=== block 1 ===
`src/rtl/fetch_unit_if.sv`:
```
// Instruction-memory request/response bus between the fetch unit and the I-cache.
// The fetch side drives the request; the cache returns one data strobe per request.
interface fetch_unit_if;
  logic        imem_rd;
  logic [15:0] imem_addr;
  logic [15:0] imem_data;
  logic        imem_valid;

  modport master (
    output imem_rd,
    output imem_addr,
    input  imem_data,
    input  imem_valid
  );

  modport slave (
    input  imem_rd,
    input  imem_addr,
    output imem_data,
    output imem_valid
  );
endinterface

```
`src/rtl/fetch_unit.sv`:
```
// Instruction fetch stage: drives the I-cache, fills the IF/ID register, absorbs
// stalls through a one-entry hold buffer, and handles branch redirects and HLT.
module fetch_unit (
  input  logic               clk,
  input  logic               rst_n,
  input  logic               stall,
  input  logic               redirect,
  input  logic [15:0]        redirect_pc,
  fetch_unit_if.master       imem,
  output logic [15:0]        if_id_instr,
  output logic [15:0]        if_id_pc_plus2,
  output logic               if_id_valid,
  output logic               halted
);

  typedef enum logic [1:0] {
    FETCH  = 2'd0,
    HOLD   = 2'd1,
    HALTED = 2'd2
  } state_t;

  localparam logic [3:0] HLT_OPCODE = 4'hF;

  state_t      state_reg;
  logic [15:0] pc_reg;
  logic [15:0] req_addr_reg;
  logic        outstanding_reg;
  logic        discard_reg;
  logic [15:0] hold_instr_reg;
  logic [15:0] hold_pc2_reg;
  logic [15:0] if_id_instr_reg;
  logic [15:0] if_id_pc2_reg;
  logic        if_id_valid_reg;
  logic        halted_reg;

  logic [15:0] pc_next;
  logic [15:0] req_pc2;
  logic        outstanding_next;
  logic        in_flight;
  logic        resp_hlt;
  logic        hold_hlt;
  logic        accept_resp;
  logic        release_hold;
  logic        rd;

  // Request is gated by rst_n so nothing is presented to the cache during reset.
  assign rd             = rst_n && (state_reg == FETCH);
  assign imem.imem_rd   = rd;
  assign imem.imem_addr = req_addr_reg;

  assign if_id_instr    = if_id_instr_reg;
  assign if_id_pc_plus2 = if_id_pc2_reg;
  assign if_id_valid    = if_id_valid_reg;
  assign halted         = halted_reg;

  assign req_pc2          = req_addr_reg + 16'd2;
  assign resp_hlt         = (imem.imem_data[15:12] == HLT_OPCODE);
  assign hold_hlt         = (hold_instr_reg[15:12] == HLT_OPCODE);
  assign outstanding_next = rd && !imem.imem_valid;
  // A request the cache has already taken but not yet answered.
  assign in_flight        = (outstanding_reg || rd) && !imem.imem_valid;

  assign accept_resp  = (state_reg == FETCH) && imem.imem_valid && !discard_reg && !stall;
  assign release_hold = (state_reg == HOLD) && !stall;

  always_comb begin
    pc_next = pc_reg;
    if (redirect) begin
      pc_next = redirect_pc;
    end else if (accept_resp && !resp_hlt) begin
      pc_next = req_pc2;
    end else if (release_hold && !hold_hlt) begin
      pc_next = hold_pc2_reg;
    end
  end

  always_ff @(posedge clk or negedge rst_n) begin
    if (!rst_n) begin
      state_reg       <= FETCH;
      pc_reg          <= 16'h0000;
      req_addr_reg    <= 16'h0000;
      outstanding_reg <= 1'b0;
      discard_reg     <= 1'b0;
      hold_instr_reg  <= 16'h0000;
      hold_pc2_reg    <= 16'h0000;
      if_id_instr_reg <= 16'h0000;
      if_id_pc2_reg   <= 16'h0000;
      if_id_valid_reg <= 1'b0;
      halted_reg      <= 1'b0;
    end else begin
      pc_reg          <= pc_next;
      outstanding_reg <= outstanding_next;
      // Address is frozen for the whole of a miss.
      if (!outstanding_next) begin
        req_addr_reg <= pc_next;
      end

      if (redirect) begin
        state_reg       <= FETCH;
        if_id_valid_reg <= 1'b0;
        if_id_instr_reg <= 16'h0000;
        halted_reg      <= 1'b0;
        discard_reg     <= in_flight;
      end else begin
        case (state_reg)
          FETCH: begin
            if (imem.imem_valid) begin
              if (discard_reg) begin
                discard_reg <= 1'b0;
              end else if (stall) begin
                hold_instr_reg <= imem.imem_data;
                hold_pc2_reg   <= req_pc2;
                state_reg      <= HOLD;
              end else begin
                if_id_instr_reg <= imem.imem_data;
                if_id_pc2_reg   <= req_pc2;
                if_id_valid_reg <= 1'b1;
                if (resp_hlt) begin
                  state_reg  <= HALTED;
                  halted_reg <= 1'b1;
                end
              end
            end else if (!stall) begin
              if_id_valid_reg <= 1'b0;
            end
          end
          HOLD: begin
            if (!stall) begin
              if_id_instr_reg <= hold_instr_reg;
              if_id_pc2_reg   <= hold_pc2_reg;
              if_id_valid_reg <= 1'b1;
              if (hold_hlt) begin
                state_reg  <= HALTED;
                halted_reg <= 1'b1;
              end else begin
                state_reg <= FETCH;
              end
            end
          end
          HALTED: begin
            if (!stall) begin
              if_id_valid_reg <= 1'b0;
            end
          end
          default: begin
            state_reg <= FETCH;
          end
        endcase
      end
    end
  end

endmodule

```
`src/flat_wrapper.sv`:
```
// flat-port wrapper written by rule: the top's interface ports become plain ports
module fetch_unit_flat 
  (clk, rst_n, stall, redirect, redirect_pc, if_id_instr, if_id_pc_plus2, if_id_valid, halted, imem_imem_rd, imem_imem_addr, imem_imem_data, imem_imem_valid);
  fetch_unit_if imem_i ();
  input  logic clk;
  input  logic rst_n;
  input  logic stall;
  input  logic redirect;
  input  logic [15:0] redirect_pc;
  output logic [15:0] if_id_instr;
  output logic [15:0] if_id_pc_plus2;
  output logic if_id_valid;
  output logic halted;
  output wire logic [$bits(imem_i.imem_rd)-1:0] imem_imem_rd;
  output wire logic [$bits(imem_i.imem_addr)-1:0] imem_imem_addr;
  input wire logic [$bits(imem_i.imem_data)-1:0] imem_imem_data;
  input wire logic [$bits(imem_i.imem_valid)-1:0] imem_imem_valid;
  assign imem_imem_rd = imem_i.imem_rd;
  assign imem_imem_addr = imem_i.imem_addr;
  assign imem_i.imem_data = imem_imem_data;
  assign imem_i.imem_valid = imem_imem_valid;
  fetch_unit u_core (.clk(clk), .rst_n(rst_n), .stall(stall), .redirect(redirect), .redirect_pc(redirect_pc), .imem(imem_i), .if_id_instr(if_id_instr), .if_id_pc_plus2(if_id_pc_plus2), .if_id_valid(if_id_valid), .halted(halted));
endmodule
```
`config.mk`:
```
export PLATFORM = sky130hd
export DESIGN_NAME = fetch_unit_flat
export DESIGN_NICKNAME = d
export VERILOG_FILES = /design/src/rtl/fetch_unit_if.sv /design/src/rtl/fetch_unit.sv /design/src/flat_wrapper.sv
export SDC_FILE = /design/constraint.sdc
export NUM_CORES = 1
export LEC_CHECK = 0
export CORE_ASPECT_RATIO = 0.5
export CORE_UTILIZATION = 57
export CTS_CLUSTER_DIAMETER = 30
export DETAILED_ROUTE_END_ITERATION = 10
export PLACE_DENSITY = 0.88
export SYNTH_ARGS = -nofsm -noshare
export SYNTH_HDL_FRONTEND = slang
export SYNTH_SLANG_ARGS = --single-unit
export TNS_END_PERCENT = 50
```
`constraint.sdc`:
```
create_clock -name clk -period 3 [get_ports clk]
set_input_delay 0.75 -clock clk [delete_from_list [all_inputs] [get_ports clk]]
set_output_delay 0.75 -clock clk [all_outputs]
set_load 0.1 [all_outputs]
```
==> flow_summary.yaml <==
# yosys + openroad results
finish:
  final_common_cell: "dfrtp_1"
  comb_area_sq_um: 2320
  flops: 102
  seqAreaFraction: 0.407
  nFillCells: 557
sta:
  setup_ws_ps: 492
  fin_crit_ps: 2510
  grt_setup_unrepaired: "false"
  tns_ps: 0
yosys:
  floorplan.nets: 526
  yosysTopAreaCell: "dfrtp_1"
placement:
  place_ws_ps: 233
  dp.cells: 668
status:
  status: "completed"
detailed_routing:
  wl_microns: 12300
power_and_ir_drop:
  powerSeq_uw: 2210
  power_leakage_uw: 0.00276
global_routing:
  use_met3: 0.0863
floorplan:
  fp.dieW_microns: 135
  fp_util: 0.610
worst_setup_path:
  required_ps: 2250
[path summary, 6_finish.rpt]
kind                       depth (start not counted)                        end                startpoint
setup reg to reg                                   7   u_core.imem.imem_addr[9]       u_core.state_reg[1]
setup / recovery                                   4               imem_imem_rd       u_core.state_reg[1]
hold / removal                                     2   u_core.if_id_pc_plus2[3]  u_core.if_id_pc_plus2[3]
hold reg to reg                                    2   u_core.if_id_pc_plus2[3]  u_core.if_id_pc_plus2[3]
max in group asynchronous                          3    u_core.hold_pc2_reg[11]                     rst_n
min in group asynchronous                          2  u_core.hold_instr_reg[11]                     rst_n
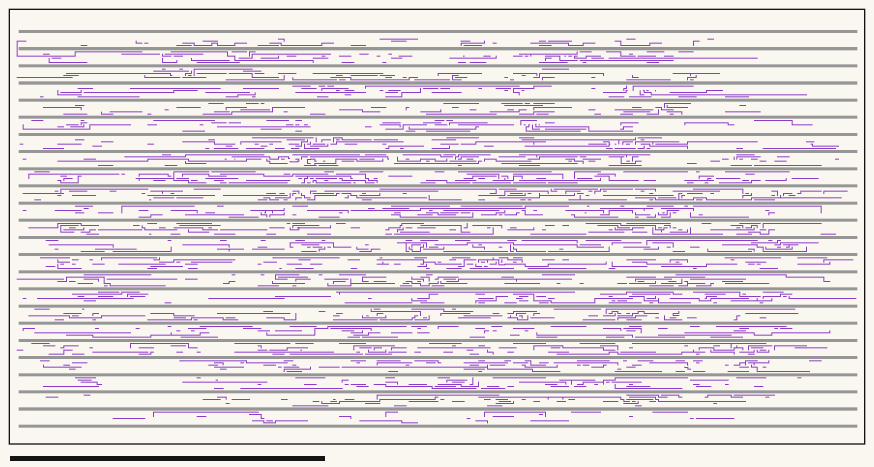
Fig. 1. Metal 1 (block 1).
Bar = 50 microns. Supply wires on this layer in grey.
nets with wire on the layer: 539
longest straight run: 37.7 microns


=== block 2 ===
## config.mk

```make
export PLATFORM = sky130hd
export DESIGN_NAME = core_dispatch_ctrl
export DESIGN_NICKNAME = d
export VERILOG_FILES = /design/src/rtl/core_dispatch_ctrl_pkg.sv /design/src/rtl/core_dispatch_ctrl_stats.sv /design/src/rtl/core_dispatch_ctrl.sv
export SDC_FILE = /design/constraint.sdc
export NUM_CORES = 1
export LEC_CHECK = 0
export CAP_MARGIN = 20
export CORE_MARGIN = 2
export CORE_UTILIZATION = 26
export DETAILED_ROUTE_END_ITERATION = 8
export HOLD_SLACK_MARGIN = 0.08
export PLACE_DENSITY = 0.74
export SYNTH_ARGS = -nofsm -noshare
export SYNTH_HDL_FRONTEND = slang
export SYNTH_SLANG_ARGS = --single-unit
```

## constraint.sdc

```tcl
create_clock -name clk -period 0.9 [get_ports clk]
set_clock_uncertainty 0.05 [all_clocks]
set_input_delay 0.18 -clock clk [delete_from_list [all_inputs] [get_ports clk]]
set_output_delay 0.18 -clock clk [all_outputs]
set_load 0.01 [all_outputs]
```

## src/rtl/core_dispatch_ctrl_pkg.sv

```systemverilog
// Shared definitions for the packet dispatch controller: FSM state encoding
// and the default statistics counter width.
package core_dispatch_ctrl_pkg;

    typedef enum logic {
        ST_IDLE   = 1'b0,
        ST_STREAM = 1'b1
    } state_e;

    localparam int STATS_W_DEFAULT = 16;

endpackage

```

## src/rtl/core_dispatch_ctrl_stats.sv

```systemverilog
// Saturating dispatch/stall counters for core_dispatch_ctrl.
// Instantiated only when DISPATCH_STATS_EN is defined.
module dispatch_stats
    import core_dispatch_ctrl_pkg::*;
#(
    parameter int STATS_W = STATS_W_DEFAULT
) (
    input  logic               clk,
    input  logic               rst,
    input  logic               inc_dispatch,
    input  logic               inc_stall,
    output logic [STATS_W-1:0] dispatch_cnt,
    output logic [STATS_W-1:0] stall_cnt
);

    logic [STATS_W-1:0] dispatch_cnt_q, dispatch_cnt_d;
    logic [STATS_W-1:0] stall_cnt_q, stall_cnt_d;

    // Both counters stick at all-ones instead of wrapping.
    always_comb begin
        dispatch_cnt_d = dispatch_cnt_q;
        stall_cnt_d    = stall_cnt_q;
        if (inc_dispatch && (dispatch_cnt_q != '1)) begin
            dispatch_cnt_d = dispatch_cnt_q + STATS_W'(1);
        end
        if (inc_stall && (stall_cnt_q != '1)) begin
            stall_cnt_d = stall_cnt_q + STATS_W'(1);
        end
    end

    always_ff @(posedge clk) begin
        if (!rst) begin
            dispatch_cnt_q <= '0;
            stall_cnt_q    <= '0;
        end else begin
            dispatch_cnt_q <= dispatch_cnt_d;
            stall_cnt_q    <= stall_cnt_d;
        end
    end

    assign dispatch_cnt = dispatch_cnt_q;
    assign stall_cnt    = stall_cnt_q;

endmodule

```

## src/rtl/core_dispatch_ctrl.sv

```systemverilog
// Claims a ready core from the tag tree and streams one packet to it.
// Optional statistics counters are built when DISPATCH_STATS_EN is defined.
module core_dispatch_ctrl
    import core_dispatch_ctrl_pkg::*;
#(
    parameter int N       = 4,
    parameter int TAG_SZ  = 5,
    parameter int STATS_W = STATS_W_DEFAULT
) (
    input  logic               clk,
    input  logic               rst,
    input  logic [TAG_SZ-1:0]  tag,
    input  logic               rdy,
    output logic               ack,
    input  logic               pkt_valid,
    input  logic               pkt_beat,
    input  logic               pkt_last,
    output logic               stream_en,
    output logic [TAG_SZ-1:0]  sel,
    output logic               done,
    output logic               err,
    output logic [STATS_W-1:0] dispatch_cnt,
    output logic [STATS_W-1:0] stall_cnt
);

    // One extra bit so N itself is representable even when N == 2**TAG_SZ.
    localparam logic [TAG_SZ:0] N_LIM = (TAG_SZ + 1)'(N);

    state_e            state_q, state_d;
    logic [TAG_SZ-1:0] sel_q, sel_d;
    logic              done_q, done_d;
    logic              err_q, err_d;
    logic              tag_ok;
    logic              ack_c;
    logic              stream_c;

    assign tag_ok = ({1'b0, tag} < N_LIM);

    // NOTE: every output of this block gets a default first, so no path can infer a latch.
    always_comb begin
        state_d  = state_q;
        sel_d    = sel_q;
        done_d   = 1'b0;
        err_d    = err_q;
        ack_c    = 1'b0;
        stream_c = 1'b0;
        unique case (state_q)
            ST_IDLE: begin
                if (rdy && pkt_valid) begin
                    if (tag_ok) begin
                        ack_c   = 1'b1;
                        sel_d   = tag;
                        state_d = ST_STREAM;
                    end else begin
                        err_d = 1'b1;
                    end
                end
                if (pkt_beat) begin
                    err_d = 1'b1;
                end
            end
            ST_STREAM: begin
                stream_c = 1'b1;
                if (pkt_beat && pkt_last) begin
                    state_d = ST_IDLE;
                    done_d  = 1'b1;
                end
            end
            default: state_d = ST_IDLE;
        endcase
    end

    // NOTE: state uses non-blocking assignments only; reset is synchronous and wins over the next-state logic.
    always_ff @(posedge clk) begin
        if (!rst) begin
            state_q <= ST_IDLE;
            sel_q   <= '0;
            done_q  <= 1'b0;
            err_q   <= 1'b0;
        end else begin
            state_q <= state_d;
            sel_q   <= sel_d;
            done_q  <= done_d;
            err_q   <= err_d;
        end
    end

    // Handshake outputs are forced low while reset is asserted, before the flops settle.
    assign ack       = ack_c & rst;
    assign stream_en = stream_c & rst;
    assign sel       = sel_q;
    assign done      = done_q;
    assign err       = err_q;

`ifdef DISPATCH_STATS_EN
    logic stall_c;
    assign stall_c = (state_q == ST_IDLE) && pkt_valid && !rdy;

    dispatch_stats #(
        .STATS_W (STATS_W)
    ) u_stats (
        .clk          (clk),
        .rst          (rst),
        .inc_dispatch (ack),
        .inc_stall    (stall_c),
        .dispatch_cnt (dispatch_cnt),
        .stall_cnt    (stall_cnt)
    );
`else
    assign dispatch_cnt = '0;
    assign stall_cnt    = '0;
`endif

endmodule

```

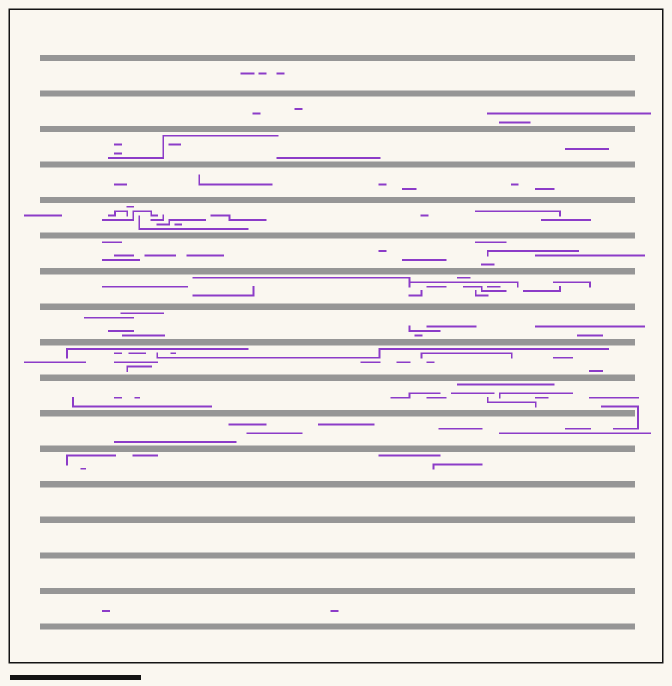
Fig. 2. Metal 1 (block 2).
Bar = 10 microns. Supply wires on this layer in grey.
wire length on this layer: 387 microns
share of all routed wire: 38%
via count: 410
Total Wirelength: 1010 microns
M1 GR Usage: 0.0807

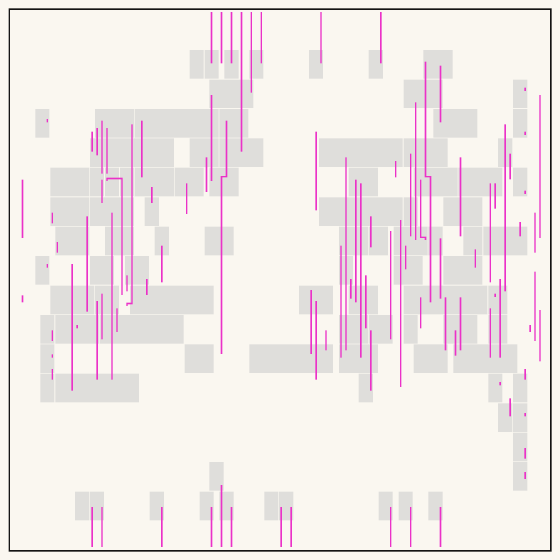
Fig. 3. The metal 2 layer (block 2).
share of all routed wire: 51%
longest straight run: 17.7 microns
wire length on this layer: 517 microns
GRT met2 Usage: 0.133

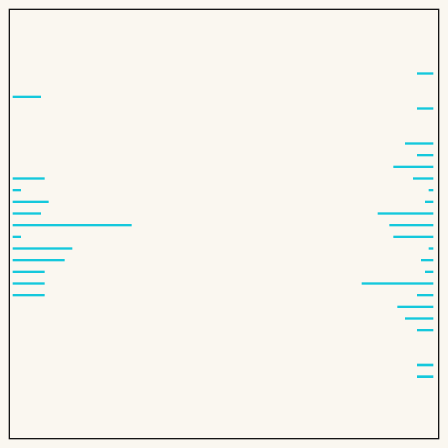
Fig. 4. Signal wires on met3 (block 2).
wire length on this layer: 105 microns
nets with wire on the layer: 33
longest straight run: 13.6 microns
share of all routed wire: 10%
met3 Use GR: 0.0242

==> cell type report <==
| class | instances | area share |
|---|---|---|
| clock buffer | 3 | 0.0289 |
| inverter | 2 | 0.00965 |
| multi-input combinational | 53 | 0.355 |
| sequential | 8 | 0.219 |
| tap | 27 | 0.0434 |
| timing repair buffer | 30 | 0.344 |
==> flip-flops by register name, summed over array words and instances (netlist names) <==
register  count
done          1
sel           5
err           1
state_q       1
==> routing by layer <==
metal	wire length, microns	vias to the layer above	global-route usage
met5	0	-	0
met1	386	171	0.0807
met4	0	0	0.0556
met2	516	33	0.133
li1	-	206	-
met3	105	0	0.0242
==> flow_summary.yaml <==
# yosys + openroad results
worst_setup_path:
  ff2ff_path_depth: 5
  cp_max_fo: 3
floorplan:
  die_y_microns: 49.9
clock_network:
  clk_latency_ps: 240
  cts_setup_buffers: 3
  clk_pin_slew_ps: 50
  clock-sinks: 8
sta:
  setup_viol: 16
  tns_ps: -1740
  hold_ws_ps: 397
  setup_ws_ps: -299
finish:
  comb_area_sq_um: 277
  synthToLayoutAreaGrowth_pct: 42.0
  n_antenna_cell: 0
  layout_top_cells: "32 x conb_1, 10 x buf_4, 9 x buf_6, 8 x dfxtp_2, 7 x nand2_1"
  utilization: 0.393
power_and_ir_drop:
  p_switching_uw: 221
status:
  violations: "negative setup slack"
  status: "complete, but fails checks"
placement:
  dp.cells: 116
  place_congestion: 0.621
min_path:
  hold_path.class: "in2reg"
yosys:
  mux_share: 0.0365
  yosysTopAreaCellShare: 0.438
global_routing:
  antenna_found_initial: 0

=== block 3 ===
===== config.mk =====
export PLATFORM = sky130hd
export DESIGN_NAME = orangecrab_reset_ctrl
export DESIGN_NICKNAME = d
export VERILOG_FILES = /design/src/rtl/orangecrab_reset_ctrl.sv
export SDC_FILE = /design/constraint.sdc
export NUM_CORES = 1
export LEC_CHECK = 0
export CORE_ASPECT_RATIO = 0.8
export CORE_MARGIN = 4
export CORE_UTILIZATION = 40
export CTS_BUF_LIST = sky130_fd_sc_hd__clkbuf_4 sky130_fd_sc_hd__clkbuf_8
export CTS_CLUSTER_SIZE = 14
export DETAILED_ROUTE_END_ITERATION = 10
export PLACE_DENSITY = 0.59
export SLEW_MARGIN = 30
export SYNTH_ARGS = -nofsm -noshare
export SYNTH_HDL_FRONTEND = slang
export SYNTH_SLANG_ARGS = --single-unit

===== constraint.sdc =====
create_clock -name clk -period 3.05 [get_ports clk]
set_clock_uncertainty 0.1 [all_clocks]
set_input_delay 0.61 -clock clk [delete_from_list [all_inputs] [get_ports clk]]
set_output_delay 0.61 -clock clk [all_outputs]
set_load 0.005 [all_outputs]

===== src/rtl/orangecrab_reset_ctrl.sv =====
// Board-reset controller: debounced multi-source reset requests drive the active-low board reset pin and latch the cause.
// Optional watchdog is built only when ORANGECRAB_RESET_WDT_EN is defined.
module orangecrab_reset_ctrl #(
    parameter int                N_SRC       = 2,
    parameter int                HOLD_CYCLES = 1000,
    parameter logic [N_SRC-1:0]  SRC_MASK    = {N_SRC{1'b1}},
    parameter int                WDT_CYCLES  = 16777216
) (
    input  logic             clk,
    input  logic             rst,
    input  logic [N_SRC-1:0] req,
    input  logic             wdt_kick,
    output logic             nreset_out,
    output logic             fired,
    output logic             pending,
    output logic [N_SRC:0]   cause
);

    localparam int             CW        = $clog2(HOLD_CYCLES + 1);
    localparam logic [CW-1:0]  HOLD_LAST = CW'(HOLD_CYCLES - 1);
    localparam logic [CW-1:0]  HOLD_MAX  = CW'(HOLD_CYCLES);

    typedef enum logic [1:0] {IDLE, ARMING, FIRED} state_t;

    state_t           state;
    state_t           state_nxt;
    logic [CW-1:0]    cnt     [N_SRC];
    logic [CW-1:0]    cnt_nxt [N_SRC];
    logic [N_SRC-1:0] qual;
    logic [N_SRC-1:0] hit;
    logic [N_SRC:0]   cause_nxt;
    logic             any_cnt;
    logic             wdt_fire;

    assign qual = req & SRC_MASK;

`ifdef ORANGECRAB_RESET_WDT_EN
    localparam int             WW       = $clog2(WDT_CYCLES);
    localparam logic [WW-1:0]  WDT_LOAD = WW'(WDT_CYCLES - 1);

    logic          wdt_armed;
    logic [WW-1:0] wdt_cnt;

    // A kick on the expiry edge wins over the timeout.
    assign wdt_fire = wdt_armed && (wdt_cnt == '0) && !wdt_kick && (state != FIRED);

    always_ff @(posedge clk) begin
        if (rst) begin
            wdt_armed <= 1'b0;
            wdt_cnt   <= WDT_LOAD;
        end else if (state != FIRED && !wdt_fire) begin
            if (wdt_kick) begin
                wdt_armed <= 1'b1;
                wdt_cnt   <= WDT_LOAD;
            end else if (wdt_armed && wdt_cnt != '0) begin
                wdt_cnt <= wdt_cnt - WW'(1);
            end
        end
    end
`else
    localparam int unused_wdt_cycles = WDT_CYCLES;
    logic unused_wdt_kick;
    assign unused_wdt_kick = wdt_kick;
    assign wdt_fire        = 1'b0;
`endif

    always_ff @(posedge clk) begin
        if (rst) state <= IDLE;
        else     state <= state_nxt;
    end

    always_comb begin
        state_nxt = state;
        hit       = '0;
        any_cnt   = 1'b0;
        for (int i = 0; i < N_SRC; i++) cnt_nxt[i] = cnt[i];
        if (state != FIRED) begin
            for (int i = 0; i < N_SRC; i++) begin
                hit[i] = qual[i] && (cnt[i] == HOLD_LAST);
                if (!qual[i])                cnt_nxt[i] = '0;
                else if (cnt[i] != HOLD_MAX) cnt_nxt[i] = cnt[i] + CW'(1);
                if (cnt_nxt[i] != '0) any_cnt = 1'b1;
            end
            // Firing discards all partial counts so nothing re-arms until rst.
            if ((|hit) || wdt_fire) begin
                state_nxt = FIRED;
                for (int i = 0; i < N_SRC; i++) cnt_nxt[i] = '0;
            end else begin
                state_nxt = any_cnt ? ARMING : IDLE;
            end
        end
        cause_nxt = (state == FIRED) ? cause : {wdt_fire, hit};
    end

    always_ff @(posedge clk) begin
        if (rst) begin
            for (int i = 0; i < N_SRC; i++) cnt[i] <= '0;
            nreset_out <= 1'b1;
            fired      <= 1'b0;
            pending    <= 1'b0;
            cause      <= '0;
        end else begin
            for (int i = 0; i < N_SRC; i++) cnt[i] <= cnt_nxt[i];
            nreset_out <= (state_nxt != FIRED);
            fired      <= (state_nxt == FIRED);
            pending    <= (state_nxt == ARMING);
            cause      <= cause_nxt;
        end
    end

endmodule


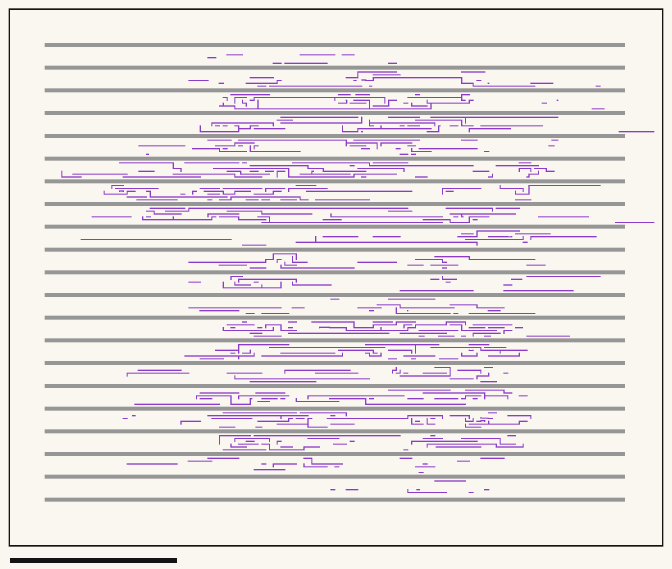
Fig. 5. Metal 1 (block 3).
Bar = 20 microns. Supply wires on this layer in grey.
main direction: horizontal
nets with wire on the layer: 180
share of all routed wire: 51%

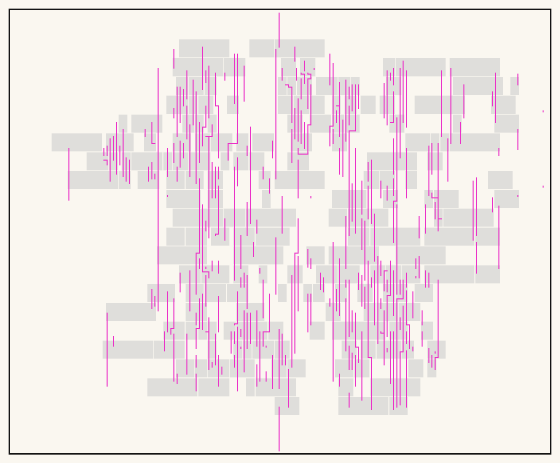
Fig. 6. The metal 2 layer (block 3).
longest straight run: 35.0 microns
main direction: vertical
GRT met2 Usage: 0.217
Total Wirelength: 3240 microns
via count: 1314

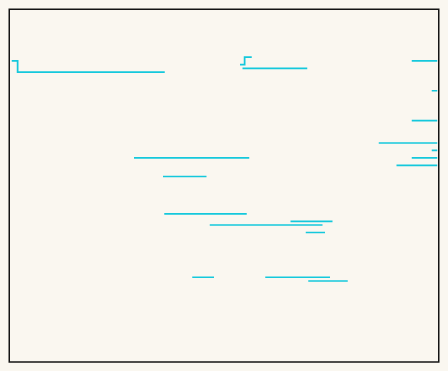
Fig. 7. Signal wires on met3 (block 3).
main direction: horizontal
nets with wire on the layer: 17
share of all routed wire: 5.3%
wire length on this layer: 172 microns
longest straight run: 26.7 microns

==> flow_summary.yaml <==
# yosys + openroad results
yosys:
  adder_share: 0.0319
  top_cells_by_count: "27 x dfxtp_1, 12 x nand2_1, 11 x nor2_1"
  yosysTopAreaCell: "dfxtp_1"
  synth_seq_share: 0.344
  floorplan.nets: 192
finish:
  regMostFlops: "cnt"
  stdcell_count: 244
  layout_top_cells: "27 x dfxtp_1, 12 x nand2_1, 11 x nor2_1, 10 x o21ai_0, 9 x a22o_1"
floorplan:
  core_sq_um: 3780
  io_pins: 11
  fp-row-count: 20
job:
  maxCapViolCount: 0
power_and_ir_drop:
  comb_cell_power_uw: 48.5
  p_switching_uw: 142
  powerSeq_uw: 362
status:
  status: "completed"
worst_setup_path:
  worstSetupStartpointType: "input port"
  end_kind: "flip-flop"
placement:
  place_congestion: 0.835
  hpwl_microns: 2430
sta:
  fin_crit_ps: 2910
  hold_violations: 0
clock_network:
  cts_tree: "built"
global_routing:
  grt_pass1_wl_microns: 5790
min_path:
  hold_path.class: "reg2reg"
cell type report:
| class | instances | share of cell area |
|---|---|---|
| clock buffers | 3 | 0.0235 |
| repair buffers | 13 | 0.0670 |
| well taps | 55 | 0.0392 |
| flip-flops and latches | 27 | 0.308 |
| inverters | 5 | 0.0107 |
| clock inverters | 1 | 0.00428 |
| multi-input cells | 140 | 0.547 |
logic make-up (layout without fill, tap and decap cells):
kind of cell               after synthesis  in the layout
and+or+nand+nor                         73             73
muxes                                    5              5
other                                    1              1
adders and majority gates                4              4
buffers and inverters                   16             22
DFF                                     27             27
xor gates and xnor gates                10             10
AOI/OAI and AO/OA                       47             47

=== block 4 ===
Fig. 8: block 4, metal 1
Bar = 100 microns. Supply wires on this layer in grey.
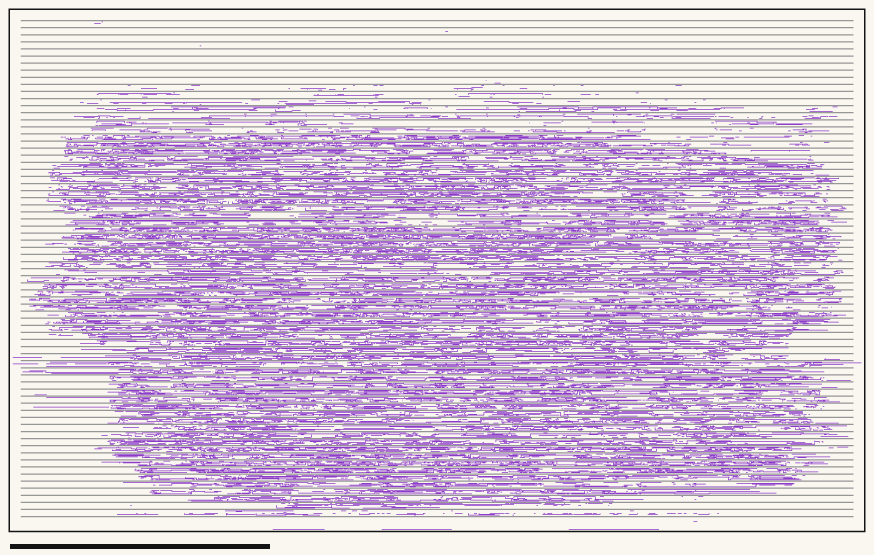
Fig. 9: block 4, the metal 2 layer
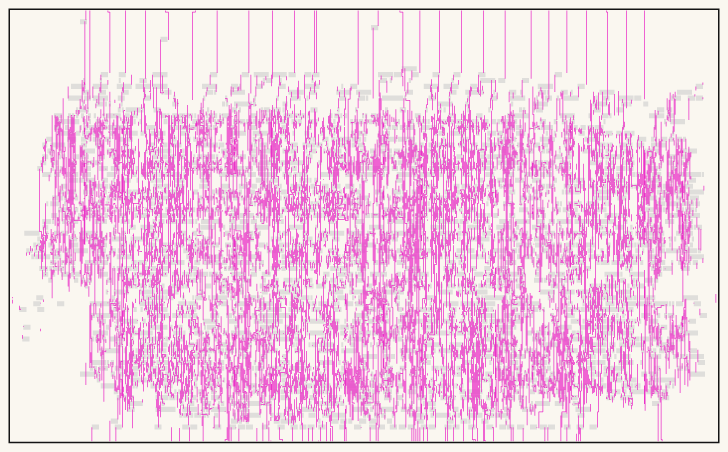
Fig. 10: block 4, signal wires on met3
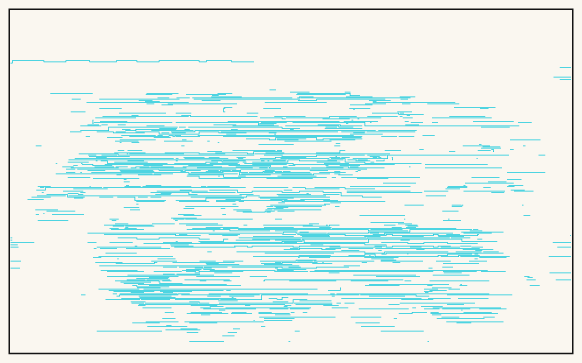
[src/rtl/mod_inv.sv]
// Sequential modular inverter C = A^-1 mod q (binary extended Euclid, one step per clock).
// Optional MODINV_CYCLE_COUNT_EN adds a 'cycles' output counting start-to-done clocks.

`ifndef DATA_SIZE_ARB
`define DATA_SIZE_ARB 32
`endif

module mod_inv #(
    parameter int DATA_SIZE = `DATA_SIZE_ARB
) (
    input  logic                 clk,
    input  logic                 reset,
    input  logic                 start,
    input  logic [DATA_SIZE-1:0] A,
    input  logic [DATA_SIZE-1:0] q,
    output logic                 ready,
    output logic                 done,
    output logic                 err,
    output logic [DATA_SIZE-1:0] C
`ifdef MODINV_CYCLE_COUNT_EN
    ,
    output logic [$clog2(4*DATA_SIZE+3)-1:0] cycles
`endif
);

    localparam int W = DATA_SIZE;

    typedef enum logic [1:0] {IDLE, CHECK, RUN, DONE} state_t;

    state_t         state_q, state_d;
    logic [W-1:0]   m_q, m_d;
    logic [W-1:0]   u_q, u_d;
    logic [W-1:0]   v_q, v_d;
    logic [W-1:0]   x1_q, x1_d;
    logic [W-1:0]   x2_q, x2_d;
    logic [W-1:0]   c_q, c_d;
    logic           err_q, err_d;

`ifdef MODINV_CYCLE_COUNT_EN
    localparam int CW = $clog2(4*W+3);
    logic [CW-1:0]  cnt_q, cnt_d;
    assign cycles = cnt_q;
`endif

    // Coefficients stay in [0,q); the +q path needs one extra bit before halving.
    logic [W:0]     x1_plus_q, x2_plus_q;
    logic [W-1:0]   x1_half, x2_half, x1_minus, x2_minus;

    assign x1_plus_q = {1'b0, x1_q} + {1'b0, m_q};
    assign x2_plus_q = {1'b0, x2_q} + {1'b0, m_q};
    assign x1_half   = x1_q[0] ? W'(x1_plus_q >> 1) : (x1_q >> 1);
    assign x2_half   = x2_q[0] ? W'(x2_plus_q >> 1) : (x2_q >> 1);
    assign x1_minus  = (x1_q >= x2_q) ? (x1_q - x2_q) : W'(x1_plus_q - {1'b0, x2_q});
    assign x2_minus  = (x2_q >= x1_q) ? (x2_q - x1_q) : W'(x2_plus_q - {1'b0, x1_q});

    assign ready = (state_q == IDLE);
    assign done  = (state_q == DONE);
    assign err   = err_q;
    assign C     = c_q;

    always_comb begin
        state_d = state_q;
        m_d     = m_q;
        u_d     = u_q;
        v_d     = v_q;
        x1_d    = x1_q;
        x2_d    = x2_q;
        c_d     = c_q;
        err_d   = err_q;
`ifdef MODINV_CYCLE_COUNT_EN
        cnt_d   = cnt_q;
`endif
        case (state_q)
            IDLE: begin
                if (start) begin
                    m_d     = q;
                    u_d     = A;
                    v_d     = q;
                    x1_d    = W'(1);
                    x2_d    = '0;
                    c_d     = '0;
                    err_d   = 1'b0;
                    state_d = CHECK;
`ifdef MODINV_CYCLE_COUNT_EN
                    cnt_d   = CW'(1);
`endif
                end
            end
            CHECK: begin
                // u still holds A here, v holds q.
                if (!m_q[0] || (m_q < W'(3)) || (u_q >= m_q)) begin
                    err_d   = 1'b1;
                    c_d     = '0;
                    state_d = DONE;
                end else begin
                    state_d = RUN;
                end
`ifdef MODINV_CYCLE_COUNT_EN
                cnt_d = cnt_q + CW'(1);
`endif
            end
            RUN: begin
                if (u_q == W'(1)) begin
                    c_d     = x1_q;
                    state_d = DONE;
                end else if (v_q == W'(1)) begin
                    c_d     = x2_q;
                    state_d = DONE;
                end else if ((u_q == '0) || (v_q == '0)) begin
                    err_d   = 1'b1;
                    c_d     = '0;
                    state_d = DONE;
                end else if (!u_q[0]) begin
                    u_d  = u_q >> 1;
                    x1_d = x1_half;
                end else if (!v_q[0]) begin
                    v_d  = v_q >> 1;
                    x2_d = x2_half;
                end else if (u_q >= v_q) begin
                    u_d  = u_q - v_q;
                    x1_d = x1_minus;
                end else begin
                    v_d  = v_q - u_q;
                    x2_d = x2_minus;
                end
`ifdef MODINV_CYCLE_COUNT_EN
                cnt_d = cnt_q + CW'(1);
`endif
            end
            DONE: begin
                state_d = IDLE;
            end
            default: begin
                state_d = IDLE;
            end
        endcase
    end

    always_ff @(posedge clk) begin
        if (!reset) begin
            state_q <= IDLE;
            m_q     <= '0;
            u_q     <= '0;
            v_q     <= '0;
            x1_q    <= '0;
            x2_q    <= '0;
            c_q     <= '0;
            err_q   <= 1'b0;
`ifdef MODINV_CYCLE_COUNT_EN
            cnt_q   <= '0;
`endif
        end else begin
            state_q <= state_d;
            m_q     <= m_d;
            u_q     <= u_d;
            v_q     <= v_d;
            x1_q    <= x1_d;
            x2_q    <= x2_d;
            c_q     <= c_d;
            err_q   <= err_d;
`ifdef MODINV_CYCLE_COUNT_EN
            cnt_q   <= cnt_d;
`endif
        end
    end

endmodule

[config.mk]
export PLATFORM = sky130hd
export DESIGN_NAME = mod_inv
export DESIGN_NICKNAME = d
export VERILOG_FILES = /design/src/rtl/mod_inv.sv
export SDC_FILE = /design/constraint.sdc
export NUM_CORES = 1
export LEC_CHECK = 0
export CORE_ASPECT_RATIO = 0.6
export CORE_MARGIN = 4
export CORE_UTILIZATION = 40
export CTS_CLUSTER_SIZE = 8
export DETAILED_ROUTE_END_ITERATION = 8
export GPL_ROUTABILITY_DRIVEN = 0
export PLACE_DENSITY_LB_ADDON = 0.3
export SETUP_SLACK_MARGIN = 0.05
export SLEW_MARGIN = 25
export SYNTH_ARGS = -nofsm -noshare
export SYNTH_HDL_FRONTEND = slang
export SYNTH_SLANG_ARGS = --single-unit
[constraint.sdc]
create_clock -name clk -period 6.19 [get_ports clk]
set_input_delay 0.9285 -clock clk [delete_from_list [all_inputs] [get_ports clk]]
set_output_delay 0.9285 -clock clk [all_outputs]
set_load 0.01 [all_outputs]
==> flow_summary.yaml <==
# yosys + openroad results
yosys:
  mux_share: 0.0280
  synthTopCellsByArea: "dfxtp_1 16%, ha_1 15%, a21oi_1 7.2%"
  synth-main-ff-cell: "dfxtp_1"
floorplan:
  die_y_microns: 200
finish:
  clock_area_frac: 0.0222
  inv_count: 224
sta:
  setup_viol: 0
  drv_slew: 0
detailed_routing:
  route.detailed.drc: 0
  via_per_inst: 6.30
  routedWlPerCell_microns: 23.2
worst_setup_path:
  crit_chain: "inv_1 -> fa_1 -> nor2b_1 -> o21ai_0 -> a21oi_1 -> nor2_1 -> o21ai_0 -> nand2_1 -> a41oi_1 -> xor2_1 -> ha_1 -> nand4_1 -> o22ai_1 -> nor3_1 -> a2111oi_0 -> nor3_1 -> o21bai_1 -> xor2_1 -> o221ai_1 -> o32ai_1"
  arrival_ps: 6240
  r2r_start: "x1_q[1]"
  cp_max_fo: 9
  cp_slowest_cell: "nor3_1"
status:
  status: "completed"
global_routing:
  track_usage: 0.292
## Picture notes: Fig. 8
longest straight run: 97.1 microns
nets with wire on the layer: 3543
main direction: horizontal
Total Wirelength: 98600 microns
via count: 26762
M1 GR Usage: 0.449

## Picture notes: Fig. 9
main direction: vertical
share of all routed wire: 35%
wire length on this layer: 34.9 mm
nets with wire on the layer: 3050
GRT met2 Usage: 0.367

## Picture notes: Fig. 10
main direction: horizontal
share of all routed wire: 16%
longest straight run: 129 microns
met3 Use GR: 0.124

-- critical path: cells and delay by family (launching register included) --
kind / cells / cell delay (ps)
DFF: 1 / 530
AOI/OAI and AO/OA: 9 / 2010
xor gates and xnor gates: 2 / 390
and+or+nand+nor: 6 / 1800
adders and majority gates: 2 / 830
buffers and inverters: 1 / 200
-- registers in the layout, indices dropped and copies added (netlist names) --
name     flops
C           32
err          1
m_q         32
state_q      2
u_q         32
v_q         32
x1_q        32
x2_q        32

=== block 5 ===
Fig. 11: block 5, metal 1
Bar = 20 microns. Supply wires on this layer in grey.
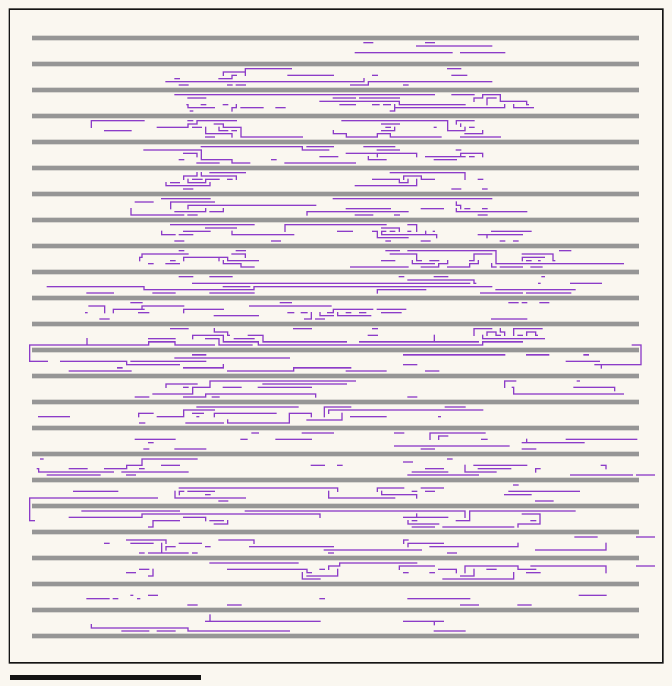
Fig. 12: block 5, the metal 2 layer
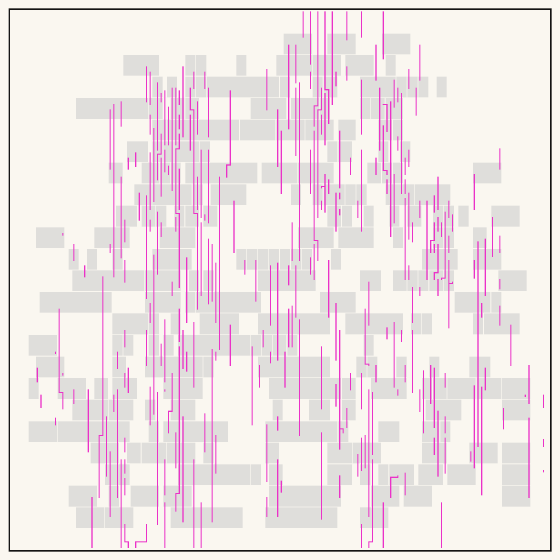
`src/rtl/rob_tag_allocator.sv`:
```
`default_nettype none
// ============================================================================
// Module      : rob_tag_allocator
// Description : Dual-issue ROB tag allocator and in-order retire sequencer.
//               Head/tail pointers plus an occupancy counter implement the ROB
//               as a circular queue. Up to two tags are handed out per cycle
//               to the dispatch slots, and up to two entries retire per cycle
//               in program order.
// Ports       : clk          - rising-edge clock
//               rst          - asynchronous, active-low reset
//               alloc1_req   - dispatch slot 1 needs a tag
//               alloc2_req   - dispatch slot 2 needs a tag
//               stall_in     - external stall, blocks allocation only
//               commit1      - oldest entry retires
//               commit2      - second-oldest also retires (only with commit1)
//               flush        - discard all in-flight entries
//               tag1/tag2    - tags offered to dispatch slots 1/2
//               commit1_tag  - head tag; commit2_tag - head+1 tag
//               alloc_stall  - requested tags exceed free entries
//               full/empty   - occupancy flags; count - in-flight entries
// Revision    : 1.0 - initial release
// ============================================================================
module rob_tag_allocator #(
    parameter int TAG_W = 5,
    parameter int DEPTH = 2**TAG_W
) (
    input  logic             clk,
    input  logic             rst,
    input  logic             alloc1_req,
    input  logic             alloc2_req,
    input  logic             stall_in,
    input  logic             commit1,
    input  logic             commit2,
    input  logic             flush,
    output logic [TAG_W-1:0] tag1,
    output logic [TAG_W-1:0] tag2,
    output logic [TAG_W-1:0] commit1_tag,
    output logic [TAG_W-1:0] commit2_tag,
    output logic             alloc_stall,
    output logic             full,
    output logic             empty,
    output logic [TAG_W:0]   count
);

    localparam logic [TAG_W:0]   c_DEPTH = (TAG_W+1)'(DEPTH);
    localparam logic [TAG_W-1:0] c_ONE   = TAG_W'(1);

    logic [TAG_W-1:0] r_head;
    logic [TAG_W-1:0] r_tail;
    logic [TAG_W:0]   r_count;

    logic [TAG_W:0]   w_n_req;
    logic [TAG_W:0]   w_free;
    logic [TAG_W:0]   w_n_alloc;
    logic [TAG_W:0]   w_n_com;
    logic             w_stall;
    logic             w_grant;
    logic [TAG_W-1:0] w_head_adv;

    // Capacity is judged against the registered count only, so entries that
    // retire this cycle cannot be reused by this cycle's dispatch group.
    always_comb begin
        w_n_req   = (TAG_W+1)'(alloc1_req) + (TAG_W+1)'(alloc2_req);
        w_free    = c_DEPTH - r_count;
        w_stall   = !flush && (w_n_req > w_free);
        w_grant   = !flush && (w_n_req != '0) && !w_stall && !stall_in;
        w_n_alloc = w_grant ? w_n_req : '0;

        // Retire count clipped to occupancy; commit2 alone is ignored.
        w_n_com = '0;
        if (commit1 && (r_count != '0)) begin
            if (commit2 && (r_count > (TAG_W+1)'(1))) begin
                w_n_com = (TAG_W+1)'(2);
            end else begin
                w_n_com = (TAG_W+1)'(1);
            end
        end

        w_head_adv = r_head + w_n_com[TAG_W-1:0];
    end

    // Pointers wrap naturally since DEPTH == 2**TAG_W.
    always_ff @(posedge clk or negedge rst) begin
        if (!rst) begin
            r_head  <= '0;
            r_tail  <= '0;
            r_count <= '0;
        end else if (flush) begin
            // Commits in the flush cycle still retire; everything younger
            // is discarded by pulling tail back onto the new head.
            r_head  <= w_head_adv;
            r_tail  <= w_head_adv;
            r_count <= '0;
        end else begin
            r_head  <= w_head_adv;
            r_tail  <= r_tail + w_n_alloc[TAG_W-1:0];
            r_count <= r_count + w_n_alloc - w_n_com;
        end
    end

    // A lone slot-2 request takes the tail tag.
    assign tag1        = r_tail;
    assign tag2        = alloc1_req ? (r_tail + c_ONE) : r_tail;
    assign commit1_tag = r_head;
    assign commit2_tag = r_head + c_ONE;
    assign alloc_stall = w_stall;
    assign full        = (r_count == c_DEPTH);
    assign empty       = (r_count == '0);
    assign count       = r_count;

endmodule
`default_nettype wire

```
`config.mk`:
```
export PLATFORM = sky130hd
export DESIGN_NAME = rob_tag_allocator
export DESIGN_NICKNAME = d
export VERILOG_FILES = /design/src/rtl/rob_tag_allocator.sv
export SDC_FILE = /design/constraint.sdc
export NUM_CORES = 1
export LEC_CHECK = 0
export ABC_AREA = 1
export CAP_MARGIN = 20
export CELL_PAD_IN_SITES_DETAIL_PLACEMENT = 0
export CELL_PAD_IN_SITES_GLOBAL_PLACEMENT = 1
export CORE_MARGIN = 2
export CORE_UTILIZATION = 35
export DETAILED_ROUTE_END_ITERATION = 12
export HOLD_SLACK_MARGIN = 0.1
export PLACE_DENSITY_LB_ADDON = 0.1
export RECOVER_POWER = 50
export SLEW_MARGIN = 25
export SYNTH_ARGS = -nofsm -noshare
export SYNTH_HDL_FRONTEND = slang
export SYNTH_SLANG_ARGS = --single-unit
```
`constraint.sdc`:
```
create_clock -name clk -period 3.5 [get_ports clk]
set_input_delay 0.35 -clock clk [delete_from_list [all_inputs] [get_ports clk]]
set_output_delay 0.35 -clock clk [all_outputs]
set_load 0.01 [all_outputs]
```
==> flow_summary.yaml <==
# yosys + openroad results
power_and_ir_drop:
  power_leakage_uw: 0.000992
  ir_drop_uv: 459
clock_network:
  cts_buffers: 3
  clk_pin_slew_ps: 70
  cts_resized: 0
sta:
  setup_ws_ps: 312
status:
  status: "completed"
global_routing:
  grt_max_degree: 17
  grt_pass1_wl_microns: 5750
finish:
  nNonClkBuffers: 40
  nFillCells: 411
  flop_area_sq_um: 400
  layout_top_cells: "37 x inv_1, 36 x nand2_1, 23 x ha_1, 21 x clkdlybuf4s50_1, 16 x dfrtp_1"
  stdcell_count: 278
floorplan:
  fp-row-count: 23
Notes on Fig. 11 above:
share of all routed wire: 51%
nets with wire on the layer: 233
via count: 1254
Total Wirelength: 3320 microns
M1 GR Usage: 0.235

Notes on Fig. 12 above:
share of all routed wire: 45%
wire length on this layer: 1490 microns
longest straight run: 25.8 microns
GRT met2 Usage: 0.263

## power breakdown
| group | internal (uW) | switching [uW] |
|---|---|---|
| clock network | 99.7 | 65.9 |
| registers | 277 | 121 |
| logic | 609 | 649 |
| total | 986 | 835 |
## routing by layer
layer / vias up / track usage / routed length, microns
met5: - / 0 / 0
met4: 0 / 0.0675 / 35
met3: 2 / 0.0148 / 104
met2: 18 / 0.263 / 1490
met1: 572 / 0.235 / 1690
li1: 662 / - / -
## registers in the layout, summed over array words and instances, names as in the netlist
signal / count
tag1: 5
commit1_tag: 5
count: 6

=== block 6 ===
Fig. 13: block 6, the metal 2 layer
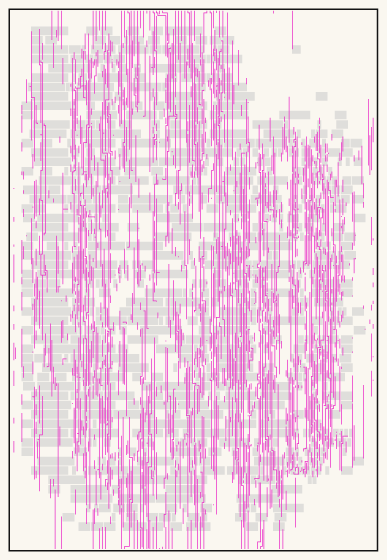
Fig. 14: block 6, routing congestion map
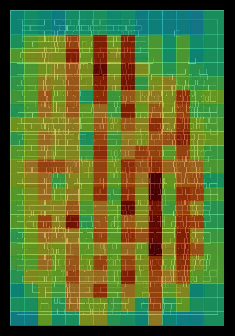
==> src/rtl/rv32i_pkg.sv <==
// Shared RV32I write-back types: register index width, the x0 constant and
// the request record that flows through the load-result queue.
package rv32i_pkg;

  localparam int XLEN      = 32;
  localparam int NREG      = 32;
  localparam int REG_IDX_W = 5;

  localparam logic [REG_IDX_W-1:0] REG_ZERO = 5'd0;

  typedef struct packed {
    logic [REG_IDX_W-1:0] rd;
    logic [XLEN-1:0]      data;
  } wb_req_t;

  // x0 is hardwired to zero: never written and never tracked as pending.
  function automatic logic is_zero_reg(input logic [REG_IDX_W-1:0] idx);
    return idx == REG_ZERO;
  endfunction

endpackage

==> src/rtl/writeback_unit_if.sv <==
// Load-result handshake between the load unit (master) and the write-back stage (slave).
// A transfer happens on a rising edge where ld_valid && ld_ready; ld_valid and its payload hold until then, and ld_ready never looks at ld_valid.
interface writeback_unit_if;
  import rv32i_pkg::*;

  logic                 ld_valid;
  logic                 ld_ready;
  logic [REG_IDX_W-1:0] ld_rd;
  logic [XLEN-1:0]      ld_data;

  modport master (output ld_valid, ld_rd, ld_data, input ld_ready);
  modport slave  (input ld_valid, ld_rd, ld_data, output ld_ready);

endinterface

==> src/rtl/writeback_unit_load_fifo.sv <==
// Small circular FIFO holding load results until the write port is free.
// The head entry is presented combinationally; pop consumes it at the next edge.
module wb_load_fifo
  import rv32i_pkg::*;
#(
  parameter int  DEPTH = 2,
  parameter type T     = wb_req_t,
  localparam int CNT_W = $clog2(DEPTH + 1)
) (
  input  logic             clk,
  input  logic             rst,
  input  logic             i_push,
  input  T                 i_data,
  input  logic             i_pop,
  output T                 o_data,
  output logic             o_full,
  output logic             o_empty,
  output logic [CNT_W-1:0] o_count
);

  localparam int PTR_W = $clog2(DEPTH);

  localparam logic [PTR_W-1:0] PTR_ONE  = PTR_W'(1);
  localparam logic [CNT_W-1:0] CNT_ONE  = CNT_W'(1);
  localparam logic [CNT_W-1:0] CNT_FULL = CNT_W'(DEPTH);

  T                 r_mem [DEPTH];
  logic [PTR_W-1:0] r_wr_ptr;
  logic [PTR_W-1:0] r_rd_ptr;
  logic [CNT_W-1:0] r_count;

  logic w_push;
  logic w_pop;

  // Guarded locally so a misbehaving caller cannot corrupt the count.
  assign w_push = i_push && !o_full;
  assign w_pop  = i_pop && !o_empty;

  // Storage needs no reset: a zero count already hides every stale entry.
  always_ff @(posedge clk) begin
    if (w_push) begin
      r_mem[r_wr_ptr] <= i_data;
    end
  end

  always_ff @(posedge clk or negedge rst) begin
    if (!rst) begin
      r_wr_ptr <= '0;
      r_rd_ptr <= '0;
      r_count  <= '0;
    end else begin
      if (w_push) begin
        r_wr_ptr <= r_wr_ptr + PTR_ONE;
      end
      if (w_pop) begin
        r_rd_ptr <= r_rd_ptr + PTR_ONE;
      end
      case ({w_push, w_pop})
        2'b10:   r_count <= r_count + CNT_ONE;
        2'b01:   r_count <= r_count - CNT_ONE;
        default: r_count <= r_count;
      endcase
    end
  end

  assign o_data  = r_mem[r_rd_ptr];
  assign o_full  = (r_count == CNT_FULL);
  assign o_empty = (r_count == '0);
  assign o_count = r_count;

endmodule

==> src/rtl/writeback_unit.sv <==
// Write-back stage feeding the register-file write port: ALU results win the
// port, queued load results fill idle cycles, and a scoreboard tracks pending rds.
module writeback_unit #(
  parameter int XLEN      = rv32i_pkg::XLEN,
  parameter int NREG      = rv32i_pkg::NREG,
  parameter int LDQ_DEPTH = 2
) (
  input  logic                           clk,
  input  logic                           rst,
  input  logic                           iss_valid,
  input  logic [rv32i_pkg::REG_IDX_W-1:0] iss_rd,
  input  logic [rv32i_pkg::REG_IDX_W-1:0] rs1_addr,
  input  logic [rv32i_pkg::REG_IDX_W-1:0] rs2_addr,
  output logic                           rs1_busy,
  output logic                           rs2_busy,
  input  logic                           alu_valid,
  input  logic [rv32i_pkg::REG_IDX_W-1:0] alu_rd,
  input  logic [XLEN-1:0]                alu_data,
  writeback_unit_if.slave                ld,
  output logic                           WE3,
  output logic [rv32i_pkg::REG_IDX_W-1:0] address3,
  output logic [XLEN-1:0]                WD3,
  output logic [NREG-1:0]                busy_vec
);
  import rv32i_pkg::*;

  localparam int CNT_W = $clog2(LDQ_DEPTH + 1);
  localparam logic [CNT_W-1:0] CNT_DEPTH = CNT_W'(LDQ_DEPTH);

  wb_req_t              w_ld_req;
  wb_req_t              w_head;
  wb_req_t              w_sel;
  logic                 w_sel_valid;
  logic                 w_write;
  logic                 w_push;
  logic                 w_pop;
  logic                 w_full;
  logic                 w_empty;
  logic [CNT_W-1:0]     w_count;
  logic [NREG-1:0]      w_busy_next;

  logic                 r_we3;
  logic [REG_IDX_W-1:0] r_address3;
  logic [XLEN-1:0]      r_wd3;
  logic [NREG-1:0]      r_busy;

  // ---------------------------------------------------------------- load queue
  assign w_ld_req.rd   = ld.ld_rd;
  assign w_ld_req.data = ld.ld_data;
  assign ld.ld_ready   = (w_count < CNT_DEPTH);
  assign w_push        = ld.ld_valid && !w_full;

  wb_load_fifo #(
    .DEPTH (LDQ_DEPTH),
    .T     (wb_req_t)
  ) u_ldq (
    .clk     (clk),
    .rst     (rst),
    .i_push  (w_push),
    .i_data  (w_ld_req),
    .i_pop   (w_pop),
    .o_data  (w_head),
    .o_full  (w_full),
    .o_empty (w_empty),
    .o_count (w_count)
  );

  // ---------------------------------------------------------------- arbiter
  // ALU results cannot wait, so they always take the port; loads fill gaps.
  assign w_pop = !alu_valid && !w_empty;

  always_comb begin
    w_sel_valid = 1'b0;
    w_sel       = '0;
    if (alu_valid) begin
      w_sel_valid = 1'b1;
      w_sel.rd    = alu_rd;
      w_sel.data  = alu_data;
    end else if (!w_empty) begin
      w_sel_valid = 1'b1;
      w_sel       = w_head;
    end
  end

  // A result aimed at x0 is consumed silently; the port keeps its last index/data.
  assign w_write = w_sel_valid && !is_zero_reg(w_sel.rd);

  always_ff @(posedge clk or negedge rst) begin
    if (!rst) begin
      r_we3      <= 1'b0;
      r_address3 <= '0;
      r_wd3      <= '0;
    end else begin
      r_we3 <= w_write;
      if (w_write) begin
        r_address3 <= w_sel.rd;
        r_wd3      <= w_sel.data;
      end
    end
  end

  // ---------------------------------------------------------------- scoreboard
  // Clear lands on the edge the register file captures; a same-edge reissue wins.
  always_comb begin
    w_busy_next = r_busy;
    if (r_we3) begin
      w_busy_next[r_address3] = 1'b0;
    end
    if (iss_valid && !is_zero_reg(iss_rd)) begin
      w_busy_next[iss_rd] = 1'b1;
    end
  end

  always_ff @(posedge clk or negedge rst) begin
    if (!rst) begin
      r_busy <= '0;
    end else begin
      r_busy <= w_busy_next;
    end
  end

  assign rs1_busy = r_busy[rs1_addr] && !is_zero_reg(rs1_addr);
  assign rs2_busy = r_busy[rs2_addr] && !is_zero_reg(rs2_addr);

  assign WE3      = r_we3;
  assign address3 = r_address3;
  assign WD3      = r_wd3;
  assign busy_vec = r_busy;

endmodule

==> src/flat_wrapper.sv <==
// flat-port wrapper written by rule: the top's interface ports become plain ports
module writeback_unit_flat import rv32i_pkg::*;
#(
  parameter int XLEN      = rv32i_pkg::XLEN,
  parameter int NREG      = rv32i_pkg::NREG,
  parameter int LDQ_DEPTH = 2
)
  (clk, rst, iss_valid, iss_rd, rs1_addr, rs2_addr, rs1_busy, rs2_busy, alu_valid, alu_rd, alu_data, WE3, address3, WD3, busy_vec, ld_ld_valid, ld_ld_rd, ld_ld_data, ld_ld_ready);
  writeback_unit_if ld_i ();
  input  logic clk;
  input  logic rst;
  input  logic iss_valid;
  input  logic [rv32i_pkg::REG_IDX_W-1:0] iss_rd;
  input  logic [rv32i_pkg::REG_IDX_W-1:0] rs1_addr;
  input  logic [rv32i_pkg::REG_IDX_W-1:0] rs2_addr;
  output logic rs1_busy;
  output logic rs2_busy;
  input  logic alu_valid;
  input  logic [rv32i_pkg::REG_IDX_W-1:0] alu_rd;
  input  logic [XLEN-1:0] alu_data;
  output logic WE3;
  output logic [rv32i_pkg::REG_IDX_W-1:0] address3;
  output logic [XLEN-1:0] WD3;
  output logic [NREG-1:0] busy_vec;
  input wire logic [$bits(ld_i.ld_valid)-1:0] ld_ld_valid;
  input wire logic [$bits(ld_i.ld_rd)-1:0] ld_ld_rd;
  input wire logic [$bits(ld_i.ld_data)-1:0] ld_ld_data;
  output wire logic [$bits(ld_i.ld_ready)-1:0] ld_ld_ready;
  assign ld_i.ld_valid = ld_ld_valid;
  assign ld_i.ld_rd = ld_ld_rd;
  assign ld_i.ld_data = ld_ld_data;
  assign ld_ld_ready = ld_i.ld_ready;
  writeback_unit #(.XLEN(XLEN), .NREG(NREG), .LDQ_DEPTH(LDQ_DEPTH)) u_core (.clk(clk), .rst(rst), .iss_valid(iss_valid), .iss_rd(iss_rd), .rs1_addr(rs1_addr), .rs2_addr(rs2_addr), .rs1_busy(rs1_busy), .rs2_busy(rs2_busy), .alu_valid(alu_valid), .alu_rd(alu_rd), .alu_data(alu_data), .ld(ld_i), .WE3(WE3), .address3(address3), .WD3(WD3), .busy_vec(busy_vec));
endmodule
==> config.mk <==
export PLATFORM = sky130hd
export DESIGN_NAME = writeback_unit_flat
export DESIGN_NICKNAME = d
export VERILOG_FILES = /design/src/rtl/rv32i_pkg.sv /design/src/rtl/writeback_unit_if.sv /design/src/rtl/writeback_unit_load_fifo.sv /design/src/rtl/writeback_unit.sv /design/src/flat_wrapper.sv
export SDC_FILE = /design/constraint.sdc
export NUM_CORES = 1
export LEC_CHECK = 0
export ABC_AREA = 1
export CORE_ASPECT_RATIO = 1.5
export CORE_MARGIN = 3
export CORE_UTILIZATION = 45
export DETAILED_ROUTE_END_ITERATION = 12
export HOLD_SLACK_MARGIN = 0.12
export PLACE_DENSITY = 0.74
export SLEW_MARGIN = 20
export SYNTH_ARGS = -nofsm -noshare
export SYNTH_HDL_FRONTEND = slang
export SYNTH_SLANG_ARGS = --single-unit
==> constraint.sdc <==
create_clock -name clk -period 4.05 [get_ports clk]
set_input_delay 0.81 -clock clk [delete_from_list [all_inputs] [get_ports clk]]
set_output_delay 0.81 -clock clk [all_outputs]
set_load 0.01 [all_outputs]
==> flow_summary.yaml <==
# yosys + openroad results
power_and_ir_drop:
  power.density_nw_per_um2: 693
worst_setup_path:
  ff2ff_path_depth: 8
  crit_end: "rs1_busy"
  cpLargestDelayFamily: "buffers and inverters"
  r2r_start: "u_core.u_ldq.r_rd_ptr"
  cp_slowest_cell: "clkdlybuf4s50_1"
  max_stage_delay_ps: 540
yosys:
  yosysWarnings: 0
  edf_count: 74
  top_logic_kind: "simple AND/OR/NAND/NOR gates"
  syn-mean-instance-area_sq_um: 9.23
  synthTopCellsByArea: "edfxtp_1 32%, dfrtp_1 27%, nand2_1 12%"
detailed_routing:
  via_per_inst: 5.31
  first_pass_iters: 5
sta:
  hold_violations: 0
  grt_setup_unrepaired: "false"
  max_slew_margin: 0.338
  worst_pin_slew_ps: 983
clock_network:
  cts_tree: "built"
  cts_max_level: 4
  cts_resized: 0
  clk_pin_slew_ps: 60
job:
  maxCapViolCount: 0
global_routing:
  grt_max_degree: 75
  grt_pass1_wl_microns: 29600
status:
  status: "completed"
finish:
  nFillCells: 1257
  nNonClkBuffers: 176
floorplan:
  fp.dieW_microns: 107
About Fig. 13:
main direction: vertical
wire length on this layer: 10300 microns
nets with wire on the layer: 790
share of all routed wire: 54%

About Fig. 14:
utilization of the core after routing: 0.628
GRT Total Usage: 0.227

[power by group through the flow]
stage	combinational [uW]	clock (uW)	sequential (uW)
finish	2350	1590	2470
global route	2600	1680	2520
CTS	2370	1610	2470
detailed placement	2350	0	2490
global placement	2310	0	2480
floorplan	1130	0	2540
[sequential cells by signal, indices dropped and copies added, names as in the netlist]
name / flops
u_core.address3: 5
u_core.u_ldq.r_rd_ptr: 1
u_core.u_ldq.r_wr_ptr: 1
u_core.u_ldq.r_mem: 74
u_core.WE3: 1
u_core.busy_vec: 32
u_core.u_ldq.o_count: 2
u_core.WD3: 32

=== block 7 ===
### config.mk
export PLATFORM = sky130hd
export DESIGN_NAME = pipeline_trace_buffer
export DESIGN_NICKNAME = d
export VERILOG_FILES = /design/src/rtl/pipeline_trace_buffer.sv
export SDC_FILE = /design/constraint.sdc
export NUM_CORES = 2
export LEC_CHECK = 0
export CAP_MARGIN = 20
export CORE_UTILIZATION = 30
export DETAILED_ROUTE_END_ITERATION = 16
export PLACE_DENSITY = 0.51
export SLEW_MARGIN = 30
export SYNTH_ARGS = -nofsm -noshare
export SYNTH_HDL_FRONTEND = slang
export SYNTH_SLANG_ARGS = --single-unit
### constraint.sdc
create_clock -name clk -period 23.1 [get_ports clk]
set_clock_uncertainty 0.1 [all_clocks]
set_input_delay 4.62 -clock clk [delete_from_list [all_inputs] [get_ports clk]]
set_output_delay 4.62 -clock clk [all_outputs]
set_load 0.03 [all_outputs]
### src/rtl/pipeline_trace_buffer.sv
// pipeline_trace_buffer
// Multi-channel circular capture buffer for pipeline probe signals. It records
// every qualified cycle, freezes a programmable number of samples after a
// trigger, then streams one selected channel out oldest-first over valid/ready.

module pipeline_trace_buffer #(
  parameter int N_CH   = 4,
  parameter int DATA_W = 32,
  parameter int DEPTH  = 16,
  localparam int AW    = $clog2(DEPTH),
  localparam int CH_W  = (N_CH > 1) ? $clog2(N_CH) : 1
) (
  input  logic                   clk,
  input  logic                   rst_n,
  input  logic [N_CH*DATA_W-1:0] probe_in,
  input  logic                   probe_valid,
  input  logic                   arm,
  input  logic                   trig,
  input  logic                   mode,
  input  logic [AW-1:0]          post_cnt,
  input  logic [CH_W-1:0]        rd_ch,
  output logic                   rd_valid,
  output logic [DATA_W-1:0]      rd_data,
  output logic                   rd_last,
  input  logic                   rd_ready,
  output logic [1:0]             state,
  output logic [AW:0]            count
);

  typedef enum logic [1:0] {
    ST_IDLE    = 2'd0,
    ST_CAPTURE = 2'd1,
    ST_POST    = 2'd2,
    ST_DONE    = 2'd3
  } state_t;

  state_t              cur_state;
  logic [DATA_W-1:0]   mem [N_CH][DEPTH];
  logic [AW-1:0]       wr_ptr;
  logic [AW-1:0]       remaining;
  logic [AW-1:0]       rd_ptr;
  logic [AW:0]         rd_left;
  logic [CH_W-1:0]     rd_ch_q;
  logic                rd_loaded;

  logic                wr_en;
  logic [AW-1:0]       post_len;
  logic [AW-1:0]       start_ptr;
  logic [AW-1:0]       next_ptr;
  logic [DATA_W-1:0]   first_data;
  logic [DATA_W-1:0]   next_data;

  assign state = cur_state;

  // Write enable, post-trigger length and the two readout candidates (first sample and the one after the presented sample).
  always_comb begin
    wr_en      = probe_valid && !arm && (cur_state == ST_CAPTURE || cur_state == ST_POST);
    post_len   = mode ? post_cnt : AW'(DEPTH - 1);
    start_ptr  = (count == (AW+1)'(DEPTH)) ? wr_ptr : '0;
    next_ptr   = rd_ptr + 1'b1;
    first_data = '0;
    next_data  = '0;
    if (32'(rd_ch) < N_CH)
      first_data = mem[rd_ch][start_ptr];
    if (32'(rd_ch_q) < N_CH)
      next_data = mem[rd_ch_q][next_ptr];
  end

  // Sample storage has no reset; every channel is written at wr_ptr on a qualified capture cycle.
  always_ff @(posedge clk) begin
    if (wr_en) begin
      for (int k = 0; k < N_CH; k++)
        mem[k][wr_ptr] <= probe_in[k*DATA_W +: DATA_W];
    end
  end

  // Capture/readout state machine with registered readout outputs.
  always_ff @(posedge clk or negedge rst_n) begin
    if (!rst_n) begin
      cur_state <= ST_IDLE;
      wr_ptr    <= '0;
      count     <= '0;
      remaining <= '0;
      rd_ptr    <= '0;
      rd_left   <= '0;
      rd_ch_q   <= '0;
      rd_loaded <= 1'b0;
      rd_valid  <= 1'b0;
      rd_data   <= '0;
      rd_last   <= 1'b0;
    end else begin
      case (cur_state)
        ST_IDLE: begin
          if (arm) begin
            cur_state <= ST_CAPTURE;
            wr_ptr    <= '0;
            count     <= '0;
          end
        end
        ST_CAPTURE, ST_POST: begin
          if (arm) begin
            cur_state <= ST_CAPTURE;
            wr_ptr    <= '0;
            count     <= '0;
            remaining <= '0;
          end else if (probe_valid) begin
            wr_ptr <= wr_ptr + 1'b1;
            if (count != (AW+1)'(DEPTH))
              count <= count + 1'b1;
            if (cur_state == ST_CAPTURE) begin
              if (trig) begin
                remaining <= post_len;
                cur_state <= (post_len == '0) ? ST_DONE : ST_POST;
              end
            end else begin
              remaining <= remaining - 1'b1;
              if (remaining == AW'(1))
                cur_state <= ST_DONE;
            end
          end
        end
        ST_DONE: begin
          if (!rd_loaded) begin
            rd_loaded <= 1'b1;
            rd_ch_q   <= rd_ch;
            rd_ptr    <= start_ptr;
            rd_left   <= count;
            rd_data   <= first_data;
            rd_valid  <= 1'b1;
            rd_last   <= (count == (AW+1)'(1));
          end else if (rd_valid && rd_ready) begin
            if (rd_left == (AW+1)'(1)) begin
              cur_state <= ST_IDLE;
              rd_loaded <= 1'b0;
              rd_left   <= '0;
              rd_valid  <= 1'b0;
              rd_data   <= '0;
              rd_last   <= 1'b0;
            end else begin
              rd_ptr  <= next_ptr;
              rd_data <= next_data;
              rd_left <= rd_left - 1'b1;
              rd_last <= (rd_left == (AW+1)'(2));
            end
          end
        end
        default: cur_state <= ST_IDLE;
      endcase
    end
  end

endmodule

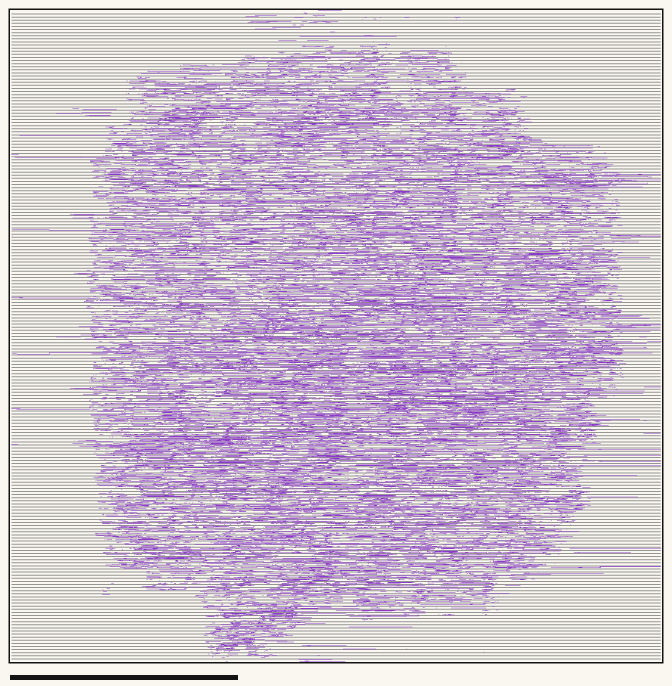
Fig. 15. Metal 1 (block 7).
Bar = 200 microns. Supply wires on this layer in grey.
wire length on this layer: 133 mm
main direction: horizontal
share of all routed wire: 40%
longest straight run: 128 microns
nets with wire on the layer: 5063

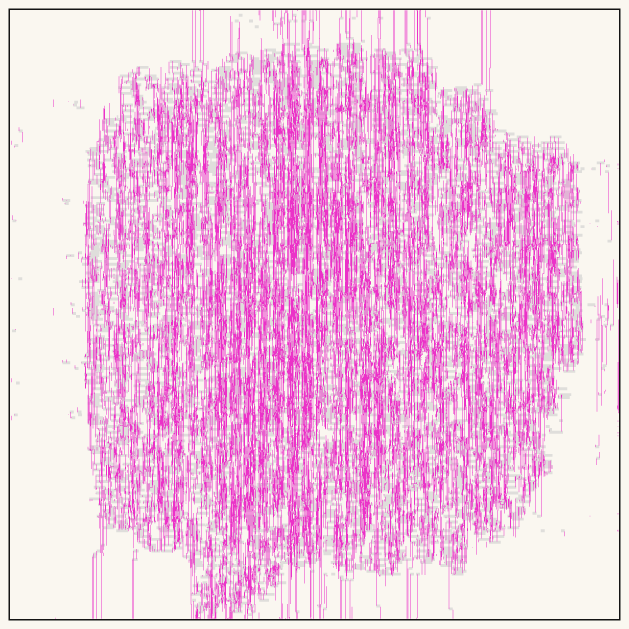
Fig. 16. The metal 2 layer (block 7).
main direction: vertical
longest straight run: 215 microns
via count: 55752
Total Wirelength: 335000 microns

==> flow_summary.yaml <==
# yosys + openroad results
floorplan:
  fp-row-count: 208
  die_y_microns: 572
detailed_routing:
  first_pass_iters: 5
  drt-met1-wl_microns: 133000
  ant_nets: 0
  drt_first_iter_violations: 6329
power_and_ir_drop:
  power_leakage_uw: 0.0342
sta:
  max_slew_margin: 0.305
yosys:
  yosys-stat-cells: 4934
  syn_area_sq_um: 97500
  synth_chip_area_sq_um: 97500
  yosysWarnings: 0
worst_setup_path:
  crit_start: "arm"
  r2r_start: "count[0]"
clock_network:
  cts_buffers: 232
status:
  status: "completed"
finish:
  layout_top_cells: "2048 x edfxtp_1, 1035 x mux4_2, 249 x nand2_1, 234 x clkbuf_16, 178 x clkdlybuf4s50_1"
==> power by group through the flow <==
stage	registers, uW	logic [uW]	clock network (uW)
final	4480	3740	3610
after global routing	4490	3900	3810
after CTS	4480	3760	3680
after detailed placement	4560	3750	0
after global placement	4560	3720	0
after floorplan	4530	2310	0
==> area by class of cell <==
cell class	count	area share
Antenna cell	22	0.000493
Clock buffer	307	0.0555
Clock inverter	109	0.00912
Inverter	22	0.000739
Multi-Input combinational cell	2431	0.292
Sequential cell	2109	0.564
Tap cell	4305	0.0482
Timing Repair Buffer	350	0.0302

=== block 8 ===
File: config.mk
export PLATFORM = sky130hd
export DESIGN_NAME = masked_transition_pipeline_flat
export DESIGN_NICKNAME = d
export VERILOG_FILES = /design/src/rtl/masked_tp_pkg.sv /design/src/rtl/masked_transition_pipeline_if.sv /design/src/rtl/masked_share_round.sv /design/src/rtl/masked_transition_pipeline.sv /design/src/flat_wrapper.sv
export SDC_FILE = /design/constraint.sdc
export NUM_CORES = 1
export LEC_CHECK = 0
export CAP_MARGIN = 20
export CORE_UTILIZATION = 57
export DETAILED_ROUTE_END_ITERATION = 10
export PLACE_DENSITY = 0.87
export SYNTH_ARGS = -nofsm -noshare
export SYNTH_HDL_FRONTEND = slang
export SYNTH_SLANG_ARGS = --single-unit
File: constraint.sdc
create_clock -name clk -period 3.52 [get_ports clk]
set_input_delay 0.704 -clock clk [delete_from_list [all_inputs] [get_ports clk]]
set_output_delay 0.704 -clock clk [all_outputs]
set_load 0.05 [all_outputs]
File: src/rtl/masked_tp_pkg.sv
// Shared types and share-wise linear helpers for the masked transition pipeline.
package masked_tp_pkg;

    localparam int MAX_W = 64;

    typedef enum logic [1:0] {
        IDLE = 2'd0,
        RUN  = 2'd1,
        DONE = 2'd2
    } state_t;

    // Helpers take the real width and rotate amount as arguments so one package serves every instance.
    function automatic logic [MAX_W-1:0] rotl(input logic [MAX_W-1:0] x, input int w, input int r);
        logic [MAX_W-1:0] m;
        logic [MAX_W-1:0] xm;
        m  = '1;
        m  = m >> (MAX_W - w);
        xm = x & m;
        return ((xm << r) | (xm >> (w - r))) & m;
    endfunction

    function automatic logic [MAX_W-1:0] mix(input logic [MAX_W-1:0] x, input int w, input int r);
        return x ^ rotl(x, w, r);
    endfunction

endpackage

File: src/rtl/masked_transition_pipeline_if.sv
// Bundle of key, plaintext, randomness and ciphertext signals for the masked pipeline.
interface masked_transition_pipeline_if #(
    parameter int WIDTH = 8
);
    // Handshake: a transfer happens on a rising edge where valid and ready are both high;
    // valid never depends on ready, and the payload is held stable while valid waits for ready.
    logic             key_load;
    logic [WIDTH-1:0] key_s0;
    logic [WIDTH-1:0] key_s1;
    logic             in_valid;
    logic             in_ready;
    logic [WIDTH-1:0] pt_s0;
    logic [WIDTH-1:0] pt_s1;
    logic [WIDTH-1:0] rnd;
    logic             out_valid;
    logic             out_ready;
    logic [WIDTH-1:0] ct_s0;
    logic [WIDTH-1:0] ct_s1;
    logic             busy;

    modport master (
        output key_load, key_s0, key_s1, in_valid, pt_s0, pt_s1, rnd, out_ready,
        input  in_ready, out_valid, ct_s0, ct_s1, busy
    );

    modport slave (
        input  key_load, key_s0, key_s1, in_valid, pt_s0, pt_s1, rnd, out_ready,
        output in_ready, out_valid, ct_s0, ct_s1, busy
    );

endinterface

File: src/rtl/masked_share_round.sv
// One share of a masked round: mix(s) ^ k ^ r, kept in its own hierarchy per share.
module masked_share_round
    import masked_tp_pkg::*;
#(
    parameter int WIDTH = 8,
    parameter int ROT   = 1
) (
    input  logic [WIDTH-1:0] s,
    input  logic [WIDTH-1:0] k,
    input  logic [WIDTH-1:0] r,
    output logic [WIDTH-1:0] y
);

    assign y = WIDTH'(mix(MAX_W'(s), WIDTH, ROT)) ^ k ^ r;

endmodule

File: src/rtl/masked_transition_pipeline.sv
// Two-share key-XOR/rotate-mix pipeline with mask refresh on every state write and
// optional ping-pong precharged banks so each register write starts from zero.
module masked_transition_pipeline
    import masked_tp_pkg::*;
#(
    parameter int WIDTH     = 8,
    parameter int ROUNDS    = 4,
    parameter int ROT       = 1,
    parameter int PRECHARGE = 1
) (
    input  logic                         clk,
    input  logic                         rst,
    masked_transition_pipeline_if.slave  bus,
    output state_t                       state_dbg
);

    localparam int            CW   = $clog2(ROUNDS + 1);
    localparam logic [CW-1:0] LAST = CW'(ROUNDS - 1);

    state_t           state;
    logic [CW-1:0]    cnt;
    logic [WIDTH-1:0] a0, a1, b0, b1;
    logic [WIDTH-1:0] k0, k1;
    logic [WIDTH-1:0] ct0, ct1;
    logic             out_valid_q;
    logic             rd_b;
    logic [WIDTH-1:0] src0, src1;
    logic [WIDTH-1:0] nxt0, nxt1;

    // Odd rounds read bank B when precharging; the single-bank build always reads A.
    assign rd_b = (PRECHARGE != 0) && cnt[0];
    assign src0 = rd_b ? b0 : a0;
    assign src1 = rd_b ? b1 : a1;

    masked_share_round #(.WIDTH(WIDTH), .ROT(ROT)) u_round_s0 (
        .s (src0),
        .k (k0),
        .r (bus.rnd),
        .y (nxt0)
    );

    masked_share_round #(.WIDTH(WIDTH), .ROT(ROT)) u_round_s1 (
        .s (src1),
        .k (k1),
        .r (bus.rnd),
        .y (nxt1)
    );

    assign bus.in_ready  = (state == IDLE);
    assign bus.busy      = (state == RUN);
    assign bus.out_valid = out_valid_q;
    assign bus.ct_s0     = ct0;
    assign bus.ct_s1     = ct1;
    assign state_dbg     = state;

    always_ff @(posedge clk or posedge rst) begin
        if (rst) begin
            state       <= IDLE;
            cnt         <= '0;
            a0          <= '0;
            a1          <= '0;
            b0          <= '0;
            b1          <= '0;
            k0          <= '0;
            k1          <= '0;
            ct0         <= '0;
            ct1         <= '0;
            out_valid_q <= 1'b0;
        end else begin
            // The key is frozen for the whole of RUN.
            if (bus.key_load && (state != RUN)) begin
                k0 <= bus.key_s0;
                k1 <= bus.key_s1;
            end
            case (state)
                IDLE: begin
                    if (bus.in_valid) begin
                        a0    <= bus.pt_s0 ^ k0 ^ bus.rnd;
                        a1    <= bus.pt_s1 ^ k1 ^ bus.rnd;
                        cnt   <= '0;
                        state <= RUN;
                    end
                end
                RUN: begin
                    if (cnt == LAST) begin
                        ct0         <= nxt0;
                        ct1         <= nxt1;
                        a0          <= '0;
                        a1          <= '0;
                        b0          <= '0;
                        b1          <= '0;
                        out_valid_q <= 1'b1;
                        state       <= DONE;
                    end else begin
                        cnt <= cnt + CW'(1);
                        if (PRECHARGE != 0) begin
                            if (rd_b) begin
                                a0 <= nxt0;
                                a1 <= nxt1;
                                b0 <= '0;
                                b1 <= '0;
                            end else begin
                                b0 <= nxt0;
                                b1 <= nxt1;
                                a0 <= '0;
                                a1 <= '0;
                            end
                        end else begin
                            a0 <= nxt0;
                            a1 <= nxt1;
                        end
                    end
                end
                DONE: begin
                    if (bus.out_ready) begin
                        out_valid_q <= 1'b0;
                        state       <= IDLE;
                        if (PRECHARGE != 0) begin
                            ct0 <= '0;
                            ct1 <= '0;
                        end
                    end
                end
                default: state <= IDLE;
            endcase
        end
    end

endmodule

File: src/flat_wrapper.sv
// flat-port wrapper written by rule: the top's interface ports become plain ports
module masked_transition_pipeline_flat import masked_tp_pkg::*;
#(
    parameter int WIDTH     = 8,
    parameter int ROUNDS    = 4,
    parameter int ROT       = 1,
    parameter int PRECHARGE = 1
)
  (clk, rst, state_dbg, bus_key_load, bus_key_s0, bus_key_s1, bus_in_valid, bus_pt_s0, bus_pt_s1, bus_rnd, bus_out_ready, bus_in_ready, bus_out_valid, bus_ct_s0, bus_ct_s1, bus_busy);
  masked_transition_pipeline_if #(.WIDTH(WIDTH)) bus_i ();
  input  logic clk;
  input  logic rst;
  output state_t state_dbg;
  input wire logic [$bits(bus_i.key_load)-1:0] bus_key_load;
  input wire logic [$bits(bus_i.key_s0)-1:0] bus_key_s0;
  input wire logic [$bits(bus_i.key_s1)-1:0] bus_key_s1;
  input wire logic [$bits(bus_i.in_valid)-1:0] bus_in_valid;
  input wire logic [$bits(bus_i.pt_s0)-1:0] bus_pt_s0;
  input wire logic [$bits(bus_i.pt_s1)-1:0] bus_pt_s1;
  input wire logic [$bits(bus_i.rnd)-1:0] bus_rnd;
  input wire logic [$bits(bus_i.out_ready)-1:0] bus_out_ready;
  output wire logic [$bits(bus_i.in_ready)-1:0] bus_in_ready;
  output wire logic [$bits(bus_i.out_valid)-1:0] bus_out_valid;
  output wire logic [$bits(bus_i.ct_s0)-1:0] bus_ct_s0;
  output wire logic [$bits(bus_i.ct_s1)-1:0] bus_ct_s1;
  output wire logic [$bits(bus_i.busy)-1:0] bus_busy;
  assign bus_i.key_load = bus_key_load;
  assign bus_i.key_s0 = bus_key_s0;
  assign bus_i.key_s1 = bus_key_s1;
  assign bus_i.in_valid = bus_in_valid;
  assign bus_i.pt_s0 = bus_pt_s0;
  assign bus_i.pt_s1 = bus_pt_s1;
  assign bus_i.rnd = bus_rnd;
  assign bus_i.out_ready = bus_out_ready;
  assign bus_in_ready = bus_i.in_ready;
  assign bus_out_valid = bus_i.out_valid;
  assign bus_ct_s0 = bus_i.ct_s0;
  assign bus_ct_s1 = bus_i.ct_s1;
  assign bus_busy = bus_i.busy;
  masked_transition_pipeline #(.WIDTH(WIDTH), .ROUNDS(ROUNDS), .ROT(ROT), .PRECHARGE(PRECHARGE)) u_core (.clk(clk), .rst(rst), .bus(bus_i), .state_dbg(state_dbg));
endmodule
==> flow_summary.yaml <==
# yosys + openroad results
yosys:
  adder_share: 0.00585
  top_cells_by_count: "70 x dfrtp_1, 32 x a22o_1, 32 x xnor3_1"
  synth-main-ff-cell: "dfrtp_1"
  synth_top_cell_by_count: "dfrtp_1"
  yosys-stat-cells: 288
  syn_area_sq_um: 4280
  ys_sh_simple: 0.0184
  yosysTopAreaCellShare: 0.409
floorplan:
  fp_util: 0.590
  chipArea_sq_um: 7860
finish:
  final_common_cell: "dfrtp_1"
  layout_top_cells: "70 x dfrtp_1, 65 x clkdlybuf4s50_1, 32 x xnor3_1, 32 x a22o_1"
  comb_area_sq_um: 2370
  synthToLayoutAreaGrowth_pct: 22.2
worst_setup_path:
  worst-path-buf-inv: 2
  cp_slowest_cell: "clkdlybuf4s50_1"
  rrSetupSlack_ps: 1310
  worstSetupStartpointType: "flip-flop"
clock_network:
  clk_pin_slew_ps: 70
  cts_resized: 0
placement:
  portBuffers: 65
  place_ws_ps: 1110
sta:
  hold_violations: 0
  max_slew_margin: 0.432
global_routing:
  antenna_found_initial: 0
status:
  status: "completed"
power_and_ir_drop:
  power.density_nw_per_um2: 1160
## per-stage QoR
step	instances	instance area (sq um)	hold slack [ps]
6_report	447	5230	504
5_1_grt	447	5230	534
4_1_cts	447	5230	506
3_5_place_dp	431	4970	489
3_3_place_gp	431	4970	491
2_1_floorplan	288	4280	481
## cells by family after synthesis
group           Yosys count
compound gates           71
xor+xnor                 64
fa+ha+maj                 2
mux                      34
buf+inv                  33
flops                    70
simple gates             14
## report_power, final
group | internal (uW) | switching (uW)
combinational | 2090 | 1630
clock | 543 | 312
sequential | 1190 | 332
total | 3820 | 2280
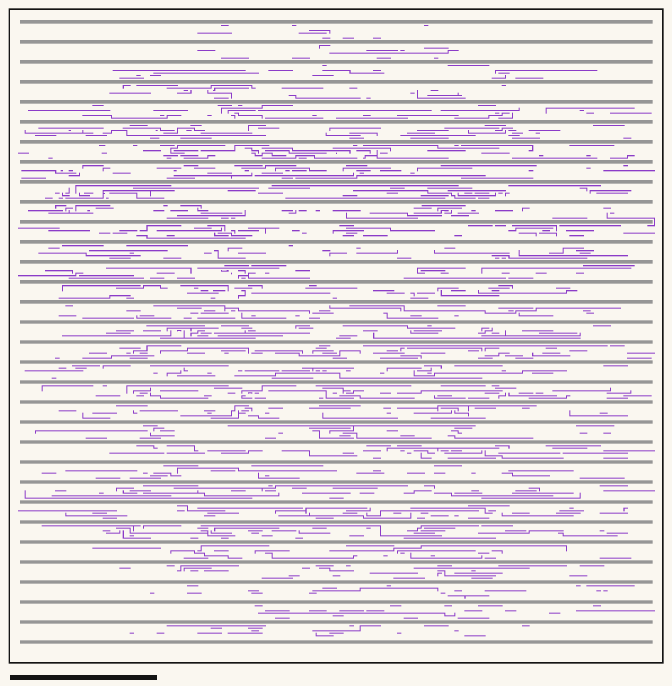
Fig. 17. Metal 1 (block 8).
Bar = 20 microns. Supply wires on this layer in grey.
share of all routed wire: 43%
longest straight run: 33.6 microns


=== block 9 ===
==> src/rtl/ula_seq.sv <==
// Clocked processor ALU: registered result/flags, multi-cycle restoring divider
// behind a start/busy/done handshake, and a small scratch memory with a spare read port.
module ula_seq #(
  parameter int WIDTH     = 8,
  parameter int ADDR_W    = 4,
  parameter int MEM_DEPTH = 16
) (
  input  logic              clock,
  input  logic              reset,
  input  logic              start,
  input  logic [3:0]        opcode,
  input  logic [WIDTH-1:0]  a,
  input  logic [WIDTH-1:0]  b,
  input  logic [ADDR_W-1:0] endereco,
  input  logic [ADDR_W-1:0] rd_endereco,
  output logic [WIDTH-1:0]  saidaULA,
  output logic              zero,
  output logic              carry,
  output logic              div_by_zero,
  output logic              busy,
  output logic              done,
  output logic [WIDTH-1:0]  mem_rdata
);
  localparam logic [0:0] IDLE = 1'b0, DIV = 1'b1;
  localparam int CNT_W = $clog2(WIDTH) + 1;
  localparam logic [3:0] OP_DIV = 4'b0100, OP_ST = 4'b1100, OP_LD = 4'b1101;

  logic [0:0]         state;
  logic [WIDTH-1:0]   memoria [MEM_DEPTH];
  logic [WIDTH-1:0]   quo, rem, divisor;
  logic [CNT_W-1:0]   cnt;

  function automatic logic in_range(input logic [ADDR_W-1:0] ad);
    return 32'(ad) < MEM_DEPTH;
  endfunction

  assign mem_rdata = in_range(rd_endereco) ? memoria[rd_endereco] : '0;

  // single-cycle datapath; the divide case here only covers b==0
  logic [WIDTH:0]     sum, diff;
  logic [2*WIDTH-1:0] prod;
  logic [WIDTH-1:0]   res, ld_data;
  logic               cy, dbz;

  assign sum     = {1'b0, a} + {1'b0, b};
  assign diff    = {1'b0, a} - {1'b0, b};
  assign prod    = {{WIDTH{1'b0}}, a} * {{WIDTH{1'b0}}, b};
  assign ld_data = in_range(endereco) ? memoria[endereco] : '0;

  always_comb begin
    res = '0;
    cy  = 1'b0;
    dbz = 1'b0;
    case (opcode)
      4'b0001: begin res = sum[WIDTH-1:0];  cy = sum[WIDTH];  end
      4'b0010: begin res = diff[WIDTH-1:0]; cy = diff[WIDTH]; end
      4'b0011: begin res = prod[WIDTH-1:0]; cy = |prod[2*WIDTH-1:WIDTH]; end
      OP_DIV:  begin res = '1; dbz = 1'b1; end
      4'b0101: res = a & b;
      4'b0110: res = a | b;
      4'b0111: res = ~a;
      4'b1000: res = a ^ b;
      4'b1001: res = a ~^ b;
      4'b1010: res = a;
      4'b1011: res = ~a;
      OP_ST:   res = a;
      OP_LD:   res = ld_data;
      default: res = '0;
    endcase
  end

  // one restoring step: shift the next dividend bit into the partial remainder
  logic [WIDTH:0]   shifted, trial;
  logic             ge;
  logic [WIDTH-1:0] quo_nx, rem_nx;

  assign shifted = {rem, quo[WIDTH-1]};
  assign trial   = shifted - {1'b0, divisor};
  assign ge      = ~trial[WIDTH];
  assign rem_nx  = ge ? trial[WIDTH-1:0] : shifted[WIDTH-1:0];
  assign quo_nx  = {quo[WIDTH-2:0], ge};

  always_ff @(posedge clock or posedge reset) begin
    if (reset) begin
      state       <= IDLE;
      saidaULA    <= '0;
      zero        <= 1'b0;
      carry       <= 1'b0;
      div_by_zero <= 1'b0;
      busy        <= 1'b0;
      done        <= 1'b0;
      quo         <= '0;
      rem         <= '0;
      divisor     <= '0;
      cnt         <= '0;
      for (int i = 0; i < MEM_DEPTH; i++) memoria[i] <= '0;
    end else begin
      done <= 1'b0;
      case (state)
        IDLE: if (start) begin
          if (opcode == OP_DIV && b != '0) begin
            quo     <= a;
            rem     <= '0;
            divisor <= b;
            cnt     <= '0;
            busy    <= 1'b1;
            state   <= DIV;
          end else begin
            saidaULA    <= res;
            carry       <= cy;
            zero        <= (res == '0);
            div_by_zero <= dbz;
            done        <= 1'b1;
            if (opcode == OP_ST && in_range(endereco)) memoria[endereco] <= a;
          end
        end
        DIV: begin
          quo <= quo_nx;
          rem <= rem_nx;
          cnt <= cnt + 1'b1;
          if (cnt == CNT_W'(WIDTH - 1)) begin
            saidaULA    <= quo_nx;
            zero        <= (quo_nx == '0);
            carry       <= 1'b0;
            div_by_zero <= 1'b0;
            busy        <= 1'b0;
            done        <= 1'b1;
            state       <= IDLE;
          end
        end
        default: state <= IDLE;
      endcase
    end
  end
endmodule

==> config.mk <==
export PLATFORM = sky130hd
export DESIGN_NAME = ula_seq
export DESIGN_NICKNAME = d
export VERILOG_FILES = /design/src/rtl/ula_seq.sv
export SDC_FILE = /design/constraint.sdc
export NUM_CORES = 1
export LEC_CHECK = 0
export CAP_MARGIN = 20
export CORE_UTILIZATION = 64
export CTS_CLUSTER_SIZE = 25
export DETAILED_ROUTE_END_ITERATION = 12
export PLACE_DENSITY = 0.85
export SLEW_MARGIN = 5
export SYNTH_ARGS = -nofsm -noshare
export SYNTH_HDL_FRONTEND = slang
export SYNTH_SLANG_ARGS = --single-unit
==> constraint.sdc <==
create_clock -name clock -period 9.7 [get_ports clock]
set_input_delay 1.455 -clock clock [delete_from_list [all_inputs] [get_ports clock]]
set_output_delay 1.455 -clock clock [all_outputs]
set_load 0.005 [all_outputs]
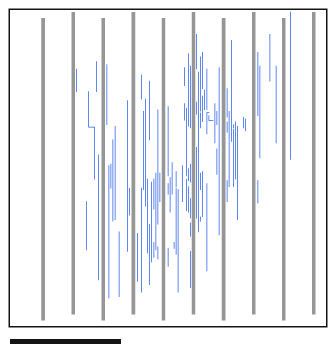
Fig. 18. The metal 4 layer (block 9).
Bar = 50 microns. Supply wires on this layer in grey.
wire length on this layer: 2020 microns
share of all routed wire: 5.5%
longest straight run: 75.5 microns
via count: 10609
Total Wirelength: 36900 microns

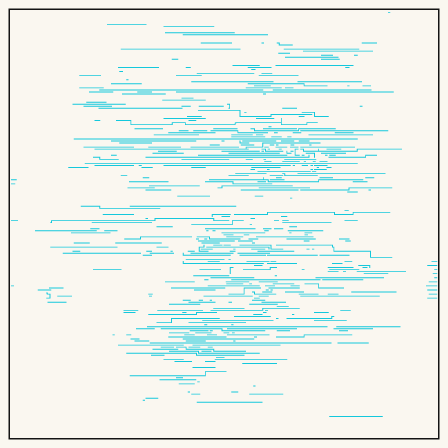
Fig. 19. Signal wires on met3 (block 9).
nets with wire on the layer: 241
wire length on this layer: 4400 microns
share of all routed wire: 12%
longest straight run: 94.3 microns
main direction: horizontal

==> flow_summary.yaml <==
# yosys + openroad results
status:
  status: "completed"
yosys:
  synth_chip_area_sq_um: 12600
  async_reset_ff_frac: 1.00
  synthDistinctLibCells: 76
  edf_count: 0
  synthAoiAreaFrac: 0.128
sta:
  post-route-period-util: 0.700
  fin_crit_ps: 6790
  hold_ws_ps: 484
min_path:
  hold_path.class: "reg2reg"
  min_from: "saidaULA[0]"
finish:
  nNonClkBuffers: 64
  regMostFlops: "memoria"
  comb_area_frac: 0.553
  flop_area_sq_um: 4250
  comb_area_sq_um: 7700
  layout_top_cells: "170 x dfrtp_1, 142 x nand2_1, 111 x o21ai_0, 94 x inv_1, 93 x nor2_1"
  n_antenna_cell: 0
clock_network:
  cts_root_buffer: "clkbuf_16"
worst_setup_path:
  rrSetupSlack_ps: 5950
  crit_start: "a[4]"
  critical_path_class: "in2reg"
  crit_end: "carry"
detailed_routing:
  drt_first_iter_violations: 1542
  first_pass_iters: 8
floorplan:
  fp.dieW_microns: 143
global_routing:
  top_usage_layer: "met2"
[through the flow]
stage | cells | power, uW
after floorplan | 1244 | 1700
after detailed placement | 1495 | 1970
after global routing | 1530 | 2890
after global placement | 1495 | 1940
after CTS | 1527 | 2710
final | 1530 | 2730
[cells by family after synthesis]
| kind of cell | count (synthesis) |
|---|---|
| muxes | 164 |
| buffers and inverters | 173 |
| and+or+nand+nor | 353 |
| xor gates and xnor gates | 17 |
| DFF | 170 |
| AOI/OAI and AO/OA | 259 |
| adders and majority gates | 108 |
[power by group]
group	internal, uW	switching (uW)
logic	487	596
clock network	363	370
registers	815	96.3

=== block 10 ===
$ cat config.mk
export PLATFORM = sky130hd
export DESIGN_NAME = fp_sqrt
export DESIGN_NICKNAME = d
export VERILOG_FILES = /design/src/rtl/fp_pkg.sv /design/src/rtl/isqrt_step.sv /design/src/rtl/fp_sqrt.sv
export SDC_FILE = /design/constraint.sdc
export NUM_CORES = 1
export LEC_CHECK = 0
export ABC_AREA = 1
export CORE_ASPECT_RATIO = 0.75
export CORE_MARGIN = 2
export CORE_UTILIZATION = 53
export CTS_CLUSTER_DIAMETER = 100
export DETAILED_ROUTE_END_ITERATION = 6
export GPL_TIMING_DRIVEN = 0
export PLACE_DENSITY = 0.87
export SYNTH_ARGS = -nofsm -noshare
export SYNTH_HDL_FRONTEND = slang
export SYNTH_HIERARCHICAL = 1
export SYNTH_SLANG_ARGS = --single-unit
$ cat constraint.sdc
create_clock -name CLK -period 2.1 [get_ports CLK]
set_clock_uncertainty 0.05 [all_clocks]
set_input_delay 0.315 -clock CLK [delete_from_list [all_inputs] [get_ports CLK]]
set_output_delay 0.315 -clock CLK [all_outputs]
set_load 0.02 [all_outputs]
$ cat src/rtl/fp_pkg.sv
// Shared IEEE754 single-precision constants and FSM state type for the FP
// calculator arithmetic units.
package fp_pkg;
  localparam int FP_EXP_W = 8;
  localparam int FP_MAN_W = 23;
  localparam int FP_BIAS  = 127;

  localparam logic [31:0] QNAN = 32'h7FC00000;
  localparam logic [31:0] PINF = 32'h7F800000;
  localparam logic [31:0] ONE  = 32'h3F800000;

  typedef enum logic [1:0] {IDLE, CALC, DONE} state_t;
endpackage

$ cat src/rtl/isqrt_step.sv
// One restoring digit-by-digit square-root step: consumes two radicand bits
// and produces the next root bit plus the updated partial remainder.
module isqrt_step #(
  parameter int RW = 24
) (
  input  logic [RW+1:0] i_rem,
  input  logic [1:0]    i_bits,
  input  logic [RW-1:0] i_root,
  output logic [RW+1:0] o_rem,
  output logic          o_bit
);
  localparam int TW = RW + 5;

  logic [TW-1:0] w_lhs;
  logic [TW-1:0] w_rhs;
  logic [TW-1:0] w_trial;

  always_comb begin
    w_lhs   = {1'b0, i_rem, i_bits};
    w_rhs   = {3'b000, i_root, 2'b01};
    w_trial = w_lhs - w_rhs;
    o_bit   = ~w_trial[TW-1];
    // The true remainder never exceeds 2*root, so dropping the top bits is lossless.
    o_rem   = o_bit ? w_trial[RW+1:0] : w_lhs[RW+1:0];
  end
endmodule

$ cat src/rtl/fp_sqrt.sv
// Iterative IEEE754 single-precision square root, one root bit per clock.
// Define FP_SQRT_ROUND_EN to add a guard iteration and round the mantissa.
module fp_sqrt
  import fp_pkg::*;
#(
  parameter int EXP_W = FP_EXP_W,
  parameter int MAN_W = FP_MAN_W,
  parameter int BIAS  = FP_BIAS
) (
  input  logic                   CLK,
  input  logic                   RST,
  input  logic [EXP_W+MAN_W:0]   A,
  input  logic                   start,
  output logic [EXP_W+MAN_W:0]   result,
  output logic                   enable,
  output logic                   busy,
  output logic                   invalid,
  output logic                   overflow,
  output logic                   underflow
);
`ifdef FP_SQRT_ROUND_EN
  localparam int ITER = MAN_W + 2;
`else
  localparam int ITER = MAN_W + 1;
`endif
  localparam int RW  = ITER;
  localparam int RADW = 2 * (MAN_W + 1);

  state_t                 r_state, w_state_nxt;
  logic [RADW-1:0]        r_rad;
  logic [RW+1:0]          r_rem;
  logic [RW-1:0]          r_root;
  logic [4:0]             r_cnt;
  logic [EXP_W-1:0]       r_exp;
  logic [EXP_W+MAN_W:0]   r_result;
  logic                   r_invalid;
  logic                   r_underflow;

  logic                   w_accept, w_last;
  logic                   w_s;
  logic [EXP_W-1:0]       w_e;
  logic [MAN_W-1:0]       w_f;
  logic                   w_special, w_spec_inv, w_spec_unf;
  logic [EXP_W+MAN_W:0]   w_spec_res;
  logic [EXP_W:0]         w_exp9;
  logic [RADW-1:0]        w_rad_init;
  logic [RW+1:0]          w_rem_nxt;
  logic                   w_bit;
  logic [RW-1:0]          w_root_fin;
  logic [EXP_W+MAN_W:0]   w_norm_res;
`ifdef FP_SQRT_ROUND_EN
  logic [MAN_W+1:0]       w_sum;
`endif

  isqrt_step #(.RW(RW)) u_step (
    .i_rem  (r_rem),
    .i_bits (r_rad[RADW-1:RADW-2]),
    .i_root (r_root),
    .o_rem  (w_rem_nxt),
    .o_bit  (w_bit)
  );

  // Operand classification and special-case results.
  always_comb begin
    w_s        = A[EXP_W+MAN_W];
    w_e        = A[EXP_W+MAN_W-1:MAN_W];
    w_f        = A[MAN_W-1:0];
    w_special  = 1'b1;
    w_spec_inv = 1'b0;
    w_spec_unf = 1'b0;
    w_spec_res = QNAN;
    if (w_e == '1) begin
      if (w_f != '0)  w_spec_res = QNAN;
      else if (w_s) begin
        w_spec_res = QNAN;
        w_spec_inv = 1'b1;
      end else        w_spec_res = PINF;
    end else if (w_e == '0) begin
      w_spec_res = {w_s, {(EXP_W+MAN_W){1'b0}}};
      w_spec_unf = (w_f != '0);
    end else if (w_s) begin
      w_spec_res = QNAN;
      w_spec_inv = 1'b1;
    end else begin
      w_special  = 1'b0;
    end
    // Odd exponents keep the radicand one bit lower so the halved exponent is exact.
    w_exp9     = {1'b0, w_e} + (EXP_W+1)'(BIAS) - {{EXP_W{1'b0}}, ~w_e[0]};
    w_rad_init = w_e[0] ? {1'b0, 1'b1, w_f, {MAN_W{1'b0}}}
                        : {1'b1, w_f, {(MAN_W+1){1'b0}}};
  end

  always_comb begin
    w_root_fin = {r_root[RW-2:0], w_bit};
`ifdef FP_SQRT_ROUND_EN
    w_sum      = {1'b0, w_root_fin[RW-1:1]} + {{(MAN_W+1){1'b0}}, w_root_fin[0]};
    w_norm_res = {1'b0, r_exp + {{(EXP_W-1){1'b0}}, w_sum[MAN_W+1]}, w_sum[MAN_W-1:0]};
`else
    w_norm_res = {1'b0, r_exp, w_root_fin[MAN_W-1:0]};
`endif
  end

  always_comb begin
    w_state_nxt = r_state;
    w_accept    = 1'b0;
    w_last      = 1'b0;
    case (r_state)
      IDLE, DONE: if (start) begin
        w_accept    = 1'b1;
        w_state_nxt = w_special ? DONE : CALC;
      end
      CALC: if (r_cnt == 5'd1) begin
        w_last      = 1'b1;
        w_state_nxt = DONE;
      end
      default: w_state_nxt = IDLE;
    endcase
  end

  always_ff @(posedge CLK) begin
    if (RST) begin
      r_state     <= IDLE;
      r_rad       <= '0;
      r_rem       <= '0;
      r_root      <= '0;
      r_cnt       <= '0;
      r_exp       <= '0;
      r_result    <= '0;
      r_invalid   <= 1'b0;
      r_underflow <= 1'b0;
    end else begin
      r_state <= w_state_nxt;
      if (w_accept) begin
        r_invalid   <= w_special & w_spec_inv;
        r_underflow <= w_special & w_spec_unf;
        if (w_special) r_result <= w_spec_res;
        r_rad  <= w_rad_init;
        r_rem  <= '0;
        r_root <= '0;
        r_cnt  <= w_special ? 5'd0 : 5'(ITER);
        r_exp  <= w_exp9[EXP_W:1];
      end else if (r_state == CALC) begin
        r_rad  <= {r_rad[RADW-3:0], 2'b00};
        r_rem  <= w_rem_nxt;
        r_root <= w_root_fin;
        r_cnt  <= r_cnt - 5'd1;
        if (w_last) r_result <= w_norm_res;
      end
    end
  end

  assign result    = r_result;
  assign enable    = (r_state == DONE);
  assign busy      = (r_state == CALC);
  assign invalid   = r_invalid;
  assign overflow  = 1'b0;
  assign underflow = r_underflow;
endmodule

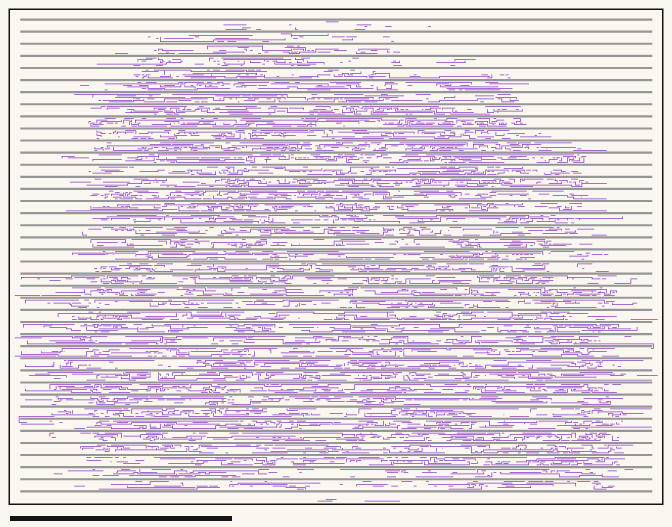
Fig. 20. Metal 1 (block 10).
Bar = 50 microns. Supply wires on this layer in grey.
longest straight run: 51.1 microns
main direction: horizontal
share of all routed wire: 41%
nets with wire on the layer: 1388
wire length on this layer: 11400 microns

repair_timing:
action,in CTS,in global routing
pin swaps,13,30
buffers inserted,16,17
gates cloned,1,4
endpoints found under the setup margin,29,63
gates resized,84,100
stage by stage:
step           cells  hold slack, ps  power [uW]  area, sq um
6_report        1614             414       10800        10800
2_1_floorplan   1270             389        5090         8080
4_1_cts         1593             413        9650        10200
5_1_grt         1614             433       11100        10800
3_5_place_dp    1545             403        5910         9040
3_3_place_gp    1545             398        5850         9040
==> flow_summary.yaml <==
# yosys + openroad results
detailed_routing:
  vias: 9243
sta:
  post-route-period-util: 1.04
  setup_viol: 13
  max_slew_margin: 0.515
  setup_ws_ps: -78.4
clock_network:
  cts_buffers: 17
  cts_max_level: 4
  cts_root_buffer: "clkbuf_16"
  clockBufferDepth: 2
floorplan:
  core_sq_um: 15100
  fp_util: 0.536
yosys:
  xor_share: 0.0173
  syn-mean-instance-area_sq_um: 6.37
worst_setup_path:
  path_depth: 13
  crit_end: "r_rem[14]"
  r2r_start: "r_root[2]"
  max_stage_delay_ps: 340
  worstSetupStartpointType: "flip-flop"
global_routing:
  track_usage: 0.305
finish:
  nets: 1474
  layout_top_cells: "337 x nand2_1, 164 x inv_1, 99 x nand3_1, 97 x a21oi_1, 91 x dfxtp_1"
  final_common_cell: "nand2_1"
  utilization: 0.714
status:
  status: "complete, but fails checks"
  violations: "negative setup slack"

=== block 11 ===
Fig. 21: block 11, metal 1
Bar = 50 microns. Supply wires on this layer in grey.
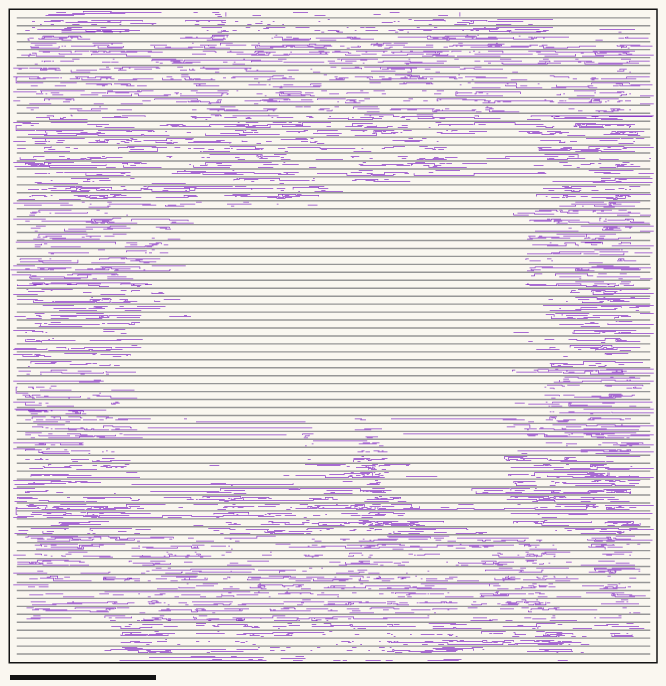
Fig. 22: block 11, the metal 2 layer
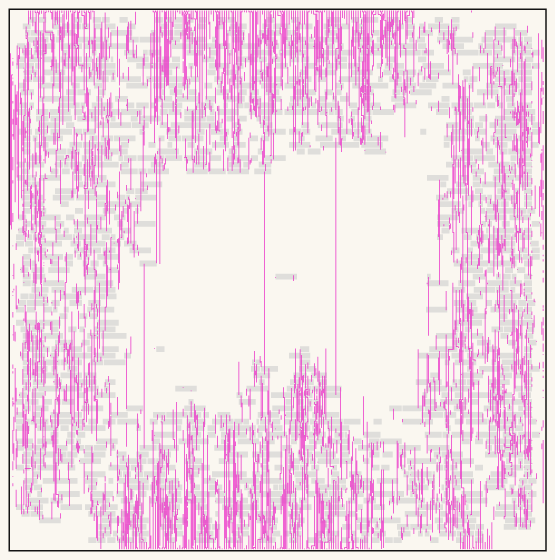
## src/rtl/lanes_tx_sequencer.sv

```systemverilog
// lanes_tx_sequencer
// Sequencing controller in front of the two-lane transmit serializer. It buffers
// one 132-bit word pair from upstream (valid/ready), presents it on the serializer
// load cycles, gates the serializer enable, freezes the speed code while
// transmitting, drains the in-flight word on link-down, and counts sent words
// and underruns.
//
// Ports:
//   clk_i, rst_ni       clock, asynchronous active-low reset
//   link_up_i           transmit request (level)
//   gen_speed_i         requested speed code, latched only when leaving idle
//   word_valid_i        upstream word pair available
//   lane_0/1_word_i     upstream lane words
//   word_ready_o        word pair accepted when high together with word_valid_i
//   ser_load_i          serializer load-cycle indicator (its counter == 0)
//   ser_enable_o        serializer enable
//   ser_gen_speed_o     latched speed code
//   lane_0/1_ser_in_o   hold register contents, or zero when empty
//   busy_o              controller not idle
//   underrun_o          one-cycle pulse after a load with an empty hold register
//   words_sent_o        wrapping count of real words loaded
module lanes_tx_sequencer (
  input  logic         clk_i,
  input  logic         rst_ni,
  input  logic         link_up_i,
  input  logic [1:0]   gen_speed_i,
  input  logic         word_valid_i,
  input  logic [131:0] lane_0_word_i,
  input  logic [131:0] lane_1_word_i,
  output logic         word_ready_o,
  input  logic         ser_load_i,
  output logic         ser_enable_o,
  output logic [1:0]   ser_gen_speed_o,
  output logic [131:0] lane_0_ser_in_o,
  output logic [131:0] lane_1_ser_in_o,
  output logic         busy_o,
  output logic         underrun_o,
  output logic [15:0]  words_sent_o
);

  typedef enum logic [1:0] {
    StIdle  = 2'd0,
    StFill  = 2'd1,
    StRun   = 2'd2,
    StDrain = 2'd3
  } state_e;

  state_e        state_q, state_d;
  logic [131:0]  hold0_q, hold0_d;
  logic [131:0]  hold1_q, hold1_d;
  logic          hold_valid_q, hold_valid_d;
  logic [1:0]    speed_q, speed_d;
  logic          underrun_q, underrun_d;
  logic [15:0]   words_sent_q, words_sent_d;

  logic          ser_enable;
  logic          word_ready;
  logic          load_now;
  logic          accept;
  logic          flush;

  // Control FSM: next state, speed latch, enable and ready.
  always_comb begin
    state_d    = state_q;
    speed_d    = speed_q;
    ser_enable = 1'b0;
    word_ready = 1'b0;
    flush      = 1'b0;
    unique case (state_q)
      StIdle: begin
        if (link_up_i) begin
          speed_d = gen_speed_i;
          state_d = StFill;
        end
      end
      StFill: begin
        word_ready = !hold_valid_q;
        if (!link_up_i) begin
          state_d = StIdle;
          flush   = 1'b1;
        end else if (hold_valid_q) begin
          state_d = StRun;
        end
      end
      StRun: begin
        ser_enable = 1'b1;
        word_ready = !hold_valid_q || ser_load_i;
        // A load coinciding with link-down still completes; drain covers it.
        if (!link_up_i) begin
          state_d = StDrain;
        end
      end
      StDrain: begin
        // Enable falls on the load cycle so the serializer stops without reloading.
        ser_enable = !ser_load_i;
        if (ser_load_i) begin
          state_d = StIdle;
          flush   = 1'b1;
        end
      end
    endcase
  end

  assign load_now = ser_enable & ser_load_i;
  assign accept   = word_valid_i & word_ready;

  // Hold register and counters.
  always_comb begin
    hold0_d      = hold0_q;
    hold1_d      = hold1_q;
    hold_valid_d = hold_valid_q;
    if (load_now) begin
      hold_valid_d = 1'b0;
    end
    // An accept on a load cycle replaces the word being loaded.
    if (accept) begin
      hold0_d      = lane_0_word_i;
      hold1_d      = lane_1_word_i;
      hold_valid_d = 1'b1;
    end
    if (flush) begin
      hold_valid_d = 1'b0;
    end
    underrun_d   = load_now & !hold_valid_q;
    words_sent_d = words_sent_q + {15'd0, load_now & hold_valid_q};
  end

  always_ff @(posedge clk_i or negedge rst_ni) begin
    if (!rst_ni) begin
      state_q      <= StIdle;
      hold0_q      <= '0;
      hold1_q      <= '0;
      hold_valid_q <= 1'b0;
      speed_q      <= 2'b00;
      underrun_q   <= 1'b0;
      words_sent_q <= 16'd0;
    end else begin
      state_q      <= state_d;
      hold0_q      <= hold0_d;
      hold1_q      <= hold1_d;
      hold_valid_q <= hold_valid_d;
      speed_q      <= speed_d;
      underrun_q   <= underrun_d;
      words_sent_q <= words_sent_d;
    end
  end

  assign word_ready_o    = word_ready;
  assign ser_enable_o    = ser_enable;
  assign ser_gen_speed_o = speed_q;
  assign lane_0_ser_in_o = hold_valid_q ? hold0_q : '0;
  assign lane_1_ser_in_o = hold_valid_q ? hold1_q : '0;
  assign busy_o          = (state_q != StIdle);
  assign underrun_o      = underrun_q;
  assign words_sent_o    = words_sent_q;

endmodule

```

## config.mk

```make
export PLATFORM = sky130hd
export DESIGN_NAME = lanes_tx_sequencer
export DESIGN_NICKNAME = d
export VERILOG_FILES = /design/src/rtl/lanes_tx_sequencer.sv
export SDC_FILE = /design/constraint.sdc
export NUM_CORES = 1
export LEC_CHECK = 0
export CAP_MARGIN = 40
export CORE_AREA = 2 2 219 221
export DETAILED_ROUTE_END_ITERATION = 10
export DIE_AREA = 0 0 221 223
export GPL_TIMING_DRIVEN = 1
export PLACE_DENSITY = 0.59
export SKIP_LAST_GASP = 1
export SYNTH_ARGS = -nofsm -noshare
export SYNTH_HDL_FRONTEND = slang
export SYNTH_SLANG_ARGS = --single-unit
```

## constraint.sdc

```tcl
create_clock -name clk_i -period 2 [get_ports clk_i]
set_input_delay 0.5 -clock clk_i [delete_from_list [all_inputs] [get_ports clk_i]]
set_output_delay 0.5 -clock clk_i [all_outputs]
set_load 0.01 [all_outputs]
```

==> flow_summary.yaml <==
# yosys + openroad results
worst_setup_path:
  max_stage_delay_ps: 550
  cpLargestDelayFamily: "buffers and inverters"
  cp_common_cell: "buf_12"
finish:
  layout-drive-gt1-share: 0.256
  comb_area_frac: 0.283
  seqAreaFraction: 0.329
  fin_area_sq_um: 21800
yosys:
  yosys-stat-cells: 951
  floorplan.nets: 1230
  syn-mean-instance-area_sq_um: 14.5
  edf_count: 0
sta:
  hold_violations: 0
  setup_ws_ps: -610
  setup_viol: 365
  fmax_mhz: 383
  max_slew_margin: 0.667
  post-route-period-util: 1.31
status:
  violations: "negative setup slack"
  status: "complete, but fails checks"
floorplan:
  io_pins: 557
power_and_ir_drop:
  clock_net_power_uw: 6010
global_routing:
  antenna_found_initial: 1
  grt_pass1_wl_microns: 62700
  grt_pass1_vias: 10377
min_path:
  holdPathStages: 1
clock_network:
  clk_pin_slew_ps: 50
  cts_resized: 26
placement:
  dp.cells: 2133
## Picture notes: Fig. 21
main direction: horizontal
longest straight run: 56.1 microns
nets with wire on the layer: 1649

## Picture notes: Fig. 22
share of all routed wire: 49%
wire length on this layer: 20.2 mm
nets with wire on the layer: 1685

==> metal layers <==
| metal | track usage | up-vias | routed length [microns] |
|---|---|---|---|
| li1 | - | 4381 | - |
| met1 | 0.194 | 4674 | 16800 |
| met2 | 0.277 | 339 | 20200 |
| met3 | 0.0579 | 60 | 3220 |
| met4 | 0.0437 | 0 | 946 |
| met5 | 0 | - | 0 |
==> registers in the layout (all words and copies together), names as in the netlist, named ones only <==
signal and flops:
words_sent_o 16, underrun_o 1, hold1_q 132, hold0_q 132, ser_gen_speed_o 2, hold_valid_q 1, state_q 1

=== block 12 ===
**src/rtl/mem_writeback.sv**
```systemverilog
// mem_writeback -- memory-access / register-writeback stage.
//
// Accepts one operation at a time from the upstream stage (in_valid/in_ready
// handshake, in_ready high only in IDLE). Register-only operations with
// writereg=1 write aluresult back the next cycle. Loads and stores issue a
// single held data-memory request (mem_req..mem_wdata registered and stable
// until mem_ack is sampled). Loads with writereg=1 write mem_rdata back the
// cycle after the ack. writeflag is high for exactly the one WB cycle.
//
// Optional feature: define MEM_TIMEOUT_EN to abandon an access after 16
// un-acked cycles and pulse mem_err for one cycle. Without it mem_err is 0
// and ACCESS waits indefinitely.
//
// Ports:
//   clock, reset            rising-edge clock, asynchronous active-high reset
//   in_valid / in_ready     operation handshake
//   aluresult, writereg,    operation fields, latched on acceptance
//   memwrite, regaddress,   (memwrite: 00 none, 01 load, 10 store, 11 none)
//   address, storedata
//   mem_req, mem_we,        data-memory request (held until mem_ack)
//   mem_addr, mem_wdata
//   mem_ack, mem_rdata      memory completion and read data
//   writeflag, writetarget, register-file write port
//   writeval
//   mem_err                 one-cycle timeout pulse
module mem_writeback (
  input  logic        clock,
  input  logic        reset,
  input  logic        in_valid,
  output logic        in_ready,
  input  logic [15:0] aluresult,
  input  logic        writereg,
  input  logic [1:0]  memwrite,
  input  logic [2:0]  regaddress,
  input  logic [15:0] address,
  input  logic [15:0] storedata,
  output logic        mem_req,
  output logic        mem_we,
  output logic [15:0] mem_addr,
  output logic [15:0] mem_wdata,
  input  logic        mem_ack,
  input  logic [15:0] mem_rdata,
  output logic        writeflag,
  output logic [3:0]  writetarget,
  output logic [15:0] writeval,
  output logic        mem_err
);

  localparam logic [1:0] S_IDLE   = 2'd0;
  localparam logic [1:0] S_ACCESS = 2'd1;
  localparam logic [1:0] S_WB     = 2'd2;

  logic [1:0]  r_state;
  logic        r_mem_req;
  logic        r_mem_we;
  logic [15:0] r_mem_addr;
  logic [15:0] r_mem_wdata;
  logic [3:0]  r_writetarget;
  logic [15:0] r_writeval;
  logic        r_is_load;
  logic        r_writereg;
`ifdef MEM_TIMEOUT_EN
  logic [3:0]  r_tcnt;
  logic        r_mem_err;
`endif

  logic w_accept;
  logic w_is_mem;

  assign in_ready = (r_state == S_IDLE);
  assign w_accept = in_valid & in_ready;
  assign w_is_mem = (memwrite == 2'b01) || (memwrite == 2'b10);

  always_ff @(posedge clock or posedge reset) begin
    if (reset) begin
      r_state       <= S_IDLE;
      r_mem_req     <= 1'b0;
      r_mem_we      <= 1'b0;
      r_mem_addr    <= '0;
      r_mem_wdata   <= '0;
      r_writetarget <= '0;
      r_writeval    <= '0;
      r_is_load     <= 1'b0;
      r_writereg    <= 1'b0;
`ifdef MEM_TIMEOUT_EN
      r_tcnt        <= '0;
      r_mem_err     <= 1'b0;
`endif
    end else begin
`ifdef MEM_TIMEOUT_EN
      r_mem_err <= 1'b0;
`endif
      case (r_state)
        S_IDLE: begin
          if (w_accept) begin
            r_writetarget <= {1'b0, regaddress};
            r_writereg    <= writereg;
            r_is_load     <= (memwrite == 2'b01);
            if (w_is_mem) begin
              r_state     <= S_ACCESS;
              r_mem_req   <= 1'b1;
              r_mem_we    <= (memwrite == 2'b10);
              r_mem_addr  <= address;
              r_mem_wdata <= storedata;
`ifdef MEM_TIMEOUT_EN
              r_tcnt      <= '0;
`endif
            end else if (writereg) begin
              r_state    <= S_WB;
              r_writeval <= aluresult;
            end
          end
        end
        S_ACCESS: begin
          // An ack sampled in the final counted cycle takes priority over
          // the timeout, so this test must come first.
          if (mem_ack) begin
            r_mem_req <= 1'b0;
            r_mem_we  <= 1'b0;
            if (r_is_load) begin
              r_writeval <= mem_rdata;
              r_state    <= r_writereg ? S_WB : S_IDLE;
            end else begin
              r_state <= S_IDLE;
            end
          end
`ifdef MEM_TIMEOUT_EN
          else if (r_tcnt == 4'hF) begin
            r_mem_req <= 1'b0;
            r_mem_we  <= 1'b0;
            r_mem_err <= 1'b1;
            r_state   <= S_IDLE;
          end else begin
            r_tcnt <= r_tcnt + 4'd1;
          end
`endif
        end
        S_WB: begin
          r_state <= S_IDLE;
        end
        default: begin
          r_state <= S_IDLE;
        end
      endcase
    end
  end

  assign mem_req     = r_mem_req;
  assign mem_we      = r_mem_we;
  assign mem_addr    = r_mem_addr;
  assign mem_wdata   = r_mem_wdata;
  assign writeflag   = (r_state == S_WB);
  assign writetarget = r_writetarget;
  assign writeval    = r_writeval;
`ifdef MEM_TIMEOUT_EN
  assign mem_err     = r_mem_err;
`else
  assign mem_err     = 1'b0;
`endif

endmodule

```
**config.mk**
```make
export PLATFORM = sky130hd
export DESIGN_NAME = mem_writeback
export DESIGN_NICKNAME = d
export VERILOG_FILES = /design/src/rtl/mem_writeback.sv
export SDC_FILE = /design/constraint.sdc
export NUM_CORES = 1
export LEC_CHECK = 0
export CAP_MARGIN = 5
export CORE_MARGIN = 4
export CORE_UTILIZATION = 33
export CTS_BUF_LIST = sky130_fd_sc_hd__clkbuf_2
export CTS_CLUSTER_DIAMETER = 30
export DETAILED_ROUTE_END_ITERATION = 6
export PLACE_DENSITY = 0.69
export SLEW_MARGIN = 5
export SYNTH_ARGS = -nofsm -noshare
export SYNTH_HDL_FRONTEND = slang
export SYNTH_SLANG_ARGS = --single-unit
```
**constraint.sdc**
```tcl
create_clock -name clock -period 2.15 [get_ports clock]
set_input_delay 0.43 -clock clock [delete_from_list [all_inputs] [get_ports clock]]
set_output_delay 0.43 -clock clock [all_outputs]
set_load 0.01 [all_outputs]
```
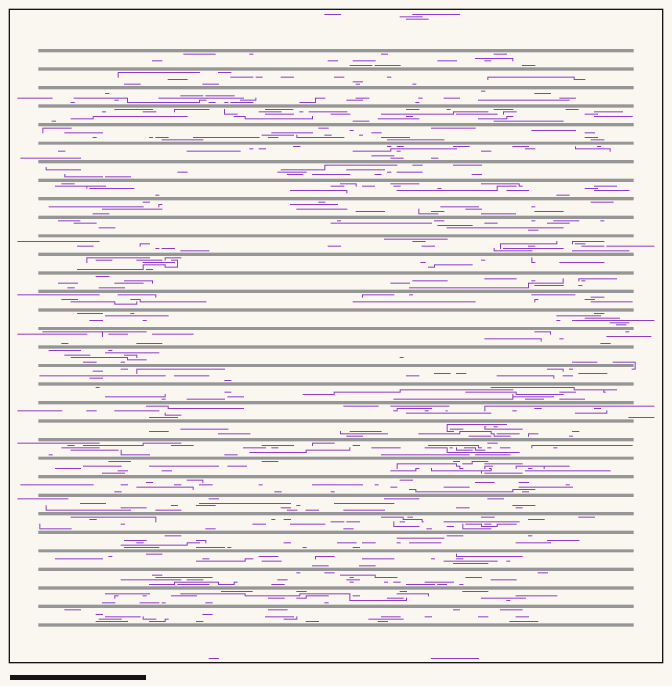
Fig. 23. Metal 1 (block 12).
Bar = 20 microns. Supply wires on this layer in grey.
share of all routed wire: 40%
nets with wire on the layer: 316
wire length on this layer: 2350 microns
main direction: horizontal
longest straight run: 24.8 microns

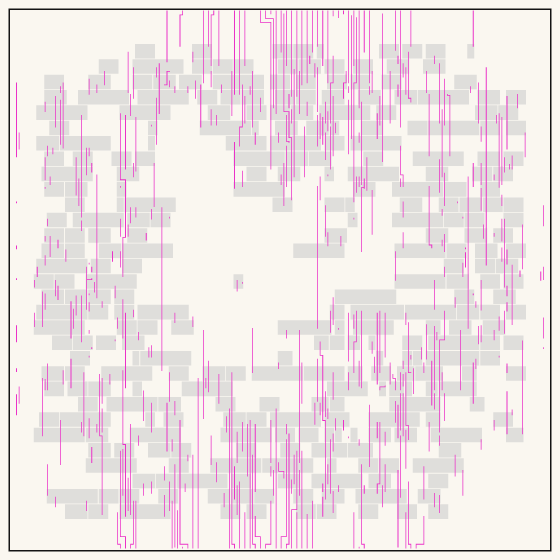
Fig. 24. The metal 2 layer (block 12).
nets with wire on the layer: 343
wire length on this layer: 2800 microns

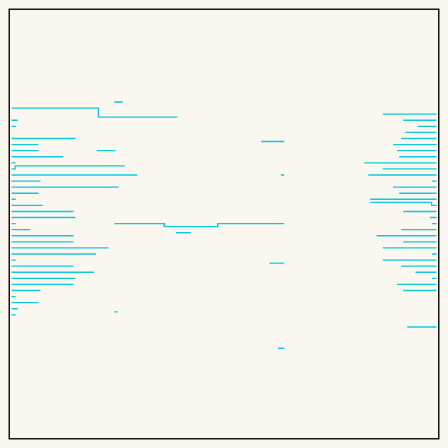
Fig. 25. Signal wires on met3 (block 12).
share of all routed wire: 11%
nets with wire on the layer: 65

==> flow_summary.yaml <==
# yosys + openroad results
status:
  status: "completed"
yosys:
  synthDistinctLibCells: 21
  synthTopCellsByArea: "dfrtp_1 56%, mux2_2 29%, buf_6 4.0%"
  ys_ff: 57
  top_cells_by_count: "65 x mux2_2, 57 x dfrtp_1, 9 x buf_6"
power_and_ir_drop:
  ir_drop_uv: 563
  p_switching_uw: 1490
  power.density_nw_per_um2: 1220
  switching_share: 0.302
finish:
  comb_cells: 91
  n_antenna_cell: 0
  layout-drive-gt1-share: 0.313
clock_network:
  cts_tree: "built"
  cts_root_buffer: "clkbuf_2"
detailed_routing:
  route.detailed.drc: 0
  wl_microns: 5920
worst_setup_path:
  r2r_start: "r_state[1]"
  critical_path_class: "reg2out"
sta:
  tns_ps: 0
  fin_crit_ps: 2050
global_routing:
  track_usage: 0.134
## cells in the final DEF, fill, tap and decap left out, types with 3 or more instances in the layout
cell type	instances
clkdlybuf4s50_1	127
mux2_2	65
dfrtp_1	55
clkbuf_2	11
buf_4	7
mux2_1	4
inv_1	4
a21o_1	3
clkinv_1	3
buf_12	3
## critical path, cell delays in order, from the launching register on
cell	delay, ps
dfrtp_2	470
and2b_1	200
clkdlybuf4s50_1	530
## sequential cells by signal, summed over array words and instances (netlist names)
register / cells
r_state: 2
r_is_load: 1
mem_wdata: 16
mem_req: 1
mem_we: 1
mem_addr: 16
r_writereg: 1
writetarget: 3
writeval: 16


## Gallery

Cell classes on the final placement.
shot_01.png
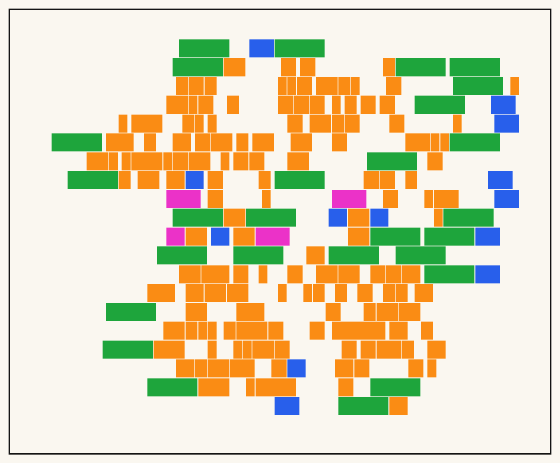
shot_02.png
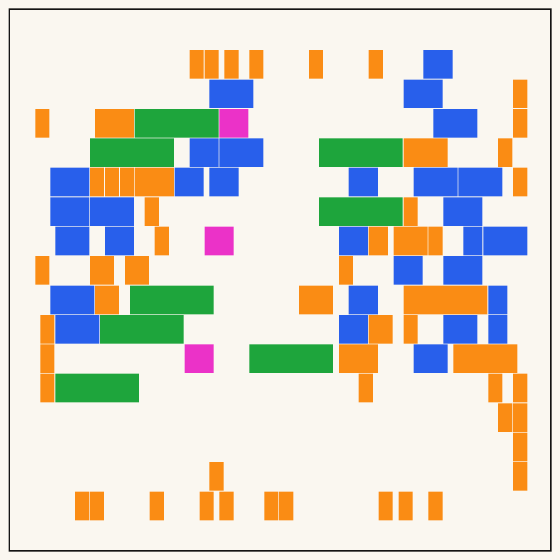
shot_03.png
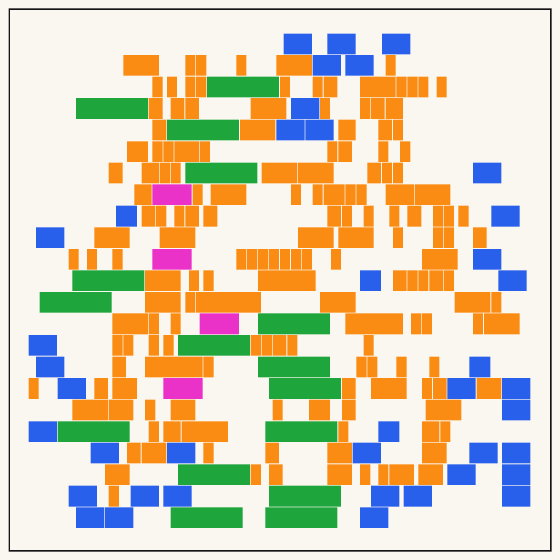
The one with the fewest sequential cells is shot_02.png.
The one with the lowest utilization is shot_02.png.
- shot_01.png = block 3
- shot_02.png = block 2
- shot_03.png = block 5

Key to shot_02.png:
| colour | class | cells | share of their area |
|---|---|---|---|
| orange | remaining logic cells | 55 | 38% |
| green | registers | 8 | 23% |
| magenta | clock-net drivers | 3 | 3.0% |
| blue | remaining buffers and delay cells | 30 | 36% |


==> notes/layouts.md <==
Pictures saved along the way, in no particular order.

Routing congestion map.
image #1
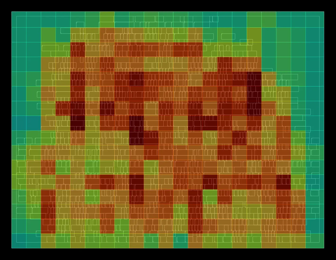
image #2
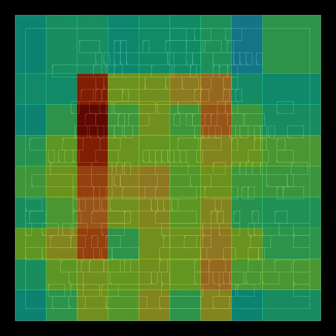
image #3
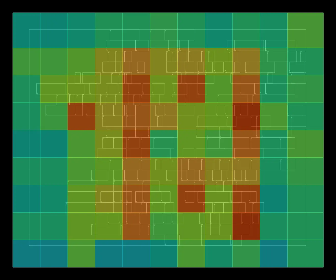
image #4
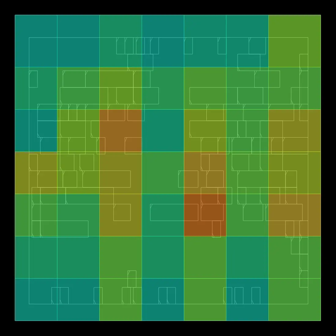
image #5
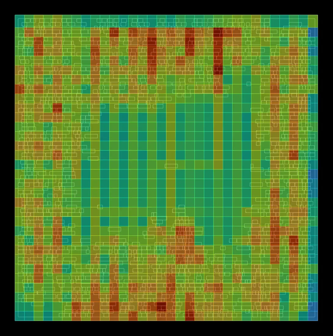
image #6
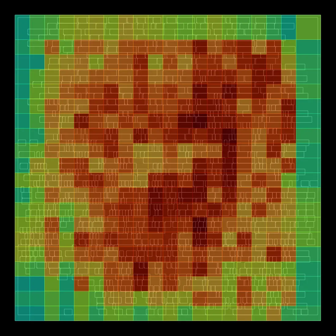
The one with the lowest utilization is image #4.
The one with the least wire per cell is image #4.
- block 11 = image #5
- block 5 = image #2
- block 2 = image #4
- block 3 = image #3
- block 9 = image #6
- block 10 = image #1

Power is estimated from default activity; no workload was simulated.
